######## design 1 ########
Design 1, clock distribution:
Bar = 20 µm.
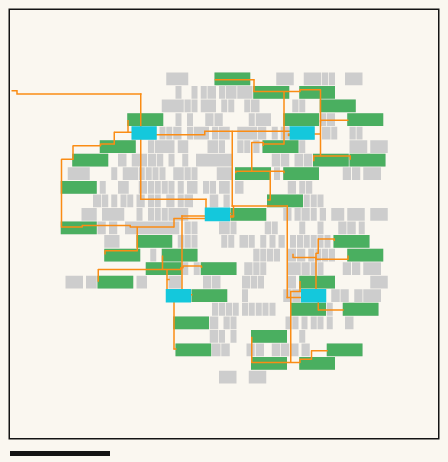

$ cat config.mk
export PLATFORM = sky130hd
export DESIGN_NAME = uart_rx
export DESIGN_NICKNAME = d
export VERILOG_FILES = /design/src/rtl/uart_pkg.sv /design/src/rtl/sync_2ff.sv /design/src/rtl/uart_rx.sv
export SDC_FILE = /design/constraint.sdc
export NUM_CORES = 1
export LEC_CHECK = 0
export ABC_AREA = 1
export CAP_MARGIN = 20
export CORE_MARGIN = 10
export CORE_UTILIZATION = 41
export DETAILED_ROUTE_END_ITERATION = 12
export MAX_ROUTING_LAYER = met4
export PLACE_DENSITY = 0.69
export SYNTH_ARGS = -nofsm -noshare
export SYNTH_HDL_FRONTEND = slang
export SYNTH_SLANG_ARGS = --single-unit
$ cat constraint.sdc
create_clock -name clk -period 2 [get_ports clk]
set_input_delay 0.2 -clock clk [delete_from_list [all_inputs] [get_ports clk]]
set_output_delay 0.2 -clock clk [all_outputs]
set_load 0.01 [all_outputs]
$ cat src/rtl/uart_pkg.sv
// uart_pkg: shared UART constants, frame-size and parity helpers, and the receiver state type.
package uart_pkg;

    localparam int PARITY_NONE = 0;
    localparam int PARITY_EVEN = 1;
    localparam int PARITY_ODD  = 2;

    typedef enum logic [2:0] {
        RX_IDLE,
        RX_START,
        RX_DATA,
        RX_PARITY,
        RX_STOP
    } rx_state_t;

    function automatic int total_bits(int data_bits, int stop_bits, int parity);
        return 1 + data_bits + ((parity != PARITY_NONE) ? 1 : 0) + stop_bits;
    endfunction

    // Data must be zero-extended; the padding does not disturb the reduction.
    function automatic logic parity_bit(logic [8:0] data, int parity);
        return (parity == PARITY_ODD) ? ~^data : ^data;
    endfunction

endpackage

$ cat src/rtl/sync_2ff.sv
// sync_2ff: two-flop synchronizer for an asynchronous single-bit input, with a configurable reset value.
module sync_2ff #(
    parameter logic ResetValue = 1'b1
) (
    input  logic clk,
    input  logic rst,
    input  logic d,
    output logic q
);

    logic meta;

    always_ff @(posedge clk) begin
        if (rst) begin
            meta <= ResetValue;
            q    <= ResetValue;
        end else begin
            meta <= d;
            q    <= meta;
        end
    end

endmodule

$ cat src/rtl/uart_rx.sv
// uart_rx: UART frame receiver with valid/ready output and parity/framing status.
// Define UART_RX_OVERRUN_EN to add a sticky overrun flag for frames dropped while the output slot is full.
module uart_rx
    import uart_pkg::*;
#(
    parameter int ClockDivider = 8,
    parameter int DataBits     = 8,
    parameter int StopBits     = 1,
    parameter int Parity       = PARITY_NONE
) (
    input  logic                clk,
    input  logic                rst,
    input  logic                in_bit,
    output logic [DataBits-1:0] data_out,
    output logic                data_out_valid,
    input  logic                data_out_ready,
    output logic                parity_error,
`ifdef UART_RX_OVERRUN_EN
    output logic                overrun,
`endif
    output logic                frame_error
);

    localparam int CW = $clog2(ClockDivider + 1);

    if (ClockDivider < 4 || DataBits < 5 || DataBits > 9 || StopBits < 1 || StopBits > 2 ||
        Parity < 0 || Parity > 2) begin : g_bad_params
        $error("uart_rx: parameter out of range");
    end

    rx_state_t           state;
    logic                rx;
    logic                rx_prev;
    logic                tick;
    logic                done;
    logic                par_err;
    logic                frm_err;
    logic [CW-1:0]       cnt;
    logic [3:0]          idx;
    logic [DataBits-1:0] shreg;

    sync_2ff #(.ResetValue(1'b1)) u_sync (
        .clk(clk),
        .rst(rst),
        .d  (in_bit),
        .q  (rx)
    );

    // cnt holds the cycle index within the current bit, so a full bit elapses when it reaches ClockDivider.
    assign tick = cnt == CW'(ClockDivider);

    always_ff @(posedge clk) begin
        if (rst) begin
            state          <= RX_IDLE;
            rx_prev        <= 1'b1;
            cnt            <= '0;
            idx            <= '0;
            shreg          <= '0;
            par_err        <= 1'b0;
            frm_err        <= 1'b0;
            done           <= 1'b0;
            data_out       <= '0;
            data_out_valid <= 1'b0;
            parity_error   <= 1'b0;
            frame_error    <= 1'b0;
`ifdef UART_RX_OVERRUN_EN
            overrun        <= 1'b0;
`endif
        end else begin
            rx_prev <= rx;
            done    <= 1'b0;
            cnt     <= cnt + 1'b1;
            case (state)
                RX_IDLE: if (rx_prev && !rx) begin
                    state   <= RX_START;
                    cnt     <= CW'(1);
                    idx     <= '0;
                    par_err <= 1'b0;
                    frm_err <= 1'b0;
                end
                RX_START: if (cnt == CW'(ClockDivider / 2)) begin
                    cnt   <= CW'(1);
                    state <= rx ? RX_IDLE : RX_DATA;
                end
                RX_DATA: if (tick) begin
                    cnt   <= CW'(1);
                    shreg <= {rx, shreg[DataBits-1:1]};
                    idx   <= idx + 1'b1;
                    if (idx == 4'(DataBits - 1)) begin
                        idx   <= '0;
                        state <= (Parity != PARITY_NONE) ? RX_PARITY : RX_STOP;
                    end
                end
                RX_PARITY: if (tick) begin
                    cnt     <= CW'(1);
                    par_err <= rx != parity_bit(9'(shreg), Parity);
                    state   <= RX_STOP;
                end
                RX_STOP: if (tick) begin
                    cnt     <= CW'(1);
                    frm_err <= frm_err | !rx;
                    idx     <= idx + 1'b1;
                    if (idx == 4'(StopBits - 1)) begin
                        idx   <= '0;
                        state <= RX_IDLE;
                        done  <= 1'b1;
                    end
                end
                default: state <= RX_IDLE;
            endcase
            // A finished frame only lands if the slot is empty or being emptied this cycle.
            if (done && (!data_out_valid || data_out_ready)) begin
                data_out       <= shreg;
                parity_error   <= par_err;
                frame_error    <= frm_err;
                data_out_valid <= 1'b1;
            end else if (data_out_ready) begin
                data_out_valid <= 1'b0;
            end
`ifdef UART_RX_OVERRUN_EN
            if (done && data_out_valid && !data_out_ready) overrun <= 1'b1;
`endif
        end
    end

endmodule
######## design 2 ########
[config.mk]
export PLATFORM = sky130hd
export DESIGN_NAME = filter_out_decimator
export DESIGN_NICKNAME = d
export VERILOG_FILES = /design/src/rtl/filter_out_pkg.sv /design/src/rtl/filter_out_decimator_fwft_fifo.sv /design/src/rtl/filter_out_decimator.sv
export SDC_FILE = /design/constraint.sdc
export NUM_CORES = 1
export LEC_CHECK = 0
export CAP_MARGIN = 30
export CELL_PAD_IN_SITES_DETAIL_PLACEMENT = 1
export CELL_PAD_IN_SITES_GLOBAL_PLACEMENT = 1
export CORE_MARGIN = 2
export CORE_UTILIZATION = 54
export CTS_CLUSTER_DIAMETER = 50
export CTS_CLUSTER_SIZE = 24
export DETAILED_ROUTE_END_ITERATION = 6
export DONT_BUFFER_PORTS = 1
export GPL_TIMING_DRIVEN = 0
export PLACE_DENSITY = 0.86
export SETUP_SLACK_MARGIN = 0.2
export SLEW_MARGIN = 20
export SYNTH_ARGS = -nofsm -noshare
export SYNTH_HDL_FRONTEND = slang
export SYNTH_HIERARCHICAL = 1
export SYNTH_SLANG_ARGS = --single-unit
[constraint.sdc]
create_clock -name Clk_i -period 3.62 [get_ports Clk_i]
set_input_delay 0.543 -clock Clk_i [delete_from_list [all_inputs] [get_ports Clk_i]]
set_output_delay 0.543 -clock Clk_i [all_outputs]
set_load 0.005 [all_outputs]
[src/rtl/filter_out_pkg.sv]
// Shared constants and the round/saturate helper for the filter output decimator.
package filter_out_pkg;

  localparam int DATA_W     = 18;
  localparam int OUT_W      = 16;
  localparam int DECIM      = 4;
  localparam int FIFO_DEPTH = 8;
  localparam int RND_D      = DATA_W - OUT_W;

  localparam int LVL_W  = $clog2(FIFO_DEPTH) + 1;
  localparam int DCNT_W = (DECIM > 1) ? $clog2(DECIM) : 1;

  localparam logic signed [DATA_W:0] RND_HALF = (DATA_W+1)'(32'sd1 <<< (RND_D - 1));
  localparam logic signed [DATA_W:0] SAT_MAX  = (DATA_W+1)'((32'sd1 <<< (OUT_W - 1)) - 32'sd1);
  localparam logic signed [DATA_W:0] SAT_MIN  = -(DATA_W+1)'(32'sd1 <<< (OUT_W - 1));

  function automatic int lvl_width(input int depth);
    return $clog2(depth) + 1;
  endfunction

  function automatic int dcnt_width(input int decim);
    return (decim > 1) ? $clog2(decim) : 1;
  endfunction

  // Round half toward +inf at one extra bit of headroom, then clamp to the output range.
  function automatic logic [OUT_W-1:0] round_sat(input logic signed [DATA_W-1:0] din);
    logic signed [DATA_W:0] sum_s;
    logic signed [DATA_W:0] t_s;
    logic [OUT_W-1:0]       res_s;
    sum_s = (DATA_W+1)'(din) + RND_HALF;
    t_s   = sum_s >>> RND_D;
    if (t_s > SAT_MAX) begin
      res_s = SAT_MAX[OUT_W-1:0];
    end else if (t_s < SAT_MIN) begin
      res_s = SAT_MIN[OUT_W-1:0];
    end else begin
      res_s = t_s[OUT_W-1:0];
    end
    return res_s;
  endfunction

endpackage

[src/rtl/filter_out_decimator_fwft_fifo.sv]
// First-word-fall-through FIFO: head word is readable combinationally whenever not empty.
module fwft_fifo
  import filter_out_pkg::*;
#(
  parameter int WIDTH = 16,
  parameter int DEPTH = 8
) (
  input  logic                     Clk_i,
  input  logic                     Rst_i,
  input  logic                     push,
  input  logic [WIDTH-1:0]         push_data,
  input  logic                     pop,
  output logic [WIDTH-1:0]         head_data,
  output logic                     empty,
  output logic                     full,
  output logic [lvl_width(DEPTH)-1:0] level
);

  localparam int PTR_W   = $clog2(DEPTH);
  localparam int LEVEL_W = lvl_width(DEPTH);
  localparam logic [LEVEL_W-1:0] LEVEL_FULL = LEVEL_W'(DEPTH);

  logic [WIDTH-1:0]   mem_r [DEPTH];
  logic [PTR_W-1:0]   wr_ptr_r;
  logic [PTR_W-1:0]   rd_ptr_r;
  logic [LEVEL_W-1:0] level_r;
  logic [LEVEL_W-1:0] level_nxt_s;
  logic               empty_r;
  logic               full_r;
  logic               push_ok_s;
  logic               pop_ok_s;

  // A push into a full FIFO only lands if the head leaves on the same edge.
  assign pop_ok_s  = pop && !empty_r;
  assign push_ok_s = push && (!full_r || pop_ok_s);

  // Next occupancy from the accepted push/pop pair.
  always_comb begin
    level_nxt_s = level_r;
    case ({push_ok_s, pop_ok_s})
      2'b10:   level_nxt_s = level_r + 1'b1;
      2'b01:   level_nxt_s = level_r - 1'b1;
      default: level_nxt_s = level_r;
    endcase
  end

  // Pointers, occupancy and registered empty/full flags.
  always_ff @(posedge Clk_i) begin
    if (Rst_i) begin
      wr_ptr_r <= '0;
      rd_ptr_r <= '0;
      level_r  <= '0;
      empty_r  <= 1'b1;
      full_r   <= 1'b0;
    end else begin
      if (push_ok_s) wr_ptr_r <= wr_ptr_r + 1'b1;
      if (pop_ok_s)  rd_ptr_r <= rd_ptr_r + 1'b1;
      level_r <= level_nxt_s;
      empty_r <= (level_nxt_s == '0);
      full_r  <= (level_nxt_s == LEVEL_FULL);
    end
  end

  // Storage array; contents are meaningless after reset because the pointers restart.
  always_ff @(posedge Clk_i) begin
    if (push_ok_s && !Rst_i) mem_r[wr_ptr_r] <= push_data;
  end

  assign head_data = mem_r[rd_ptr_r];
  assign empty     = empty_r;
  assign full      = full_r;
  assign level     = level_r;

endmodule

[src/rtl/filter_out_decimator.sv]
// Decimating, rounding output stage behind the systolic filter, with a FWFT buffer and sticky overflow.
module filter_out_decimator
  import filter_out_pkg::*;
#(
  parameter int DATA_W     = 18,
  parameter int OUT_W      = 16,
  parameter int DECIM      = 4,
  parameter int FIFO_DEPTH = 8
) (
  input  logic                                Clk_i,
  input  logic                                Rst_i,
  input  logic signed [DATA_W-1:0]            Data_i,
  input  logic                                DataNd_i,
  output logic [OUT_W-1:0]                    Data_o,
  output logic                                DataValid_o,
  input  logic                                DataReady_i,
  output logic                                Overflow_o,
  output logic [lvl_width(FIFO_DEPTH)-1:0]    Level_o
);

  localparam int LEVEL_W = lvl_width(FIFO_DEPTH);
  localparam int CNT_W   = dcnt_width(DECIM);
  localparam logic [CNT_W-1:0] CNT_LAST = CNT_W'(DECIM - 1);

  logic [CNT_W-1:0]   dcnt_r;
  logic               stg_v_r;
  logic [OUT_W-1:0]   stg_data_r;
  logic               ovf_r;
  logic [OUT_W-1:0]   head_s;
  logic               empty_s;
  logic               full_s;
  logic               pop_s;
  logic               drop_s;
  logic [LEVEL_W-1:0] level_s;

  // Decimation counter (only advances on valid input) and the round/saturate stage.
  always_ff @(posedge Clk_i) begin
    if (Rst_i) begin
      dcnt_r     <= '0;
      stg_v_r    <= 1'b0;
      stg_data_r <= '0;
    end else begin
      stg_v_r <= DataNd_i && (dcnt_r == '0);
      if (DataNd_i) begin
        dcnt_r <= (dcnt_r == CNT_LAST) ? '0 : dcnt_r + 1'b1;
        if (dcnt_r == '0) stg_data_r <= round_sat(Data_i);
      end
    end
  end

  assign pop_s  = !empty_s && DataReady_i;
  assign drop_s = stg_v_r && full_s && !pop_s;

  // Sticky record of any kept word lost to a full buffer.
  always_ff @(posedge Clk_i) begin
    if (Rst_i) begin
      ovf_r <= 1'b0;
    end else begin
      ovf_r <= ovf_r | drop_s;
    end
  end

  fwft_fifo #(
    .WIDTH (OUT_W),
    .DEPTH (FIFO_DEPTH)
  ) u_fifo (
    .Clk_i     (Clk_i),
    .Rst_i     (Rst_i),
    .push      (stg_v_r),
    .push_data (stg_data_r),
    .pop       (pop_s),
    .head_data (head_s),
    .empty     (empty_s),
    .full      (full_s),
    .level     (level_s)
  );

  // Hide stale memory contents while nothing is offered.
  always_comb begin
    Data_o = '0;
    if (!empty_s) begin
      Data_o = head_s;
    end else begin
      Data_o = '0;
    end
  end

  assign DataValid_o = !empty_s;
  assign Overflow_o  = ovf_r;
  assign Level_o     = level_s;

endmodule
######## design 3 ########
===== src/rtl/instr_fetch_unit.sv =====
// Instruction fetch unit: holds the PC, fetches MIPS32 words over a req/ack
// handshake, decodes the fields of the issued word and selects the next PC
// from the control unit's redirect decisions. No branch delay slot.
module instr_fetch_unit #(
    parameter int unsigned            ADDR_W   = 32,
    parameter logic [ADDR_W-1:0]      RESET_PC = '0
) (
    input  logic              clk,
    input  logic              rst_n,
    output logic              imem_req,
    output logic [ADDR_W-1:0] imem_addr,
    input  logic              imem_ack,
    input  logic [31:0]       imem_rdata,
    input  logic              stall,
    input  logic              branch_taken,
    input  logic              PCSrcJal,
    input  logic              PCSrcJr,
    input  logic [ADDR_W-1:0] jr_target,
    output logic              instr_valid,
    output logic [5:0]        Opcode,
    output logic [4:0]        rs,
    output logic [4:0]        rt,
    output logic [4:0]        rd,
    output logic [4:0]        shamt,
    output logic [5:0]        funct,
    output logic [15:0]       imm,
    output logic [25:0]       instr_index,
    output logic [ADDR_W-1:0] pc_plus4,
    output logic              fault
);

    typedef enum logic [1:0] {
        BOOT  = 2'd0,
        FETCH = 2'd1,
        ISSUE = 2'd2,
        HALT  = 2'd3
    } state_t;

    state_t            state;
    state_t            state_next;
    logic [ADDR_W-1:0] pc;
    logic [31:0]       ir;
    logic [ADDR_W-1:0] target;
    logic              retire;
    logic              misaligned;

    assign retire     = (state == ISSUE) && !stall;
    assign misaligned = (target[1:0] != 2'b00);

    // Next-PC selection; only consumed when the instruction retires.
    always_comb begin
        target = pc_plus4;
        if (PCSrcJr) begin
            target = jr_target;
        end else if (PCSrcJal) begin
            target = {pc_plus4[ADDR_W-1:ADDR_W-4], ir[25:0], 2'b00};
        end else if (branch_taken) begin
            target = pc_plus4 + {{(ADDR_W-18){ir[15]}}, ir[15:0], 2'b00};
        end
    end

    // State register.
    always_ff @(posedge clk or negedge rst_n) begin
        if (!rst_n) begin
            state <= BOOT;
        end else begin
            state <= state_next;
        end
    end

    // Next-state logic and state-decoded handshake outputs.
    always_comb begin
        state_next  = state;
        imem_req    = 1'b0;
        instr_valid = 1'b0;
        case (state)
            BOOT: begin
                state_next = FETCH;
            end
            FETCH: begin
                imem_req = 1'b1;
                if (imem_ack) begin
                    state_next = ISSUE;
                end
            end
            ISSUE: begin
                instr_valid = 1'b1;
                if (!stall) begin
                    state_next = misaligned ? HALT : FETCH;
                end
            end
            HALT: begin
                state_next = HALT;
            end
            default: begin
                state_next = BOOT;
            end
        endcase
    end

    // PC, instruction register, link value and sticky fault.
    always_ff @(posedge clk or negedge rst_n) begin
        if (!rst_n) begin
            pc       <= RESET_PC;
            ir       <= '0;
            pc_plus4 <= '0;
            fault    <= 1'b0;
        end else if ((state == FETCH) && imem_ack) begin
            ir       <= imem_rdata;
            pc_plus4 <= pc + ADDR_W'(4);
        end else if (retire) begin
            // A misaligned jr target is never loaded; the PC keeps the
            // faulting instruction's address while halted.
            if (misaligned) begin
                fault <= 1'b1;
            end else begin
                pc <= target;
            end
        end
    end

    assign imem_addr   = pc;
    assign Opcode      = ir[31:26];
    assign rs          = ir[25:21];
    assign rt          = ir[20:16];
    assign rd          = ir[15:11];
    assign shamt       = ir[10:6];
    assign funct       = ir[5:0];
    assign imm         = ir[15:0];
    assign instr_index = ir[25:0];

endmodule


===== config.mk =====
export PLATFORM = sky130hd
export DESIGN_NAME = instr_fetch_unit
export DESIGN_NICKNAME = d
export VERILOG_FILES = /design/src/rtl/instr_fetch_unit.sv
export SDC_FILE = /design/constraint.sdc
export NUM_CORES = 1
export LEC_CHECK = 0
export ABC_AREA = 0
export CORE_MARGIN = 2
export CORE_UTILIZATION = 54
export DETAILED_ROUTE_END_ITERATION = 16
export DONT_BUFFER_PORTS = 1
export HOLD_SLACK_MARGIN = 0.05
export PLACE_DENSITY = 0.78
export SETUP_SLACK_MARGIN = 0.1
export SKIP_CTS_REPAIR_TIMING = 1
export SKIP_LAST_GASP = 1
export SLEW_MARGIN = 20
export SYNTH_ARGS = -nofsm -noshare
export SYNTH_HDL_FRONTEND = slang
export SYNTH_SLANG_ARGS = --single-unit

===== constraint.sdc =====
create_clock -name clk -period 3.51 [get_ports clk]
set_clock_uncertainty 0.2 [all_clocks]
set_input_delay 0.5265 -clock clk [delete_from_list [all_inputs] [get_ports clk]]
set_output_delay 0.5265 -clock clk [all_outputs]
set_load 0.01 [all_outputs]

######## design 4 ########
File: src/rtl/blinker.sv
// blinker: free-running divided square wave driving every bit of a bus in lockstep
module blinker #(
    parameter int   OUTPUT_WIDTH = 4,
    parameter int   DIVIDE       = 1,
    parameter logic INIT         = 1'b0
) (
    input  logic                    clk,
    input  logic                    rst,
    output logic [OUTPUT_WIDTH-1:0] out
);
    localparam int CW = DIVIDE > 1 ? $clog2(DIVIDE) : 1;
    localparam logic [CW-1:0] LAST = CW'(DIVIDE - 1);
    logic [OUTPUT_WIDTH-1:0] out_q = {OUTPUT_WIDTH{INIT}};
    logic [OUTPUT_WIDTH-1:0] out_d;
    logic [CW-1:0]           cnt_q = '0;
    logic [CW-1:0]           cnt_d;
    logic                    wrap;
    // toggle the whole bus when the divide period ends, otherwise advance the counter
    always_comb begin
        wrap  = cnt_q == LAST;
        out_d = wrap ? ~out_q : out_q;
        cnt_d = wrap ? '0 : cnt_q + CW'(1);
    end
    // reset wins over a toggle due on the same edge and restarts the period
    always_ff @(posedge clk) begin
        if (rst) begin
            out_q <= {OUTPUT_WIDTH{INIT}};
            cnt_q <= '0;
        end else begin
            out_q <= out_d;
            cnt_q <= cnt_d;
        end
    end
    assign out = out_q;
endmodule

File: config.mk
export PLATFORM = sky130hd
export DESIGN_NAME = blinker
export DESIGN_NICKNAME = d
export VERILOG_FILES = /design/src/rtl/blinker.sv
export SDC_FILE = /design/constraint.sdc
export NUM_CORES = 1
export LEC_CHECK = 0
export CAP_MARGIN = 0
export CORE_AREA = 3 3 40 42
export CTS_CLUSTER_SIZE = 20
export DETAILED_ROUTE_END_ITERATION = 8
export DIE_AREA = 0 0 43 45
export PLACE_DENSITY = 0.3
export RECOVER_POWER = 100
export SETUP_SLACK_MARGIN = 0.02
export SLEW_MARGIN = 30
export SYNTH_ARGS = -nofsm -noshare
export SYNTH_HDL_FRONTEND = slang
export SYNTH_SLANG_ARGS = --single-unit
export TNS_END_PERCENT = 100
File: constraint.sdc
create_clock -name clk -period 1.39 [get_ports clk]
set_input_delay 0.278 -clock clk [delete_from_list [all_inputs] [get_ports clk]]
set_output_delay 0.278 -clock clk [all_outputs]
set_load 0.01 [all_outputs]
######## design 5 ########
--- config.mk ---
export PLATFORM = sky130hd
export DESIGN_NAME = tis_instr_mem_loader
export DESIGN_NICKNAME = d
export VERILOG_FILES = /design/src/rtl/tis_instr_mem_loader.sv
export SDC_FILE = /design/constraint.sdc
export NUM_CORES = 1
export LEC_CHECK = 0
export ABC_AREA = 1
export CAP_MARGIN = 20
export CORE_UTILIZATION = 28
export CTS_CLUSTER_SIZE = 24
export DETAILED_ROUTE_END_ITERATION = 10
export DONT_BUFFER_PORTS = 1
export GPL_TIMING_DRIVEN = 0
export PLACE_DENSITY = 0.44
export SETUP_SLACK_MARGIN = 0.1
export SLEW_MARGIN = 20
export SYNTH_ARGS = -nofsm -noshare
export SYNTH_HDL_FRONTEND = slang
export SYNTH_SLANG_ARGS = --single-unit
--- constraint.sdc ---
create_clock -name clk -period 4.76 [get_ports clk]
set_input_delay 0.952 -clock clk [delete_from_list [all_inputs] [get_ports clk]]
set_output_delay 0.952 -clock clk [all_outputs]
set_load 0.005 [all_outputs]
--- src/rtl/tis_instr_mem_loader.sv ---
// Program loader and instruction memory for a TIS100 core: streams a program in,
// then releases the core from reset and serves combinational instruction fetches.
module tis_instr_mem_loader #(
    parameter int unsigned INSTR_W = 16,
    parameter int unsigned DEPTH   = 15,
    parameter int unsigned AW      = 4
) (
    input  logic               clk,
    input  logic               rst,
    input  logic               load_start,
    input  logic               load_valid,
    input  logic [INSTR_W-1:0] load_data,
    input  logic               load_last,
    output logic               load_ready,
    input  logic [AW-1:0]      Addr_instr,
    output logic [INSTR_W-1:0] instr,
    output logic               core_rst_n,
    output logic [AW-1:0]      prog_len,
    output logic               load_err
);

    typedef enum logic [1:0] {StIdle, StLoad, StRun, StErr} state_e;

    state_e             state_q, state_d;
    logic [AW-1:0]      wp_q, wp_d;
    logic [AW-1:0]      prog_len_q, prog_len_d;
    logic               load_err_q, load_err_d;
    logic               core_rst_n_q, core_rst_n_d;
    logic               accept;
    logic               at_end;
    logic [INSTR_W-1:0] mem_q [DEPTH];

    // load_start wins over a simultaneous word, so that word is never accepted
    assign accept = (state_q == StLoad) && load_valid && !load_start;
    assign at_end = (wp_q == AW'(DEPTH - 1));

    always_ff @(posedge clk or posedge rst) begin
        if (rst) begin
            state_q <= StIdle;
        end else begin
            state_q <= state_d;
        end
    end

    always_comb begin
        state_d = state_q;
        unique case (state_q)
            StIdle: begin
                if (load_start) state_d = StLoad;
            end
            StLoad: begin
                if (load_start) begin
                    state_d = StLoad;
                end else if (accept && load_last) begin
                    state_d = StRun;
                end else if (accept && at_end) begin
                    state_d = StErr;
                end
            end
            StRun: begin
                if (load_start) state_d = StLoad;
            end
            StErr: begin
                if (load_start) state_d = StLoad;
            end
            default: state_d = StIdle;
        endcase
    end

    // Core leaves reset only once RUN has been registered and is being held
    always_comb begin
        load_ready   = (state_q == StLoad);
        core_rst_n_d = (state_q == StRun) && (state_d == StRun);
    end

    always_comb begin
        wp_d       = wp_q;
        prog_len_d = prog_len_q;
        load_err_d = load_err_q;
        if (load_start) begin
            wp_d       = '0;
            prog_len_d = '0;
            load_err_d = 1'b0;
        end else if (accept) begin
            wp_d = wp_q + AW'(1);
            if (load_last) begin
                prog_len_d = wp_q + AW'(1);
            end else if (at_end) begin
                prog_len_d = '0;
                load_err_d = 1'b1;
            end
        end
    end

    always_ff @(posedge clk or posedge rst) begin
        if (rst) begin
            wp_q         <= '0;
            prog_len_q   <= '0;
            load_err_q   <= 1'b0;
            core_rst_n_q <= 1'b0;
        end else begin
            wp_q         <= wp_d;
            prog_len_q   <= prog_len_d;
            load_err_q   <= load_err_d;
            core_rst_n_q <= core_rst_n_d;
        end
    end

    always_ff @(posedge clk) begin
        if (accept) begin
            mem_q[wp_q] <= load_data;
        end
    end

    // Addresses at or beyond prog_len read as NOP; prog_len never exceeds DEPTH
    always_comb begin
        instr = '0;
        if (Addr_instr < prog_len_q) begin
            instr = mem_q[Addr_instr];
        end
    end

    assign core_rst_n = core_rst_n_q;
    assign prog_len   = prog_len_q;
    assign load_err   = load_err_q;

endmodule
Design 1, routed metal, one colour a layer:
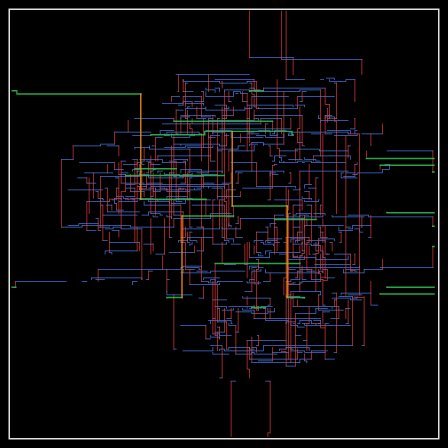
layer	colour	wire length
met4	orange	70.7 µm
met1	blue	1,710 µm
met2	red	1,450 µm
met3	green	231 µm
total track usage: 10.5%
DR WL/cell: 10.6 µm
Routed Wire Length: 3460 µm

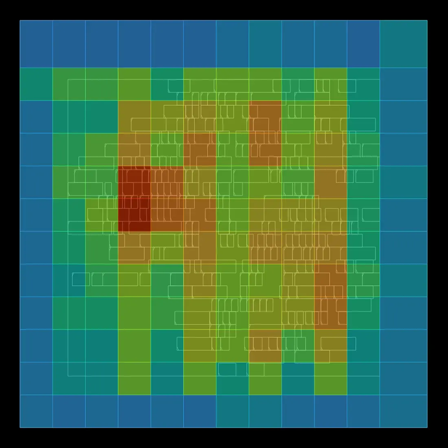
Design 1: congestion heat map
share of the core filled with cells: 50.6%
met3 Use GR: 3.31%
GRT met2 Usage: 14.5%
grt met1 use: 13.5%

Notes on 'clock distribution' of design 1 above:
[clock wires] orange | length: 494 µm
[flip-flops] green | count: 36
[cells driving clock nets] cyan | count: 5
routed clock nets	6
clock latency on the worst-skew pair: 0.30 ns
Clk. pwr: 0.642 mW
Clock Power Share: 30.5%
Worst Clk Skew: 0.0105 ns

==> out/metrics.csv, design 1 <==
stage,metric,value,unit
logic_synthesis,post-synthesis register bit count,36,
critical_path,RR Startpoint,cnt[0],
outcome,status,"complete, no violations",
global_route,GRT Residual Overflow,0,
logic_synthesis,syn_area_per_cell,6.87,µm²
routing,Post-DRT Antenna Nets,0,
critical_path,"Max FO, Critical Path",6,
logic_synthesis,dominant cell type by area after synthesis,dfxtp_1,
final_layout,layout cells sized above 1,11.2,%
die,Die Width,85.9,µm
routing,DRT met1 WL,1710,µm
clocking,TritonCTS clock tree,built,
routing,DRT iter0 DRCs,109,
final_timing,RSZ-0062 raised after global routing,false,
global_route,Top Usage Layer GRT,met2,
final_layout,most frequent cells in the layout,"nand2_1, dfxtp_1, nor2_1",
clocking,cts hold-fix bufs,0,
final_layout,top flop regs,"data_out x8, shreg x8",
logic_synthesis,# Cells Yosys,259,
logic_synthesis,simple share,31.8,%
routing,Vias,1556,
critical_path,worst path bufs/invs,3,
[design 1: area by class of cell]
class	count	area, µm²
multi-input cells	186	912
clock buffers	5	68.8
repair buffers	16	155
fillers	422	2030
clock inverters	3	42.5
inverters	32	120
well taps	50	62.6
flip-flops and latches	36	721
[design 1: report_power, final]
group | internal (mW) | leakage, nW | total [mW] | switching, mW
clock | 0.369 | 0.0541 | 0.642 | 0.274
sequential | 0.779 | 0.292 | 0.841 | 0.0623
combinational | 0.215 | 0.618 | 0.625 | 0.411
[design 1: per-stage QoR]
stage	hold slack, ns	setup WS (ns)	area [µm²]	std cells	total power, mW
6_report	0.409	0.440	2080	328	2.11
5_1_grt	0.424	0.186	2080	328	2.27
4_1_cts	0.411	0.429	2080	328	2.13
3_5_place_dp	0.393	0.422	1970	320	1.48
3_3_place_gp	0.393	0.453	1970	320	1.49
2_1_floorplan	0.304	0.614	1780	259	1.36
[design 1: kinds of logic after synthesis]
group | Yosys count
AND-OR/OR-AND | 49
XOR/XNOR | 4
adder cells (fa/ha/maj) | 4
buffers and inverters | 37
flip-flops | 36
AND/OR/NAND/NOR | 129
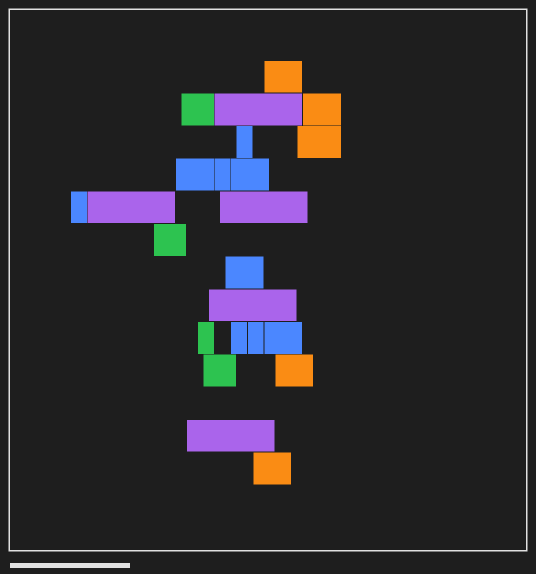
Design 4: placement by cell class
Bar = 10 µm.
class	colour	cells	share of their area
flip-flops	purple	5	44%
clock drivers and dummy loads	green	4	12%
all other logic	blue	9	24%
other buffers and delay cells	orange	5	20%
flop share of the area: 41.0%
core area: 1280 µm²
Core Rows: 13
share of the core filled with cells: 19.0%
Final Cell Area: 244 µm²

==> out/metrics.csv, design 4 <==
stage,metric,value,unit
global_route,vias in the first global route,113,
logic_synthesis,Syn Inst Count,14,
clocking,TritonCTS clock tree,built,
routing,vias per inst,2.89,
final_timing,Final Max-Slew Violation Tally,0,
outcome,status,"complete, no violations",
critical_path,worst path bufs/invs,1,
pwr,sw frac,22.3,%
critical_path,crit-path cells,dlygate4sd2_1,
final_layout,most used logic cell in the final layout,dfxtp_1,
pwr,sequential power share,45.4,%
final_timing,Worst Clk Skew,0.000435,ns
final_timing,setup tns final,0,ns
logic_synthesis,part of the Yosys area used for sequential elements,65.0,%
critical_path,"CP delay by family, top",flip-flops,
final_layout,most frequent cells in the layout,"dfxtp_1, xor2_1, nor2_1, dlygate4sd2_1, clkbuf_4",
routing,max layer used,met3,
pwr,Switch Pwr,0.0827,mW
global_route,GRT met2 Usage,5.09,%
clocking,cts hold-fix bufs,0,
pwr,Logic pwr share,11.0,%
logic_synthesis,post-synthesis register bit count,5,
routing,Vias,110,
global_route,largest net degree at the start of global routing,5,
clocking,CTS Root Cell,clkbuf_4,
final_layout,final-stage net count,26,
critical_path,crit path launch type,flip-flop,
==> design 4: sequential cells by signal (all words and copies together), names as in the netlist <==
| signal | flops |
|---|---|
| out | 4 |
| cnt_q | 1 |
==> design 4: path summary, 6_finish.rpt <==
check | startpoint | endpoint | slack (ns) | cells after the start
setup / recovery | out[3] | out[3] | 0.26 | 1
hold / removal | out[2] | out[2] | 0.50 | 2
hold reg to reg | out[2] | out[2] | 0.50 | 2
setup reg to reg | cnt_q | out[1] | 0.61 | 2
==> design 4: kinds of logic (layout without fill, tap and decap cells) <==
kind of cell,count (synthesis),in the layout,synth area share (%)
buffers and inverters,0,9,0
DFF,5,5,65.0
xor gates and xnor gates,4,4,22.8
other,1,1,2.44
and+or+nand+nor,4,4,9.75
==> design 4: cell type report <==
| type | count | area, µm² | share of cell area, % |
|---|---|---|---|
| Clock buffer | 4 | 26.3 | 10.8 |
| Sequential cell | 5 | 100 | 41.0 |
| Multi-Input combinational cell | 9 | 53.8 | 22.1 |
| Timing Repair Buffer | 5 | 45.0 | 18.5 |
| Tap cell | 15 | 18.8 | 7.69 |
==> design 4: synth_stat cells <==
master   n  area share (%)
conb_1   1             2.4
dfxtp_1  5              65
nor2_1   4             9.8
xor2_1   4              23
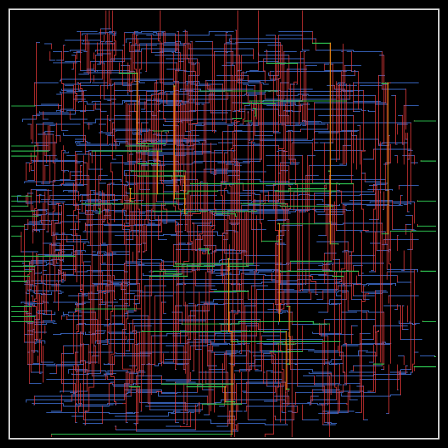
Design 2: routed metal, one colour a layer
layer	colour	wire length
met2	red	8,450 µm
met3	green	882 µm
met4	orange	280 µm
met1	blue	6,580 µm
total track usage: 26.3%
Vias: 3,788

==> out/metrics.csv, design 2 <==
stage,metric,value,unit
outcome,status,"complete, no violations",
logic_synthesis,yosys aoi share,4.38,%
die,Core Rows,40,
final_timing,hold slack final,0.191,ns
logic_synthesis,Syn. warnings,6,
critical_path,Setup crit end kind,flip-flop,
final_layout,Biggest Area Class,flip-flops and latches,
final_timing,Final setup viols,0,
die,core area,12200,µm²
global_route,antenna violations before repair,0,
clocking,postcts setup bufs,0,
clocking,cts hold-fix bufs,0,
logic_synthesis,"Top FF cell, synth",edfxtp_1,
final_timing,setup tns final,0,ns
final_timing,cycle use final,82.7,%
final_layout,fill count,1115,
routing,DR WL/cell,25.5,µm
logic_synthesis,top cells by count,"edfxtp_1, nor2_1, dfxtp_1",
routing,Met2 Wirelength,8450,µm
critical_path,CP peak stage delay,0.48,ns
critical_path,worst path bufs/invs,2,
logic_synthesis,dominant cell type by area after synthesis,edfxtp_1,
pwr,Logic pwr share,4.7,%
clocking,H-tree depth,4,
placement,Placer Congestion,0.746,
final_layout,flop share of the area,58.9,%
-- design 2: sequential cells by signal (all words and copies together) (netlist names), named ones only --
| register | flops |
|---|---|
| u_fifo/mem_r | 128 |
| stg_data_r | 16 |
| u_fifo/level | 4 |
| u_fifo/rd_ptr_r | 3 |
| u_fifo/wr_ptr_r | 3 |
| dcnt_r | 2 |
| Overflow_o | 1 |
| stg_v_r | 1 |
| u_fifo/empty | 1 |
| u_fifo/full | 1 |
-- design 2: how the worst max path moves through the flow --
stage / slack (ns) / cells past startpoint / endpoint / from
floorplan: 0.65 / 6 / u_fifo/mem_r[0][0] / DataReady_i
finish: 0.63 / 13 / u_fifo/full / u_fifo/empty
global placement: -0.52 / 6 / u_fifo/mem_r[1][7] / DataReady_i
CTS: 0.39 / 13 / u_fifo/full / u_fifo/empty
detailed placement: 0.42 / 13 / u_fifo/full / DataReady_i
global route: 0.34 / 13 / u_fifo/full / u_fifo/empty
-- design 2: per-stage QoR --
step                cell area [µm²]  power, mW  util [%]
CTS                            7720       4.11      63.5
finish                         7720       4.09      63.5
global placement               7000       2.34      57.6
detailed placement             7150       2.37      58.8
floorplan                      6790       2.30         -
global route                   7720       4.20      63.5
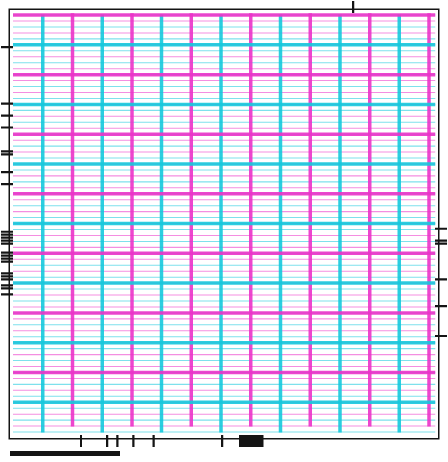
Design 5: PDN straps and rails
Bar = 50 µm. Pins as bars on the die edge.
net	colour
VDD	magenta
VSS	cyan
met1 rails	71
met5 straps	14
met4 straps	14
core area: 36,700 µm²
Die Width: 195 µm
Max IR drop VDD: 0.271 mV
Die Y: 195 µm

==> out/metrics.csv, design 5 <==
stage,metric,value,unit
logic_synthesis,part of the Yosys area used for sequential elements,71.7,%
final_layout,Comb area share,21.0,%
clocking,postcts setup bufs,0,
routing,met3 routed WL,1420,µm
outcome,status,"complete, no violations",
critical_path,WS Path Type,in -> out,
logic_synthesis,# Cells Yosys,908,
routing,Met2 Wirelength,13400,µm
critical_path,RR Startpoint,state_q[1],
clocking,TritonCTS clock tree,built,
routing,iteration tally of the first detailed-router pass,5,
die,# IOs,48,
global_route,met3 Use GR,2.71,%
logic_synthesis,MUX share of area,0,%
clocking,clock latency on the worst-skew pair,0.55,ns
critical_path,crit path launch type,primary input,
final_timing,Tmin final,3.38,ns
logic_synthesis,Post-synth EDFFs,240,
routing,max layer used,met4,
clocking,cts hold-fix bufs,0,
logic_synthesis,Netlist cell types,26,
final_timing,Worst Clk Skew,0.0155,ns
min_path,Worst Hold Class,in -> async,
logic_synthesis,dominant cell type by area after synthesis,edfxtp_1,
design 5: cell usage after synthesis, types with 3 or more instances:
master / number
a21oi_1: 31
buf_2: 18
buf_4: 12
buf_6: 10
clkbuf_1: 7
dfrtp_1: 12
edfxtp_1: 240
ha_1: 7
inv_1: 29
nand2_1: 336
nand3_1: 150
nor2_1: 27
nor3_1: 6
o21ai_0: 7
o22ai_1: 3
design 5: placed cells by master, fill, tap and decap left out, types with 3 or more instances in the layout:
master and instances:
a21oi_1 31, buf_2 18, buf_4 19, buf_6 15, buf_8 5, bufinv_16 3
clkbuf_1 13, clkbuf_16 29, clkinv_1 5, clkinv_2 6, dfrtp_1 12, edfxtp_1 240
ha_1 7, inv_1 29, nand2_1 336, nand3_1 150, nor2_1 19, nor2_2 8
nor3_2 6, o21ai_0 7, o22ai_1 3
design 5: how the worst min path moves through the flow:
stage / end / from / cells past startpoint
after floorplan: load_err / load_err / 2
after global placement: load_err / load_err / 2
after detailed placement: load_err / load_err / 2
after CTS: load_err / rst / 1
after global routing: prog_len[3] / rst / 1
final: load_err / rst / 1
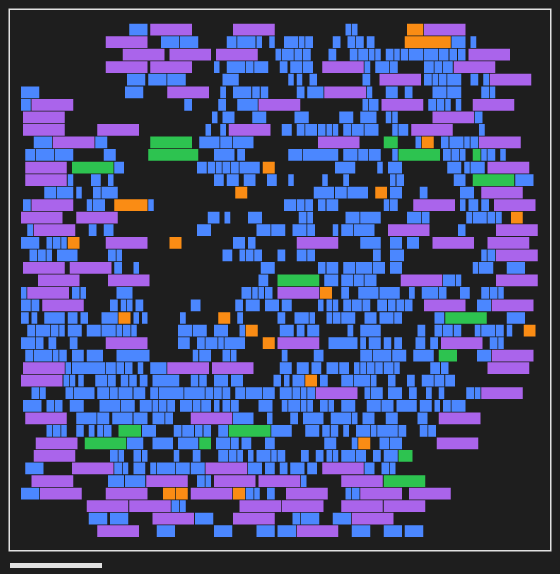
Design 3: placement by cell class
Bar = 20 µm.
class	colour	cells	share of their area
all other logic	blue	602	57%
flip-flops	purple	99	36%
other buffers and delay cells	orange	21	2.8%
clock drivers and dummy loads	green	16	4.5%
Core Rows: 41
flop share of the area: 34.7%
Final Cell Area: 7140 µm²
core area: 12,600 µm²

==> out/metrics.csv, design 3 <==
stage,metric,value,unit
critical_path,R2R depth,10,
pwr,Clk. pwr,1.05,mW
final_layout,Final Instance Count excl. Fillers,910,
pwr,sw frac,48.2,%
routing,met3 routed WL,2090,µm
global_route,vias in the first global route,5626,
outcome,status,"complete, no violations",
critical_path,crit-path cells,ha_1 -> fa_1 -> a21o_1 -> a211o_1 -> and3_1 -> o211ai_1 -> a21oi_1 -> o211a_1 -> o21a_1 -> o31ai_1,
pwr,Logic pwr share,44.5,%
final_timing,RSZ-0062 raised after global routing,true,
global_route,antenna violations before repair,0,
final_timing,Tmin final,3.26,ns
critical_path,"Max FO, Critical Path",4,
global_route,met3 Use GR,11.1,%
final_layout,layout cells sized above 1,11.9,%
logic_synthesis,synthesized cell area,6910,µm²
logic_synthesis,Syn Inst Count,783,
final_timing,final number of hold-violating endpoints,0,
placement,Place WS,0.322,ns
routing,Met2 Wirelength,9470,µm
critical_path,critical path launch point,pc_plus4[2],
final_timing,Achievable Freq,0.306,GHz
global_route,GRT Residual Overflow,0,
pwr,pwr dens,939,nW/µm²
-- design 3: synth_stat cells (6+ instances only) --
library cell / number / area [µm²]
dfrtp_1: 99 / 2480
nand2_1: 90 / 338
o21ai_0: 74 / 370
a21oi_1: 66 / 330
nor2_1: 48 / 180
buf_4: 43 / 323
mux2_2: 35 / 394
clkbuf_1: 32 / 120
ha_1: 30 / 375
a21o_1: 23 / 173
xor2_1: 23 / 201
nand3_1: 22 / 110
xnor2_1: 21 / 184
and3_1: 16 / 100
nor3_1: 14 / 70.1
a211oi_1: 8 / 60.1
a31oi_1: 8 / 50.1
inv_1: 8 / 30.0
nand4_1: 7 / 43.8
a221oi_1: 6 / 52.6
mux2i_1: 6 / 60.1
o21a_1: 6 / 45.0
o31ai_1: 6 / 45.0
-- design 3: area by class of cell --
cell class              count  area share [%]
flip-flops and latches     99            34.7
repair buffers             21            2.70
multi-input cells         594            54.8
clock buffers              10            3.35
clock inverters             6           0.998
inverters                   8           0.420
well taps                 172            3.01
-- design 3: logic make-up after synthesis --
logic type,share of synthesized area [%]
muxes,6.57
DFF,35.9
adders and majority gates,5.72
xor gates and xnor gates,5.58
and+or+nand+nor,16.2
buffers and inverters,7.53
AOI/OAI and AO/OA,22.6

==> notes/layouts.md <==
Pictures saved along the way, in no particular order.

Clock distribution.
panel A
Bar = 20 µm.
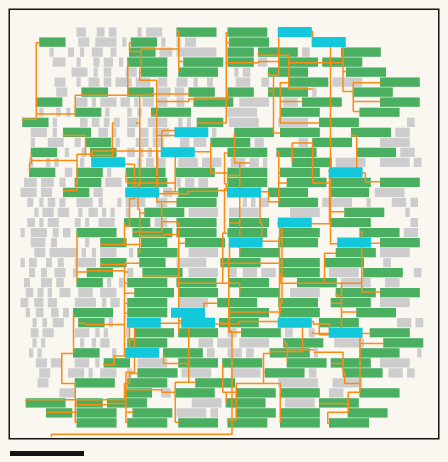
panel B
Bar = 50 µm.
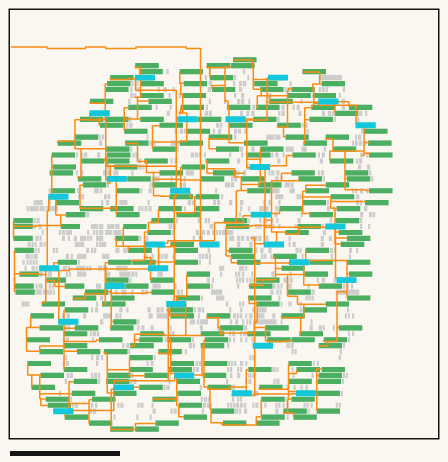
panel C
Bar = 20 µm.
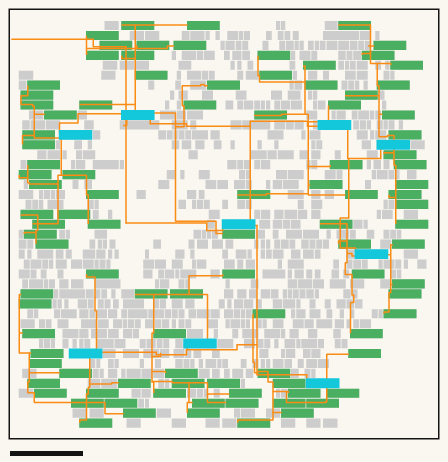
panel D
Bar = 10 µm.
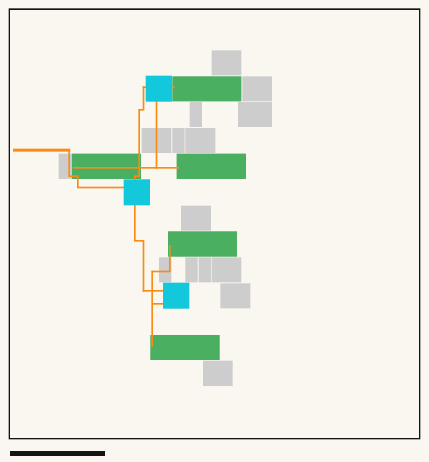
- smallest die: panel D
- most sequential cells: panel B
Design 5 is panel B.
Design 4 is panel D.
Design 3 is panel C.
Design 2 is panel A.

Key to panel D:
[clock wires] orange | length: 77.6 µm
[cells driving clock nets] cyan | count: 3
[flip-flops] green | count: 5
routed clock nets	4


######## design 6 ########
Design 6, routed metal, one colour a layer:
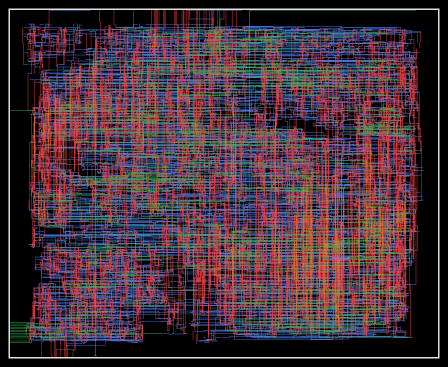

### config.mk
export PLATFORM = sky130hd
export DESIGN_NAME = golomb_coder_flat
export DESIGN_NICKNAME = d
export VERILOG_FILES = /design/src/rtl/golomb_coder_if.sv /design/src/rtl/golomb_coder.sv /design/src/flat_wrapper.sv
export SDC_FILE = /design/constraint.sdc
export NUM_CORES = 2
export LEC_CHECK = 0
export CAP_MARGIN = 20
export CELL_PAD_IN_SITES_DETAIL_PLACEMENT = 1
export CELL_PAD_IN_SITES_GLOBAL_PLACEMENT = 1
export CORE_ASPECT_RATIO = 0.8
export CORE_MARGIN = 10
export CORE_UTILIZATION = 27
export DETAILED_ROUTE_END_ITERATION = 6
export DONT_BUFFER_PORTS = 1
export PLACE_DENSITY_LB_ADDON = 0.1
export SLEW_MARGIN = 20
export SYNTH_ARGS = -nofsm -noshare
export SYNTH_HDL_FRONTEND = slang
export SYNTH_SLANG_ARGS = --single-unit
### constraint.sdc
create_clock -name clk -period 4.9 [get_ports clk]
set_input_delay 0.98 -clock clk [delete_from_list [all_inputs] [get_ports clk]]
set_output_delay 0.98 -clock clk [all_outputs]
set_load 0.02 [all_outputs]
### src/rtl/golomb_coder_if.sv
// Stream bundle between error_calc, the Golomb-Rice coder and the packed-word sink.
// The coder is the slave; the producer/consumer side uses master.
interface golomb_coder_if #(
   parameter int MERR_WIDTH = 19,
   parameter int ACC_LOG    = 5,
   parameter int OUT_WIDTH  = 32
);
   logic                  merr_valid;
   logic                  merr_ready;
   logic [MERR_WIDTH-1:0] merr_data;
   logic                  kj_valid;
   logic                  kj_ready;
   logic [ACC_LOG-1:0]    kj_data;
   logic                  out_valid;
   logic                  out_ready;
   logic [OUT_WIDTH-1:0]  out_data;
   logic                  out_last;

   modport master (
      output merr_valid, merr_data, kj_valid, kj_data, out_ready,
      input  merr_ready, kj_ready, out_valid, out_data, out_last
   );

   modport slave (
      input  merr_valid, merr_data, kj_valid, kj_data, out_ready,
      output merr_ready, kj_ready, out_valid, out_data, out_last
   );
endinterface

### src/rtl/golomb_coder.sv
// Golomb-Rice coder: joins merr/kj, builds one codeword per sample and packs the
// bit stream MSB-first into OUT_WIDTH words, zero-padding and flagging each block end.
module golomb_coder #(
   parameter int BANDS          = 224,
   parameter int DATA_WIDTH     = 16,
   parameter int BLOCK_SIZE_LOG = 8,
   parameter int ACC_LOG        = 5,
   parameter int U_MAX          = 16,
   parameter int OUT_WIDTH      = 32,
   parameter int MERR_WIDTH     = DATA_WIDTH + 3
) (
   input  logic          clk,
   input  logic          rst,
   golomb_coder_if.slave bus
);
   localparam int MAX_LEN = U_MAX + MERR_WIDTH;
   localparam int LEN_W   = $clog2(MAX_LEN + 1);
   localparam int BUF_W   = OUT_WIDTH - 1 + MAX_LEN;
   localparam int CNT_W   = $clog2(BUF_W + 1);
   localparam int SPB     = BANDS * (2 ** BLOCK_SIZE_LOG);
   localparam int SMP_W   = $clog2(SPB + 1);

   localparam logic [1:0] ACCEPT = 2'd0;
   localparam logic [1:0] EMIT1  = 2'd1;
   localparam logic [1:0] EMIT2  = 2'd2;
   localparam logic [1:0] FLUSH  = 2'd3;

   typedef struct packed {
      logic [LEN_W-1:0]   len;
      logic [MAX_LEN-1:0] cw;
   } code_t;

   function automatic logic [LEN_W-1:0] sat_k(input logic [ACC_LOG-1:0] kj);
      if (32'(kj) > 32'(MERR_WIDTH)) return LEN_W'(MERR_WIDTH);
      return LEN_W'(kj);
   endfunction

   function automatic code_t gr_code(input logic [MERR_WIDTH-1:0] merr,
                                     input logic [ACC_LOG-1:0]    kj);
      code_t                 c;
      logic [LEN_W-1:0]      k;
      logic [MERR_WIDTH-1:0] q;
      logic [MERR_WIDTH-1:0] r;
      k = sat_k(kj);
      q = merr >> k;
      r = merr & ~({MERR_WIDTH{1'b1}} << k);
      if (q < MERR_WIDTH'(U_MAX)) begin
         c.cw  = (((MAX_LEN'(1) << q) - MAX_LEN'(1)) << (k + LEN_W'(1))) | MAX_LEN'(r);
         c.len = LEN_W'(q) + k + LEN_W'(1);
      end else begin
         c.cw  = {{U_MAX{1'b1}}, merr};
         c.len = LEN_W'(MAX_LEN);
      end
      return c;
   endfunction

   // Valid bits sit right-aligned; anything above bit n-1 is stale and falls off here.
   function automatic logic [OUT_WIDTH-1:0] word_at(input logic [BUF_W-1:0] b,
                                                    input logic [CNT_W-1:0] n);
      return OUT_WIDTH'(b >> (n - CNT_W'(OUT_WIDTH)));
   endfunction

   function automatic logic [OUT_WIDTH-1:0] pad_word(input logic [BUF_W-1:0] b,
                                                     input logic [CNT_W-1:0] n);
      return OUT_WIDTH'(b << (CNT_W'(OUT_WIDTH) - n));
   endfunction

   logic                  vld_p1;
   logic [MAX_LEN-1:0]    cw_p1;
   logic [LEN_W-1:0]      len_p1;
   logic                  last_p1;
   logic [SMP_W-1:0]      smp_cnt;
   logic [1:0]            state;
   logic [BUF_W-1:0]      bits_p2;
   logic [CNT_W-1:0]      cnt_p2;
   logic                  blk_end_p2;
   logic                  out_valid_p2;
   logic [OUT_WIDTH-1:0]  out_data_p2;
   logic                  out_last_p2;
   code_t                 code_p0;
   logic                  take;
   logic                  join_ok;
   logic                  last_smp;
   logic [BUF_W-1:0]      bits_cat;
   logic [CNT_W-1:0]      cnt_cat;

   assign code_p0  = gr_code(bus.merr_data, bus.kj_data);
   assign take     = vld_p1 && (state == ACCEPT);
   assign join_ok  = rst && bus.merr_valid && bus.kj_valid && (!vld_p1 || take);
   assign last_smp = (smp_cnt == SMP_W'(SPB - 1));
   assign bits_cat = (bits_p2 << len_p1) | BUF_W'(cw_p1);
   assign cnt_cat  = cnt_p2 + CNT_W'(len_p1);

   assign bus.merr_ready = join_ok;
   assign bus.kj_ready   = join_ok;
   assign bus.out_valid  = out_valid_p2;
   assign bus.out_data   = out_data_p2;
   assign bus.out_last   = out_last_p2;

   // Stage 1: joined sample -> codeword
   always_ff @(posedge clk) begin
      if (!rst) begin
         vld_p1  <= 1'b0;
         smp_cnt <= '0;
      end else begin
         if (take) vld_p1 <= 1'b0;
         if (join_ok) begin
            vld_p1  <= 1'b1;
            smp_cnt <= last_smp ? '0 : smp_cnt + SMP_W'(1);
         end
      end
   end

   always_ff @(posedge clk) begin
      if (join_ok) begin
         cw_p1   <= code_p0.cw;
         len_p1  <= code_p0.len;
         last_p1 <= last_smp;
      end
   end

   // Stage 2: bit packer and output handshake
   always_ff @(posedge clk) begin
      if (!rst) begin
         state        <= ACCEPT;
         bits_p2      <= '0;
         cnt_p2       <= '0;
         blk_end_p2   <= 1'b0;
         out_valid_p2 <= 1'b0;
         out_data_p2  <= '0;
         out_last_p2  <= 1'b0;
      end else begin
         case (state)
            ACCEPT: if (vld_p1) begin
               bits_p2    <= bits_cat;
               blk_end_p2 <= last_p1;
               if (cnt_cat >= CNT_W'(OUT_WIDTH)) begin
                  cnt_p2       <= cnt_cat - CNT_W'(OUT_WIDTH);
                  out_valid_p2 <= 1'b1;
                  out_data_p2  <= word_at(bits_cat, cnt_cat);
                  out_last_p2  <= last_p1 && (cnt_cat == CNT_W'(OUT_WIDTH));
                  state        <= EMIT1;
               end else if (last_p1) begin
                  cnt_p2       <= cnt_cat;
                  out_valid_p2 <= 1'b1;
                  out_data_p2  <= pad_word(bits_cat, cnt_cat);
                  out_last_p2  <= 1'b1;
                  state        <= FLUSH;
               end else begin
                  cnt_p2 <= cnt_cat;
               end
            end
            EMIT1: if (bus.out_ready) begin
               if (cnt_p2 >= CNT_W'(OUT_WIDTH)) begin
                  cnt_p2      <= cnt_p2 - CNT_W'(OUT_WIDTH);
                  out_data_p2 <= word_at(bits_p2, cnt_p2);
                  out_last_p2 <= blk_end_p2 && (cnt_p2 == CNT_W'(OUT_WIDTH));
                  state       <= EMIT2;
               end else if (blk_end_p2 && (cnt_p2 != '0)) begin
                  out_data_p2 <= pad_word(bits_p2, cnt_p2);
                  out_last_p2 <= 1'b1;
                  state       <= FLUSH;
               end else begin
                  out_valid_p2 <= 1'b0;
                  out_last_p2  <= 1'b0;
                  state        <= ACCEPT;
               end
            end
            EMIT2: if (bus.out_ready) begin
               if (blk_end_p2 && (cnt_p2 != '0)) begin
                  out_data_p2 <= pad_word(bits_p2, cnt_p2);
                  out_last_p2 <= 1'b1;
                  state       <= FLUSH;
               end else begin
                  out_valid_p2 <= 1'b0;
                  out_last_p2  <= 1'b0;
                  state        <= ACCEPT;
               end
            end
            default: if (bus.out_ready) begin
               cnt_p2       <= '0;
               out_valid_p2 <= 1'b0;
               out_last_p2  <= 1'b0;
               state        <= ACCEPT;
            end
         endcase
      end
   end
endmodule

### src/flat_wrapper.sv
// flat-port wrapper written by rule: the top's interface ports become plain ports
module golomb_coder_flat 
#(
   parameter int BANDS          = 224,
   parameter int DATA_WIDTH     = 16,
   parameter int BLOCK_SIZE_LOG = 8,
   parameter int ACC_LOG        = 5,
   parameter int U_MAX          = 16,
   parameter int OUT_WIDTH      = 32,
   parameter int MERR_WIDTH     = DATA_WIDTH + 3
)
  (clk, rst, bus_merr_valid, bus_merr_data, bus_kj_valid, bus_kj_data, bus_out_ready, bus_merr_ready, bus_kj_ready, bus_out_valid, bus_out_data, bus_out_last);
  golomb_coder_if #(.MERR_WIDTH(MERR_WIDTH), .ACC_LOG(ACC_LOG), .OUT_WIDTH(OUT_WIDTH)) bus_i ();
  input  logic clk;
  input  logic rst;
  input wire logic [$bits(bus_i.merr_valid)-1:0] bus_merr_valid;
  input wire logic [$bits(bus_i.merr_data)-1:0] bus_merr_data;
  input wire logic [$bits(bus_i.kj_valid)-1:0] bus_kj_valid;
  input wire logic [$bits(bus_i.kj_data)-1:0] bus_kj_data;
  input wire logic [$bits(bus_i.out_ready)-1:0] bus_out_ready;
  output wire logic [$bits(bus_i.merr_ready)-1:0] bus_merr_ready;
  output wire logic [$bits(bus_i.kj_ready)-1:0] bus_kj_ready;
  output wire logic [$bits(bus_i.out_valid)-1:0] bus_out_valid;
  output wire logic [$bits(bus_i.out_data)-1:0] bus_out_data;
  output wire logic [$bits(bus_i.out_last)-1:0] bus_out_last;
  assign bus_i.merr_valid = bus_merr_valid;
  assign bus_i.merr_data = bus_merr_data;
  assign bus_i.kj_valid = bus_kj_valid;
  assign bus_i.kj_data = bus_kj_data;
  assign bus_i.out_ready = bus_out_ready;
  assign bus_merr_ready = bus_i.merr_ready;
  assign bus_kj_ready = bus_i.kj_ready;
  assign bus_out_valid = bus_i.out_valid;
  assign bus_out_data = bus_i.out_data;
  assign bus_out_last = bus_i.out_last;
  golomb_coder #(.BANDS(BANDS), .DATA_WIDTH(DATA_WIDTH), .BLOCK_SIZE_LOG(BLOCK_SIZE_LOG), .ACC_LOG(ACC_LOG), .U_MAX(U_MAX), .OUT_WIDTH(OUT_WIDTH), .MERR_WIDTH(MERR_WIDTH)) u_core (.clk(clk), .rst(rst), .bus(bus_i));
endmodule
######## design 7 ########
[src/rtl/instruction_fetch_if.sv]
// rtl/instruction_fetch_if.sv - memory request/response and decoder handshake bundle for instruction_fetch
//
// Purpose: groups the instruction-memory port and the decoder-side output
// port of the fetch unit.
// Signals:
//   imem_req/imem_addr       read request and word-aligned address (fetch -> memory)
//   imem_ready               memory accepts the request this cycle
//   imem_rvalid/rdata/err    read response; err is qualified by rvalid
//   out_valid/out_ready      buffer head handshake toward the decoder
//   out_instr/out_pc         instruction word and its address
//   out_fault                00 none, 01 bus error, 10 misaligned target
// Modports: master = fetch unit, slave = memory plus decoder side.
interface instruction_fetch_if;
   logic        imem_req;
   logic [31:0] imem_addr;
   logic        imem_ready;
   logic        imem_rvalid;
   logic [31:0] imem_rdata;
   logic        imem_err;
   logic        out_valid;
   logic        out_ready;
   logic [31:0] out_instr;
   logic [31:0] out_pc;
   logic [1:0]  out_fault;

   modport master (
      output imem_req, imem_addr,
      input  imem_ready, imem_rvalid, imem_rdata, imem_err,
      output out_valid, out_instr, out_pc, out_fault,
      input  out_ready
   );

   modport slave (
      input  imem_req, imem_addr,
      output imem_ready, imem_rvalid, imem_rdata, imem_err,
      input  out_valid, out_instr, out_pc, out_fault,
      output out_ready
   );
endinterface

[src/rtl/instruction_fetch.sv]
// rtl/instruction_fetch.sv - instruction fetch unit with in-order prefetch buffer
//
// Purpose: issues word reads to instruction memory (at most one outstanding),
// stores each returned word with its address and fault code in a small FIFO
// and presents the FIFO head to the decoder. Redirects flush the buffer and
// restart fetch; a response belonging to a request issued before a redirect
// is discarded in DRAIN.
// Ports:
//   clk             rising-edge clock
//   rst_n           asynchronous active-low reset
//   en              fetch enable; low stops new requests only
//   redirect_valid  branch/jump/trap redirect, highest priority
//   redirect_pc     redirect target
//   bus (master)    imem_* memory port and out_* decoder port
// FIFO_DEPTH must be 2 or 4 (pointers rely on a power-of-two depth).
module instruction_fetch #(
   parameter logic [31:0] RESET_PC   = 32'h0000_0000,
   parameter int unsigned FIFO_DEPTH = 2
) (
   input  logic                clk,
   input  logic                rst_n,
   input  logic                en,
   input  logic                redirect_valid,
   input  logic [31:0]         redirect_pc,
   instruction_fetch_if.master bus
);

   localparam int unsigned   PW      = (FIFO_DEPTH > 2) ? 2 : 1;
   localparam int unsigned   CW      = PW + 1;
   localparam logic [CW-1:0] DEPTH_C = CW'(FIFO_DEPTH);

   typedef enum logic [2:0] {IDLE, REQ, WAIT, DRAIN, HALT} state_t;

   typedef struct packed {
      logic [31:0] pc;
      logic [31:0] instr;
      logic [1:0]  fault;
   } entry_t;

   state_t        state_q, state_d;
   logic [31:0]   fetch_pc_q, fetch_pc_d;
   logic          pend_q, pend_d;
   entry_t        fifo_q [FIFO_DEPTH];
   entry_t        fifo_d [FIFO_DEPTH];
   logic [PW-1:0] rd_ptr_q, rd_ptr_d;
   logic [PW-1:0] wr_ptr_q, wr_ptr_d;
   logic [CW-1:0] count_q, count_d;

   logic          pop;
   logic          push;
   logic          outstanding;
   logic [CW-1:0] count_after_pop;
   entry_t        push_entry;
   entry_t        head;

   assign head          = fifo_q[rd_ptr_q];
   assign bus.out_valid = (count_q != '0);
   assign bus.out_instr = bus.out_valid ? head.instr : 32'h0;
   assign bus.out_pc    = bus.out_valid ? head.pc    : 32'h0;
   assign bus.out_fault = bus.out_valid ? head.fault : 2'b00;
   assign bus.imem_req  = (state_q == REQ);
   assign bus.imem_addr = fetch_pc_q;
   assign pop           = bus.out_valid && bus.out_ready;

   always_comb begin
      state_d         = state_q;
      fetch_pc_d      = fetch_pc_q;
      pend_d          = pend_q;
      fifo_d          = fifo_q;
      rd_ptr_d        = rd_ptr_q;
      wr_ptr_d        = wr_ptr_q;
      count_d         = count_q;
      push            = 1'b0;
      push_entry      = '0;
      count_after_pop = count_q - CW'(pop);

      // A response is still owed by memory after this cycle. pend_q covers a
      // request left in flight when a misaligned redirect parked us in HALT.
      outstanding = ((state_q == WAIT)  && !bus.imem_rvalid) ||
                    ((state_q == REQ)   &&  bus.imem_ready)  ||
                    ((state_q == DRAIN) && !bus.imem_rvalid) ||
                    ((state_q == HALT)  &&  pend_q && !bus.imem_rvalid);

      if (pop) begin
         rd_ptr_d = rd_ptr_q + PW'(1);
      end

      if (redirect_valid) begin
         // Flush wins over any same-cycle pop or response.
         rd_ptr_d   = '0;
         wr_ptr_d   = '0;
         count_d    = '0;
         fetch_pc_d = redirect_pc;
         if (redirect_pc[1:0] != 2'b00) begin
            fifo_d[0] = '{pc: redirect_pc, instr: 32'h0, fault: 2'b10};
            wr_ptr_d  = PW'(1);
            count_d   = CW'(1);
            pend_d    = outstanding;
            state_d   = HALT;
         end else begin
            pend_d = 1'b0;
            if (outstanding) begin
               state_d = DRAIN;
            end else if (en) begin
               state_d = REQ;
            end else begin
               state_d = IDLE;
            end
         end
      end else begin
         if (pend_q && bus.imem_rvalid) begin
            pend_d = 1'b0;
         end
         case (state_q)
            IDLE: begin
               if (en && (count_after_pop < DEPTH_C)) begin
                  state_d = REQ;
               end
            end
            REQ: begin
               if (bus.imem_ready) begin
                  state_d = WAIT;
               end
            end
            WAIT: begin
               if (bus.imem_rvalid) begin
                  push = 1'b1;
                  if (bus.imem_err) begin
                     push_entry = '{pc: fetch_pc_q, instr: 32'h0, fault: 2'b01};
                     state_d    = HALT;
                  end else begin
                     push_entry = '{pc: fetch_pc_q, instr: bus.imem_rdata, fault: 2'b00};
                     fetch_pc_d = fetch_pc_q + 32'd4;
                     // The slot just filled counts against the free space.
                     if (en && ((count_after_pop + CW'(1)) < DEPTH_C)) begin
                        state_d = REQ;
                     end else begin
                        state_d = IDLE;
                     end
                  end
               end
            end
            DRAIN: begin
               if (bus.imem_rvalid) begin
                  if (en && (count_after_pop < DEPTH_C)) begin
                     state_d = REQ;
                  end else begin
                     state_d = IDLE;
                  end
               end
            end
            HALT: begin
               state_d = HALT;
            end
            default: begin
               state_d = IDLE;
            end
         endcase

         // A request is only issued with a slot reserved, so a push never
         // lands on a full buffer.
         if (push) begin
            fifo_d[wr_ptr_q] = push_entry;
            wr_ptr_d         = wr_ptr_q + PW'(1);
         end
         count_d = count_after_pop + CW'(push);
      end
   end

   always_ff @(posedge clk or negedge rst_n) begin
      if (!rst_n) begin
         state_q    <= IDLE;
         fetch_pc_q <= RESET_PC;
         pend_q     <= 1'b0;
         rd_ptr_q   <= '0;
         wr_ptr_q   <= '0;
         count_q    <= '0;
         for (int i = 0; i < int'(FIFO_DEPTH); i++) begin
            fifo_q[i] <= '0;
         end
      end else begin
         state_q    <= state_d;
         fetch_pc_q <= fetch_pc_d;
         pend_q     <= pend_d;
         rd_ptr_q   <= rd_ptr_d;
         wr_ptr_q   <= wr_ptr_d;
         count_q    <= count_d;
         fifo_q     <= fifo_d;
      end
   end

endmodule
[src/flat_wrapper.sv]
// flat-port wrapper written by rule: the top's interface ports become plain ports
module instruction_fetch_flat 
#(
   parameter logic [31:0] RESET_PC   = 32'h0000_0000,
   parameter int unsigned FIFO_DEPTH = 2
)
  (clk, rst_n, en, redirect_valid, redirect_pc, bus_imem_req, bus_imem_addr, bus_imem_ready, bus_imem_rvalid, bus_imem_rdata, bus_imem_err, bus_out_valid, bus_out_instr, bus_out_pc, bus_out_fault, bus_out_ready);
  instruction_fetch_if bus_i ();
  input  logic clk;
  input  logic rst_n;
  input  logic en;
  input  logic redirect_valid;
  input  logic [31:0] redirect_pc;
  output wire logic [$bits(bus_i.imem_req)-1:0] bus_imem_req;
  output wire logic [$bits(bus_i.imem_addr)-1:0] bus_imem_addr;
  input wire logic [$bits(bus_i.imem_ready)-1:0] bus_imem_ready;
  input wire logic [$bits(bus_i.imem_rvalid)-1:0] bus_imem_rvalid;
  input wire logic [$bits(bus_i.imem_rdata)-1:0] bus_imem_rdata;
  input wire logic [$bits(bus_i.imem_err)-1:0] bus_imem_err;
  output wire logic [$bits(bus_i.out_valid)-1:0] bus_out_valid;
  output wire logic [$bits(bus_i.out_instr)-1:0] bus_out_instr;
  output wire logic [$bits(bus_i.out_pc)-1:0] bus_out_pc;
  output wire logic [$bits(bus_i.out_fault)-1:0] bus_out_fault;
  input wire logic [$bits(bus_i.out_ready)-1:0] bus_out_ready;
  assign bus_imem_req = bus_i.imem_req;
  assign bus_imem_addr = bus_i.imem_addr;
  assign bus_i.imem_ready = bus_imem_ready;
  assign bus_i.imem_rvalid = bus_imem_rvalid;
  assign bus_i.imem_rdata = bus_imem_rdata;
  assign bus_i.imem_err = bus_imem_err;
  assign bus_out_valid = bus_i.out_valid;
  assign bus_out_instr = bus_i.out_instr;
  assign bus_out_pc = bus_i.out_pc;
  assign bus_out_fault = bus_i.out_fault;
  assign bus_i.out_ready = bus_out_ready;
  instruction_fetch #(.RESET_PC(RESET_PC), .FIFO_DEPTH(FIFO_DEPTH)) u_core (.clk(clk), .rst_n(rst_n), .en(en), .redirect_valid(redirect_valid), .redirect_pc(redirect_pc), .bus(bus_i));
endmodule
[config.mk]
export PLATFORM = sky130hd
export DESIGN_NAME = instruction_fetch_flat
export DESIGN_NICKNAME = d
export VERILOG_FILES = /design/src/rtl/instruction_fetch_if.sv /design/src/rtl/instruction_fetch.sv /design/src/flat_wrapper.sv
export SDC_FILE = /design/constraint.sdc
export NUM_CORES = 1
export LEC_CHECK = 0
export ABC_AREA = 1
export CORE_MARGIN = 4
export CORE_UTILIZATION = 55
export DETAILED_ROUTE_END_ITERATION = 7
export GPL_ROUTABILITY_DRIVEN = 0
export PLACE_DENSITY = 0.84
export SLEW_MARGIN = 30
export SYNTH_ARGS = -nofsm -noshare
export SYNTH_HDL_FRONTEND = slang
export SYNTH_SLANG_ARGS = --single-unit
export TNS_END_PERCENT = 20
[constraint.sdc]
create_clock -name clk -period 4.72 [get_ports clk]
set_input_delay 0.708 -clock clk [delete_from_list [all_inputs] [get_ports clk]]
set_output_delay 0.708 -clock clk [all_outputs]
set_load 0.03 [all_outputs]
######## design 8 ########
==> config.mk <==
export PLATFORM = sky130hd
export DESIGN_NAME = sys_mode_ctrl
export DESIGN_NICKNAME = d
export VERILOG_FILES = /design/src/rtl/sys_mode_pkg.sv /design/src/rtl/sys_tick_timer.sv /design/src/rtl/sys_mode_ctrl.sv
export SDC_FILE = /design/constraint.sdc
export NUM_CORES = 1
export LEC_CHECK = 0
export ABC_AREA = 1
export CAP_MARGIN = 20
export CORE_UTILIZATION = 50
export CTS_CLUSTER_DIAMETER = 60
export DETAILED_ROUTE_END_ITERATION = 8
export HOLD_SLACK_MARGIN = 0.03
export PLACE_DENSITY_LB_ADDON = 0.25
export SETUP_SLACK_MARGIN = 0.4
export SYNTH_ARGS = -nofsm -noshare
export SYNTH_HDL_FRONTEND = slang
export SYNTH_SLANG_ARGS = --single-unit
==> constraint.sdc <==
create_clock -name clk -period 1.45 [get_ports clk]
set_input_delay 0.29 -clock clk [delete_from_list [all_inputs] [get_ports clk]]
set_output_delay 0.29 -clock clk [all_outputs]
set_load 0.1 [all_outputs]
==> src/rtl/sys_mode_pkg.sv <==
// Shared state encodings, key masks and key decode helper for the system-mode controller.
package sys_mode_pkg;

    typedef enum logic [2:0] {
        ST_INIT        = 3'd0,
        ST_NORM        = 3'd1,
        ST_TUNESEL     = 3'd2,
        ST_TUNING      = 3'd3,
        ST_ALARMSEL    = 3'd4,
        ST_ALARMTUNING = 3'd5,
        ST_ALARMING    = 3'd6
    } state_e;

    localparam logic [3:0] K_CONFIRM = 4'b1000;
    localparam logic [3:0] K_UP      = 4'b0100;
    localparam logic [3:0] K_DOWN    = 4'b0010;
    localparam logic [3:0] K_CANCEL  = 4'b0001;

    // A key press counts only when exactly one key line is active.
    function automatic logic key_valid(input logic [3:0] k);
        return (k != 4'b0000) && ((k & (k - 4'd1)) == 4'b0000);
    endfunction

endpackage

==> src/rtl/sys_tick_timer.sv <==
// Counts tick pulses and flags the LIMIT-th tick since the last clear; clr dominates tick.
module sys_tick_timer #(
    parameter int unsigned LIMIT = 30
) (
    input  logic clk,
    input  logic rst,
    input  logic clr,
    input  logic tick,
    output logic expire
);

    localparam int unsigned CW = (LIMIT > 1) ? $clog2(LIMIT) : 1;
    localparam logic [CW-1:0] LAST = CW'(LIMIT - 1);

    logic [CW-1:0] cnt_q, cnt_d;

    assign expire = tick & ~clr & (cnt_q == LAST);

    always_comb begin
        cnt_d = cnt_q;
        if (clr) begin
            cnt_d = '0;
        end else if (tick) begin
            cnt_d = (cnt_q == LAST) ? '0 : cnt_q + 1'b1;
        end
    end

    always_ff @(posedge clk) begin
        if (rst) begin
            cnt_q <= '0;
        end else begin
            cnt_q <= cnt_d;
        end
    end

endmodule

==> src/rtl/sys_mode_ctrl.sv <==
// Clock system-mode controller: key/alarm decode into mode, tuning strobes, pending queue and ringer.
// Optional snooze on UP while ringing is built when SYS_MODE_SNOOZE_EN is defined.
module sys_mode_ctrl
    import sys_mode_pkg::*;
#(
    parameter int N_ALARMS      = 2,
    parameter int N_FIELDS      = 3,
    parameter int TIMEOUT_TICKS = 30,
    parameter int RING_TICKS    = 60,
    parameter int SNOOZE_TICKS  = 300,
    localparam int FSEL_W = (N_FIELDS > 1) ? $clog2(N_FIELDS) : 1,
    localparam int ASEL_W = (N_ALARMS > 1) ? $clog2(N_ALARMS) : 1
) (
    input  logic                clk,
    input  logic                rst,
    input  logic [3:0]          neg_keys_filtered,
    input  logic                tick_1hz,
    input  logic [N_ALARMS-1:0] alarm_hit,
    input  logic [N_ALARMS-1:0] alarm_en,
    output logic [2:0]          sys_status,
    output logic [FSEL_W-1:0]   field_sel,
    output logic [ASEL_W-1:0]   alarm_sel,
    output logic                ring,
    output logic [ASEL_W-1:0]   ring_idx,
    output logic                tune_inc,
    output logic                tune_dec,
    output logic [N_ALARMS-1:0] pending
);

    localparam logic [N_ALARMS-1:0] ONE_A = 1;
    localparam logic [FSEL_W-1:0]   F_MAX = FSEL_W'(N_FIELDS - 1);
    localparam logic [ASEL_W-1:0]   A_MAX = ASEL_W'(N_ALARMS - 1);

    state_e                state_q, state_d;
    logic [FSEL_W-1:0]     field_sel_q, field_sel_d;
    logic [ASEL_W-1:0]     alarm_sel_q, alarm_sel_d;
    logic [ASEL_W-1:0]     ring_idx_q, ring_idx_d;
    logic                  tune_inc_q, tune_inc_d;
    logic                  tune_dec_q, tune_dec_d;
    logic                  ring_q;
    logic [N_ALARMS-1:0]   pending_q, pending_d;
    logic [N_ALARMS-1:0]   service_mask, set_mask, snz_set;
    logic [ASEL_W-1:0]     pend_idx;
    logic                  key_vld, k_confirm, k_up, k_down, k_cancel;
    logic                  in_sel_state, to_expire, ring_expire;

    assign key_vld   = key_valid(neg_keys_filtered);
    assign k_confirm = (neg_keys_filtered == K_CONFIRM);
    assign k_up      = (neg_keys_filtered == K_UP);
    assign k_down    = (neg_keys_filtered == K_DOWN);
    assign k_cancel  = (neg_keys_filtered == K_CANCEL);

    assign in_sel_state = (state_q == ST_TUNESEL) || (state_q == ST_TUNING) ||
                          (state_q == ST_ALARMSEL) || (state_q == ST_ALARMTUNING);

    // Every entry into states 2..5 is caused by a valid key, so clearing on key covers entry.
    sys_tick_timer #(.LIMIT(TIMEOUT_TICKS)) u_timeout (
        .clk    (clk),
        .rst    (rst),
        .clr    (key_vld | ~in_sel_state),
        .tick   (tick_1hz),
        .expire (to_expire)
    );

    sys_tick_timer #(.LIMIT(RING_TICKS)) u_ring (
        .clk    (clk),
        .rst    (rst),
        .clr    (state_q != ST_ALARMING),
        .tick   (tick_1hz),
        .expire (ring_expire)
    );

`ifdef SYS_MODE_SNOOZE_EN
    logic              snooze_go, snz_armed_q, snz_expire;
    logic [ASEL_W-1:0] snz_idx_q;

    sys_tick_timer #(.LIMIT(SNOOZE_TICKS)) u_snooze (
        .clk    (clk),
        .rst    (rst),
        .clr    (snooze_go | ~snz_armed_q),
        .tick   (tick_1hz & snz_armed_q),
        .expire (snz_expire)
    );

    always_ff @(posedge clk) begin
        if (rst) begin
            snz_armed_q <= 1'b0;
            snz_idx_q   <= '0;
        end else if (snooze_go) begin
            snz_armed_q <= 1'b1;
            snz_idx_q   <= ring_idx_q;
        end else if (snz_expire) begin
            snz_armed_q <= 1'b0;
        end
    end

    assign snz_set = snz_expire ? (ONE_A << snz_idx_q) : '0;
`else
    assign snz_set = '0;
`endif

    always_comb begin
        pend_idx = '0;
        for (int i = N_ALARMS - 1; i >= 0; i--) begin
            if (pending_q[i]) pend_idx = ASEL_W'(i);
        end
    end

    always_comb begin
        state_d      = state_q;
        field_sel_d  = field_sel_q;
        alarm_sel_d  = alarm_sel_q;
        ring_idx_d   = ring_idx_q;
        tune_inc_d   = 1'b0;
        tune_dec_d   = 1'b0;
        service_mask = '0;
`ifdef SYS_MODE_SNOOZE_EN
        snooze_go    = 1'b0;
`endif
        case (state_q)
            ST_INIT: begin
                if (neg_keys_filtered == 4'b0000) state_d = ST_NORM;
            end
            ST_NORM: begin
                if (k_confirm) begin
                    state_d     = ST_TUNESEL;
                    field_sel_d = '0;
                end else if (k_cancel) begin
                    state_d = ST_ALARMSEL;
                end else if (pending_q != '0) begin
                    state_d      = ST_ALARMING;
                    ring_idx_d   = pend_idx;
                    service_mask = ONE_A << pend_idx;
                end
            end
            ST_TUNESEL: begin
                if (k_up)           field_sel_d = (field_sel_q == F_MAX) ? '0 : field_sel_q + 1'b1;
                else if (k_down)    field_sel_d = (field_sel_q == '0) ? F_MAX : field_sel_q - 1'b1;
                else if (k_confirm) state_d = ST_TUNING;
                else if (k_cancel)  state_d = ST_NORM;
                else if (to_expire) state_d = ST_NORM;
            end
            ST_TUNING, ST_ALARMTUNING: begin
                if (k_up)                        tune_inc_d = 1'b1;
                else if (k_down)                 tune_dec_d = 1'b1;
                else if (k_confirm || k_cancel)  state_d = (state_q == ST_TUNING) ? ST_TUNESEL : ST_ALARMSEL;
                else if (to_expire)              state_d = ST_NORM;
            end
            ST_ALARMSEL: begin
                if (k_up)           alarm_sel_d = (alarm_sel_q == A_MAX) ? '0 : alarm_sel_q + 1'b1;
                else if (k_down)    alarm_sel_d = (alarm_sel_q == '0) ? A_MAX : alarm_sel_q - 1'b1;
                else if (k_confirm) state_d = ST_ALARMTUNING;
                else if (k_cancel)  state_d = ST_NORM;
                else if (to_expire) state_d = ST_NORM;
            end
            ST_ALARMING: begin
`ifdef SYS_MODE_SNOOZE_EN
                if (k_up) snooze_go = 1'b1;
`endif
                if (key_vld || ring_expire) state_d = ST_NORM;
            end
            default: state_d = ST_NORM;
        endcase
    end

    // A repeat hit on the channel already ringing is absorbed; new sets beat en-clear and service.
    always_comb begin
        set_mask = alarm_hit & alarm_en;
        if (state_q == ST_ALARMING) set_mask = set_mask & ~(ONE_A << ring_idx_q);
        pending_d = (pending_q & alarm_en & ~service_mask) | set_mask | snz_set;
    end

    always_ff @(posedge clk) begin
        if (rst) begin
            state_q     <= ST_INIT;
            field_sel_q <= '0;
            alarm_sel_q <= '0;
            ring_idx_q  <= '0;
            tune_inc_q  <= 1'b0;
            tune_dec_q  <= 1'b0;
            ring_q      <= 1'b0;
            pending_q   <= '0;
        end else begin
            state_q     <= state_d;
            field_sel_q <= field_sel_d;
            alarm_sel_q <= alarm_sel_d;
            ring_idx_q  <= ring_idx_d;
            tune_inc_q  <= tune_inc_d;
            tune_dec_q  <= tune_dec_d;
            ring_q      <= (state_d == ST_ALARMING);
            pending_q   <= pending_d;
        end
    end

    assign sys_status = state_q;
    assign field_sel  = field_sel_q;
    assign alarm_sel  = alarm_sel_q;
    assign ring       = ring_q;
    assign ring_idx   = ring_idx_q;
    assign tune_inc   = tune_inc_q;
    assign tune_dec   = tune_dec_q;
    assign pending    = pending_q;

endmodule


## Gallery

Congestion heat map.
Plate I
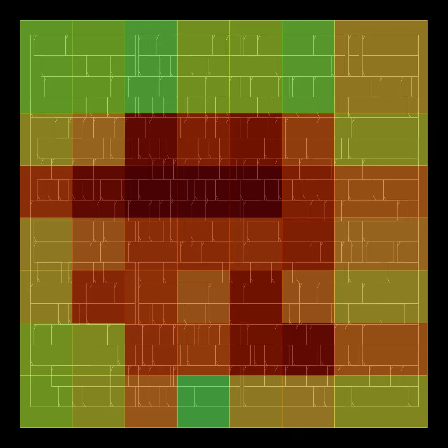
Plate II
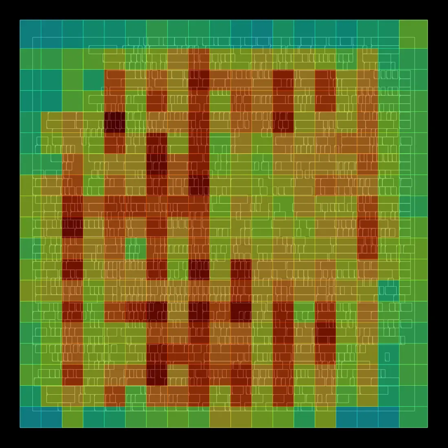
Plate III
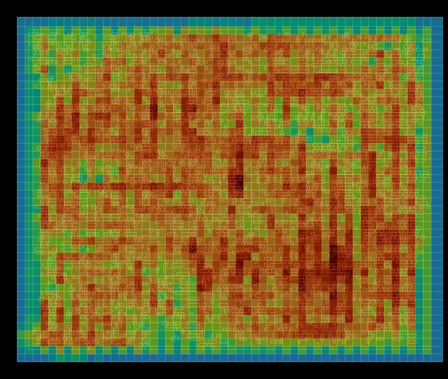
Plate I: design 8
Plate III: design 6
Plate II: design 7
Of these, lowest track usage: Plate II
Of these, highest utilization: Plate I

Design 8, placement by cell class:
Bar = 20 µm.
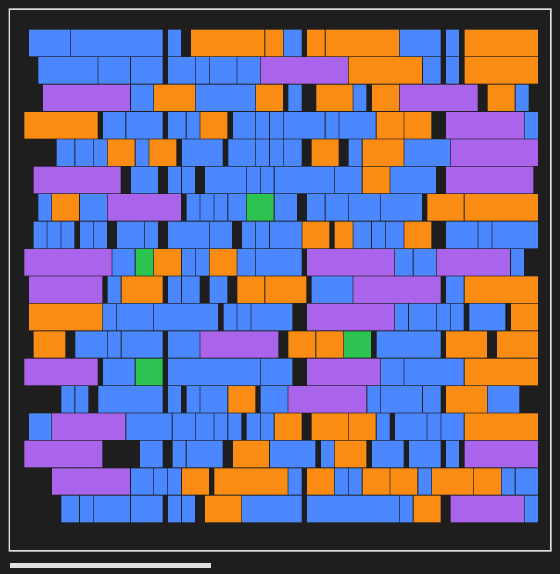
class	colour	cells	share of their area
clock drivers and dummy loads	green	4	1.2%
other buffers and delay cells	orange	58	27%
flip-flops	purple	23	22%
all other logic	blue	165	50%
flop share of the area: 21.6%
Core Rows: 18
core area: 2500 µm²
Final Cell Area: 2320 µm²

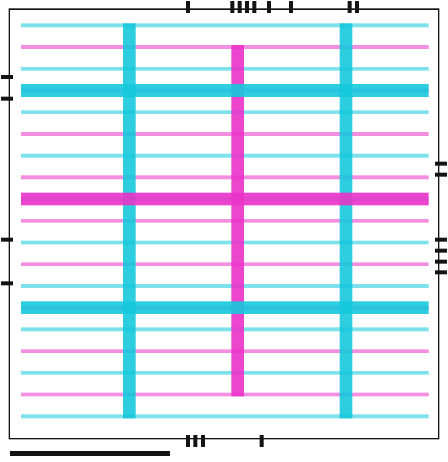
Design 8: PDN straps and rails
Bar = 20 µm. Pins as bars on the die edge.
net	colour
VDD	magenta
VSS	cyan
met5 straps	3
met4 straps	3
Die Width: 53.6 µm
Die Y: 53.6 µm

==> out/metrics.csv, design 8 <==
stage,metric,value,unit
final_timing,Max-slew headroom,75.9,%
pwr,sequential power share,44.7,%
logic_synthesis,Post-synth EDFFs,0,
logic_synthesis,dominant cell type by area after synthesis,dfxtp_1,
clocking,clk buf depth,2,
outcome,status,"finished, violations left",
final_layout,Largest Register,u_ring.cnt_q,
logic_synthesis,yosys xor share,3.95,%
pwr,sw frac,38.0,%
critical_path,crit path launch type,flip-flop,
min_path,hold depth,4,
logic_synthesis,MUX share of area,0,%
global_route,GRT met2 Usage,65.2,%
final_timing,cycle use final,105,%
final_timing,setup tns final,-0.130,ns
outcome,failing checks,setup timing,
logic_synthesis,Syn Inst Count,190,
final_timing,"Worst Setup Slack, final",-0.0661,ns
critical_path,"setup slack, reg-to-reg",-0.07,ns
global_route,total track usage,34.7,%
final_timing,Tmin final,1.52,ns
final_timing,Final setup viols,3,
flow_run,Tool Warnings,32,
global_route,antenna violations before repair,0,
## design 8: layout make-up
class | count | share of cell area, %
Multi-Input combinational cell | 137 | 43.4
Clock buffer | 3 | 0.971
Sequential cell | 23 | 21.6
Inverter | 28 | 5.29
Clock inverter | 1 | 0.216
Tap cell | 30 | 1.62
Timing Repair Buffer | 58 | 26.9
## design 8: power groups by stage
stage	combinational (mW)	sequential [mW]	clock, mW
2_1_floorplan	0.143	0.796	0
6_report	0.524	0.681	0.319
4_1_cts	0.450	0.680	0.295
3_5_place_dp	0.402	0.698	0
3_3_place_gp	0.388	0.696	0
5_1_grt	0.544	0.682	0.326
## design 8: stage by stage
step                      setup WS, ns  total power [mW]  instances  instance area, µm²
after global routing            -0.165              1.55        280                2320
after global placement          -0.284              1.08        252                1870
final                          -0.0661              1.52        280                2320
after detailed placement        -0.409              1.10        252                1870
after CTS                       0.0996              1.43        275                2170
after floorplan                 0.0868             0.939        190                1420
## design 8: what timing repair did
action	CTS	global route
pin swaps	21	14
setup buffers	19	5
hold endpoints to repair	0	0
resized	48	36
setup endpoints to repair	34	33
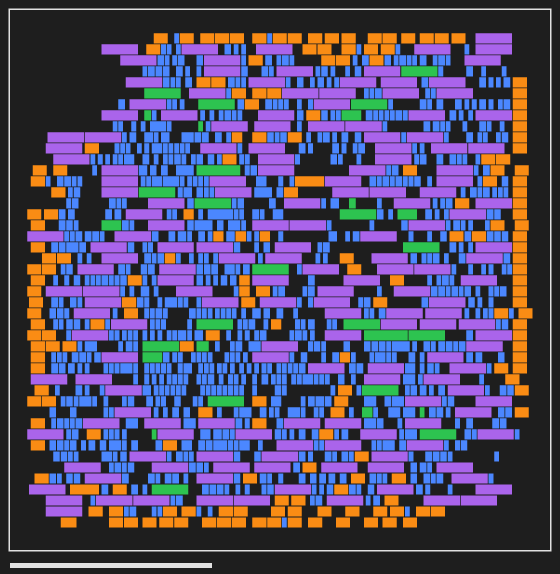
Design 7: placement by cell class
Bar = 50 µm.
class	colour	cells	share of their area
all other logic	blue	909	38%
other buffers and delay cells	orange	183	17%
flip-flops	purple	171	40%
clock drivers and dummy loads	green	30	5.4%
core area: 15,300 µm²
Core Rows: 45

==> out/metrics.csv, design 7 <==
stage,metric,value,unit
routing,vias per inst,5.55,
logic_synthesis,Adder Area Share,0.433,%
critical_path,Arrival @ worst endpoint,2.77,ns
final_layout,most frequent cells in the layout,"nand2_1, o21ai_0, dfrtp_1",
critical_path,critical path launch point,u_core.rd_ptr_q,
final_timing,Tmin final,3.48,ns
logic_synthesis,Syn. warnings,0,
final_layout,Non-clock buffering overhead,16.6,%
outcome,status,"complete, no violations",
final_timing,Achievable Freq,0.288,GHz
clocking,TritonCTS clock tree,built,
critical_path,Setup crit end kind,output port,
logic_synthesis,# Cells Yosys,1145,
pwr,post-layout power,4.27,mW
routing,post-route DRC violation count,0,
pwr,leak pwr,4.78,nW
logic_synthesis,YS chip area,8660,µm²
critical_path,"setup slack, reg-to-reg",2.33,ns
final_layout,Biggest Area Class,flip-flops and latches,
logic_synthesis,Mapped Nets,1220,
final_timing,cycle use final,73.7,%
final_layout,fill count,1256,
final_layout,Multi-In Gates,810,
==> design 7: power by group <==
part | internal [mW] | switching [mW]
sequential | 1.65 | 0.127
clock | 0.830 | 0.557
combinational | 0.400 | 0.705
total | 2.88 | 1.39
==> design 7: critical path, cell delays in order, from the launching register on <==
cell	delay, ns
dfrtp_1	0.38
inv_2	0.52
buf_12	0.32
o21ai_0	0.11
a21oi_1	0.25
clkdlybuf4s50_1	0.72
==> design 7: sequential cells by signal, indices dropped and copies added, names as in the netlist <==
register,cells
u_core.count_q,2
u_core.fifo_q,131
u_core.bus.imem_addr,32
u_core.pend_q,1
u_core.state_q,3
u_core.wr_ptr_q,1
u_core.rd_ptr_q,1
==> design 7: stage by stage <==
step	utilization (%)	instance area [µm²]
2_1_floorplan	-	8660
3_5_place_dp	68.2	10400
4_1_cts	71.9	11000
5_1_grt	71.9	11000
6_report	71.9	11000
3_3_place_gp	68.2	10400
==> design 7: metal layers <==
layer | wire length [µm] | track usage (%) | vias up
met3 | 1970 | 5.74 | 55
met4 | 701 | 11.9 | 0
met1 | 10800 | 39.3 | 3932
met5 | 0 | 0 | -
li1 | - | - | 3975
met2 | 11800 | 45.2 | 385
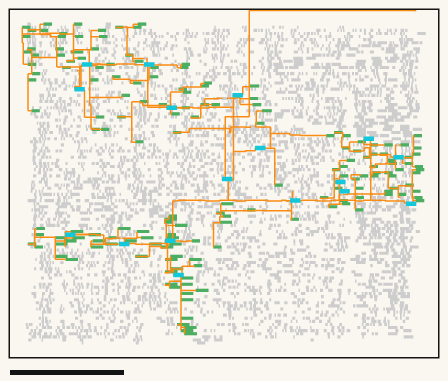
Design 6: clock distribution
Bar = 100 µm.
[clock wires] orange | length: 3,450 µm
[cells driving clock nets] cyan | count: 17
[flip-flops] green | count: 169
routed clock nets	18
Clock Power Share: 6.3%
Worst Clk Skew: 0.0278 ns
clock latency on the worst-skew pair: 0.54 ns
Clk. pwr: 1.51 mW

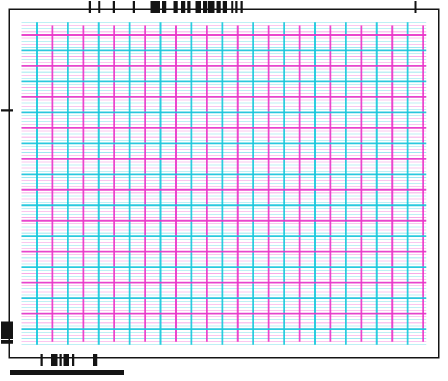
Design 6: PDN straps and rails
Bar = 100 µm. Pins as bars on the die edge.
net	colour
VDD	magenta
VSS	cyan
met4 straps	26
met1 rails	105
rows	104
Die Width: 376 µm
core area: 101,000 µm²

About 'routed metal, one colour a layer' of design 6:
layer	colour	wire length
met5	purple	13.8 µm
met1	blue	95.8 mm
met2	red	80.3 mm
met4	orange	5,170 µm
met3	green	22.0 mm
total track usage: 34.0%
Vias: 34,800
DR WL/cell: 39.7 µm
Routed Wire Length: 203,000 µm

==> out/metrics.csv, design 6 <==
stage,metric,value,unit
outcome,status,"finished, violations left",
outcome,failing checks,setup timing,
final_layout,nonclk inv count,55,
critical_path,Arrival @ worst endpoint,5.45,ns
logic_synthesis,yosys xor share,1.22,%
final_layout,Multi-In Gates,2948,
final_layout,ant diodes,7,
pwr,Max IR drop VDD,0.501,mV
logic_synthesis,ys async rst share,0,%
placement,IO buf count,0,
critical_path,WS Path Type,reg -> reg,
final_timing,Max-slew headroom,20.0,%
final_layout,Final Cell Area,33000,µm²
final_timing,Final setup viols,1,
die,Core Rows,104,
global_route,first-pass GRT wire length,280000,µm
logic_synthesis,Netlist cell types,107,
final_layout,non-clock buffer count in the final layout,584,
clocking,clk buf depth,2,
flow_run,Max Cap Violations,0,
logic_synthesis,Mapped Nets,3583,
clocking,TritonCTS clock tree,built,
final_layout,most frequent cells in the layout,"buf_4, nand2_1, nor2_1",
critical_path,CP peak stage delay,0.51,ns
critical_path,crit-path cells,ha_4 -> fa_4 -> a21o_1 -> a21oi_1 -> or4b_2 -> o2111ai_1 -> buf_4 -> ha_1 -> nand2b_1 -> nor2_1 -> nand2_1 -> nor2_1 -> a32oi_1 -> a311oi_1 -> buf_4,
final_timing,"Worst Setup Slack, final",-0.0570,ns
## design 6: state kept, by name, summed over array words and instances, names as in the netlist
register and cells:
u_core.bus.out_last 1, u_core.cw_p1 35, u_core.vld_p1 1, u_core.state 2, u_core.len_p1 6, u_core.last_p1 1, u_core.bus.out_valid 1, u_core.bus.out_data 32
u_core.smp_cnt 16, u_core.blk_end_p2 1, u_core.bits_p2 66, u_core.cnt_p2 7
## design 6: power by group through the flow
stage                     registers, mW  clock network, mW  logic (mW)
after detailed placement           2.35                  0        19.2
after global routing               2.33               1.59        20.9
after CTS                          2.32               1.54        19.3
final                              2.34               1.51        20.1
after global placement             2.35                  0        19.2
after floorplan                    1.97                  0        10.4
## design 6: metal layers
metal	up-vias	GRT usage [%]	routed length, µm
met3	241	8.35	22000
met5	-	0	13
met2	2181	46.3	80300
li1	14300	-	-
met4	2	8.28	5170
met1	18100	52.0	95800
## design 6: repair_timing
item                                    4_1_cts  5_1_grt
pin swaps                                     0        1
hold endpoints to repair                      0        0
hold buffers                                  0        0
endpoints found under the setup margin        2       20
resized                                       2       17
buffers inserted                              0        1


## Gallery

Placement by cell class.
image #1
Bar = 100 µm.
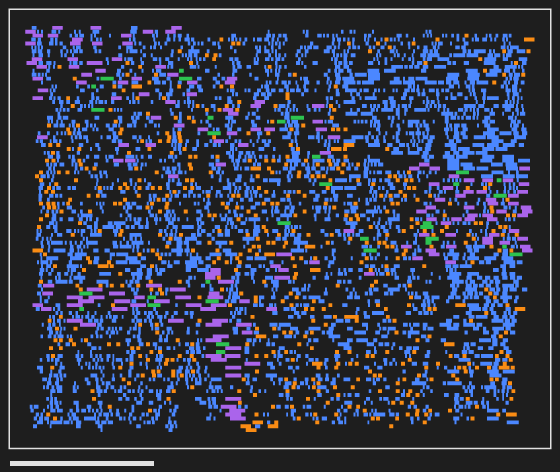
image #2
Bar = 20 µm.
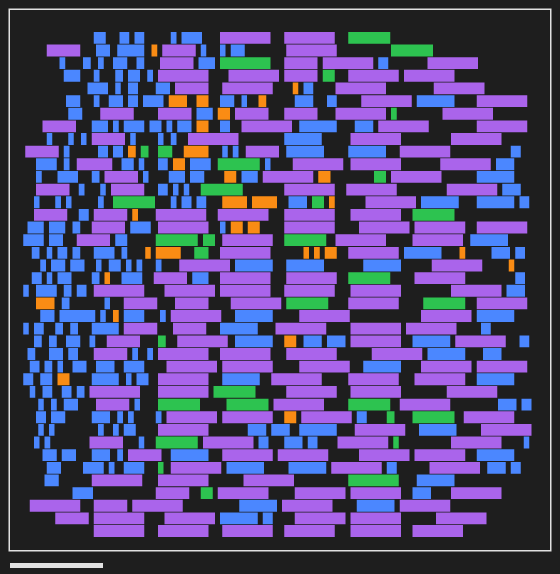
image #3
Bar = 50 µm.
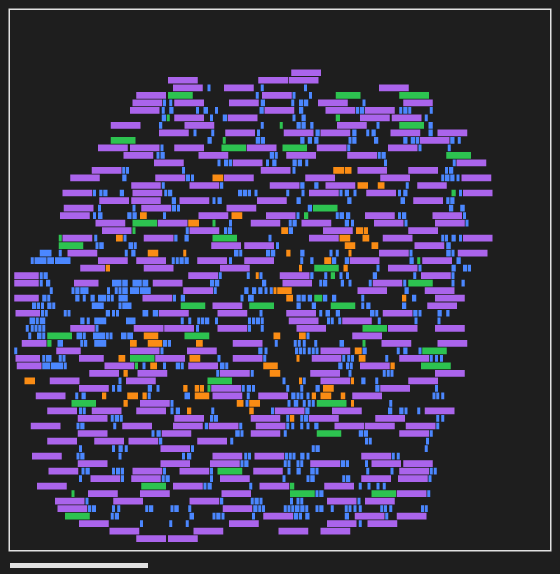
image #4
Bar = 20 µm.
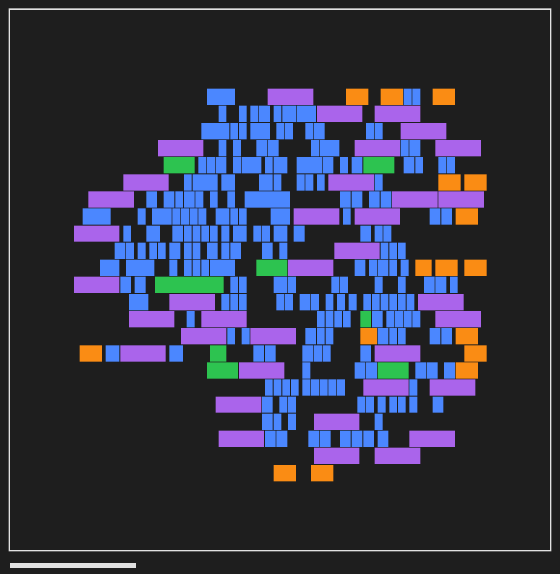
Design 2 is image #2.
Design 6 is image #1.
Design 1 is image #4.
Design 5 is image #3.
- smallest die: image #4
- fewest cells: image #4


==> layout pictures side by side <==
Congestion heat map.
(a)
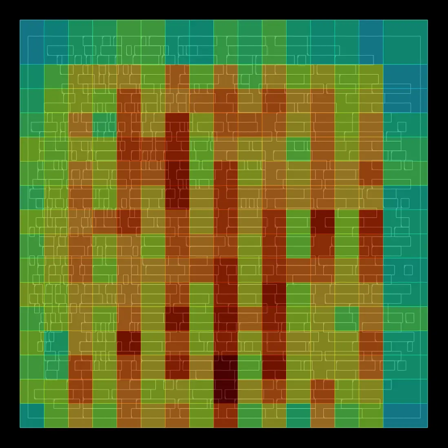
(b)
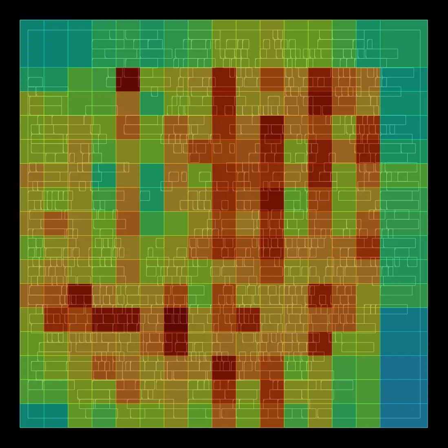
(c)
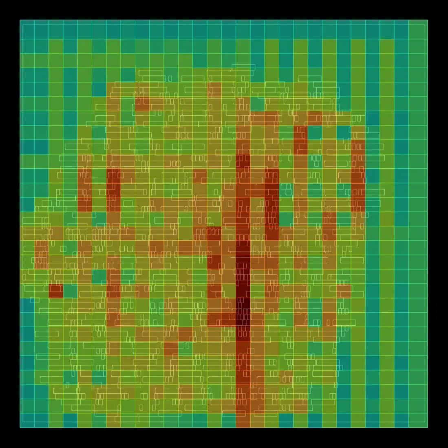
Of these, lowest utilization: (c)
Of these, lowest track usage: (c)
design 3 -> (b)
design 5 -> (c)
design 2 -> (a)

Power and IR drop assume default switching activity.
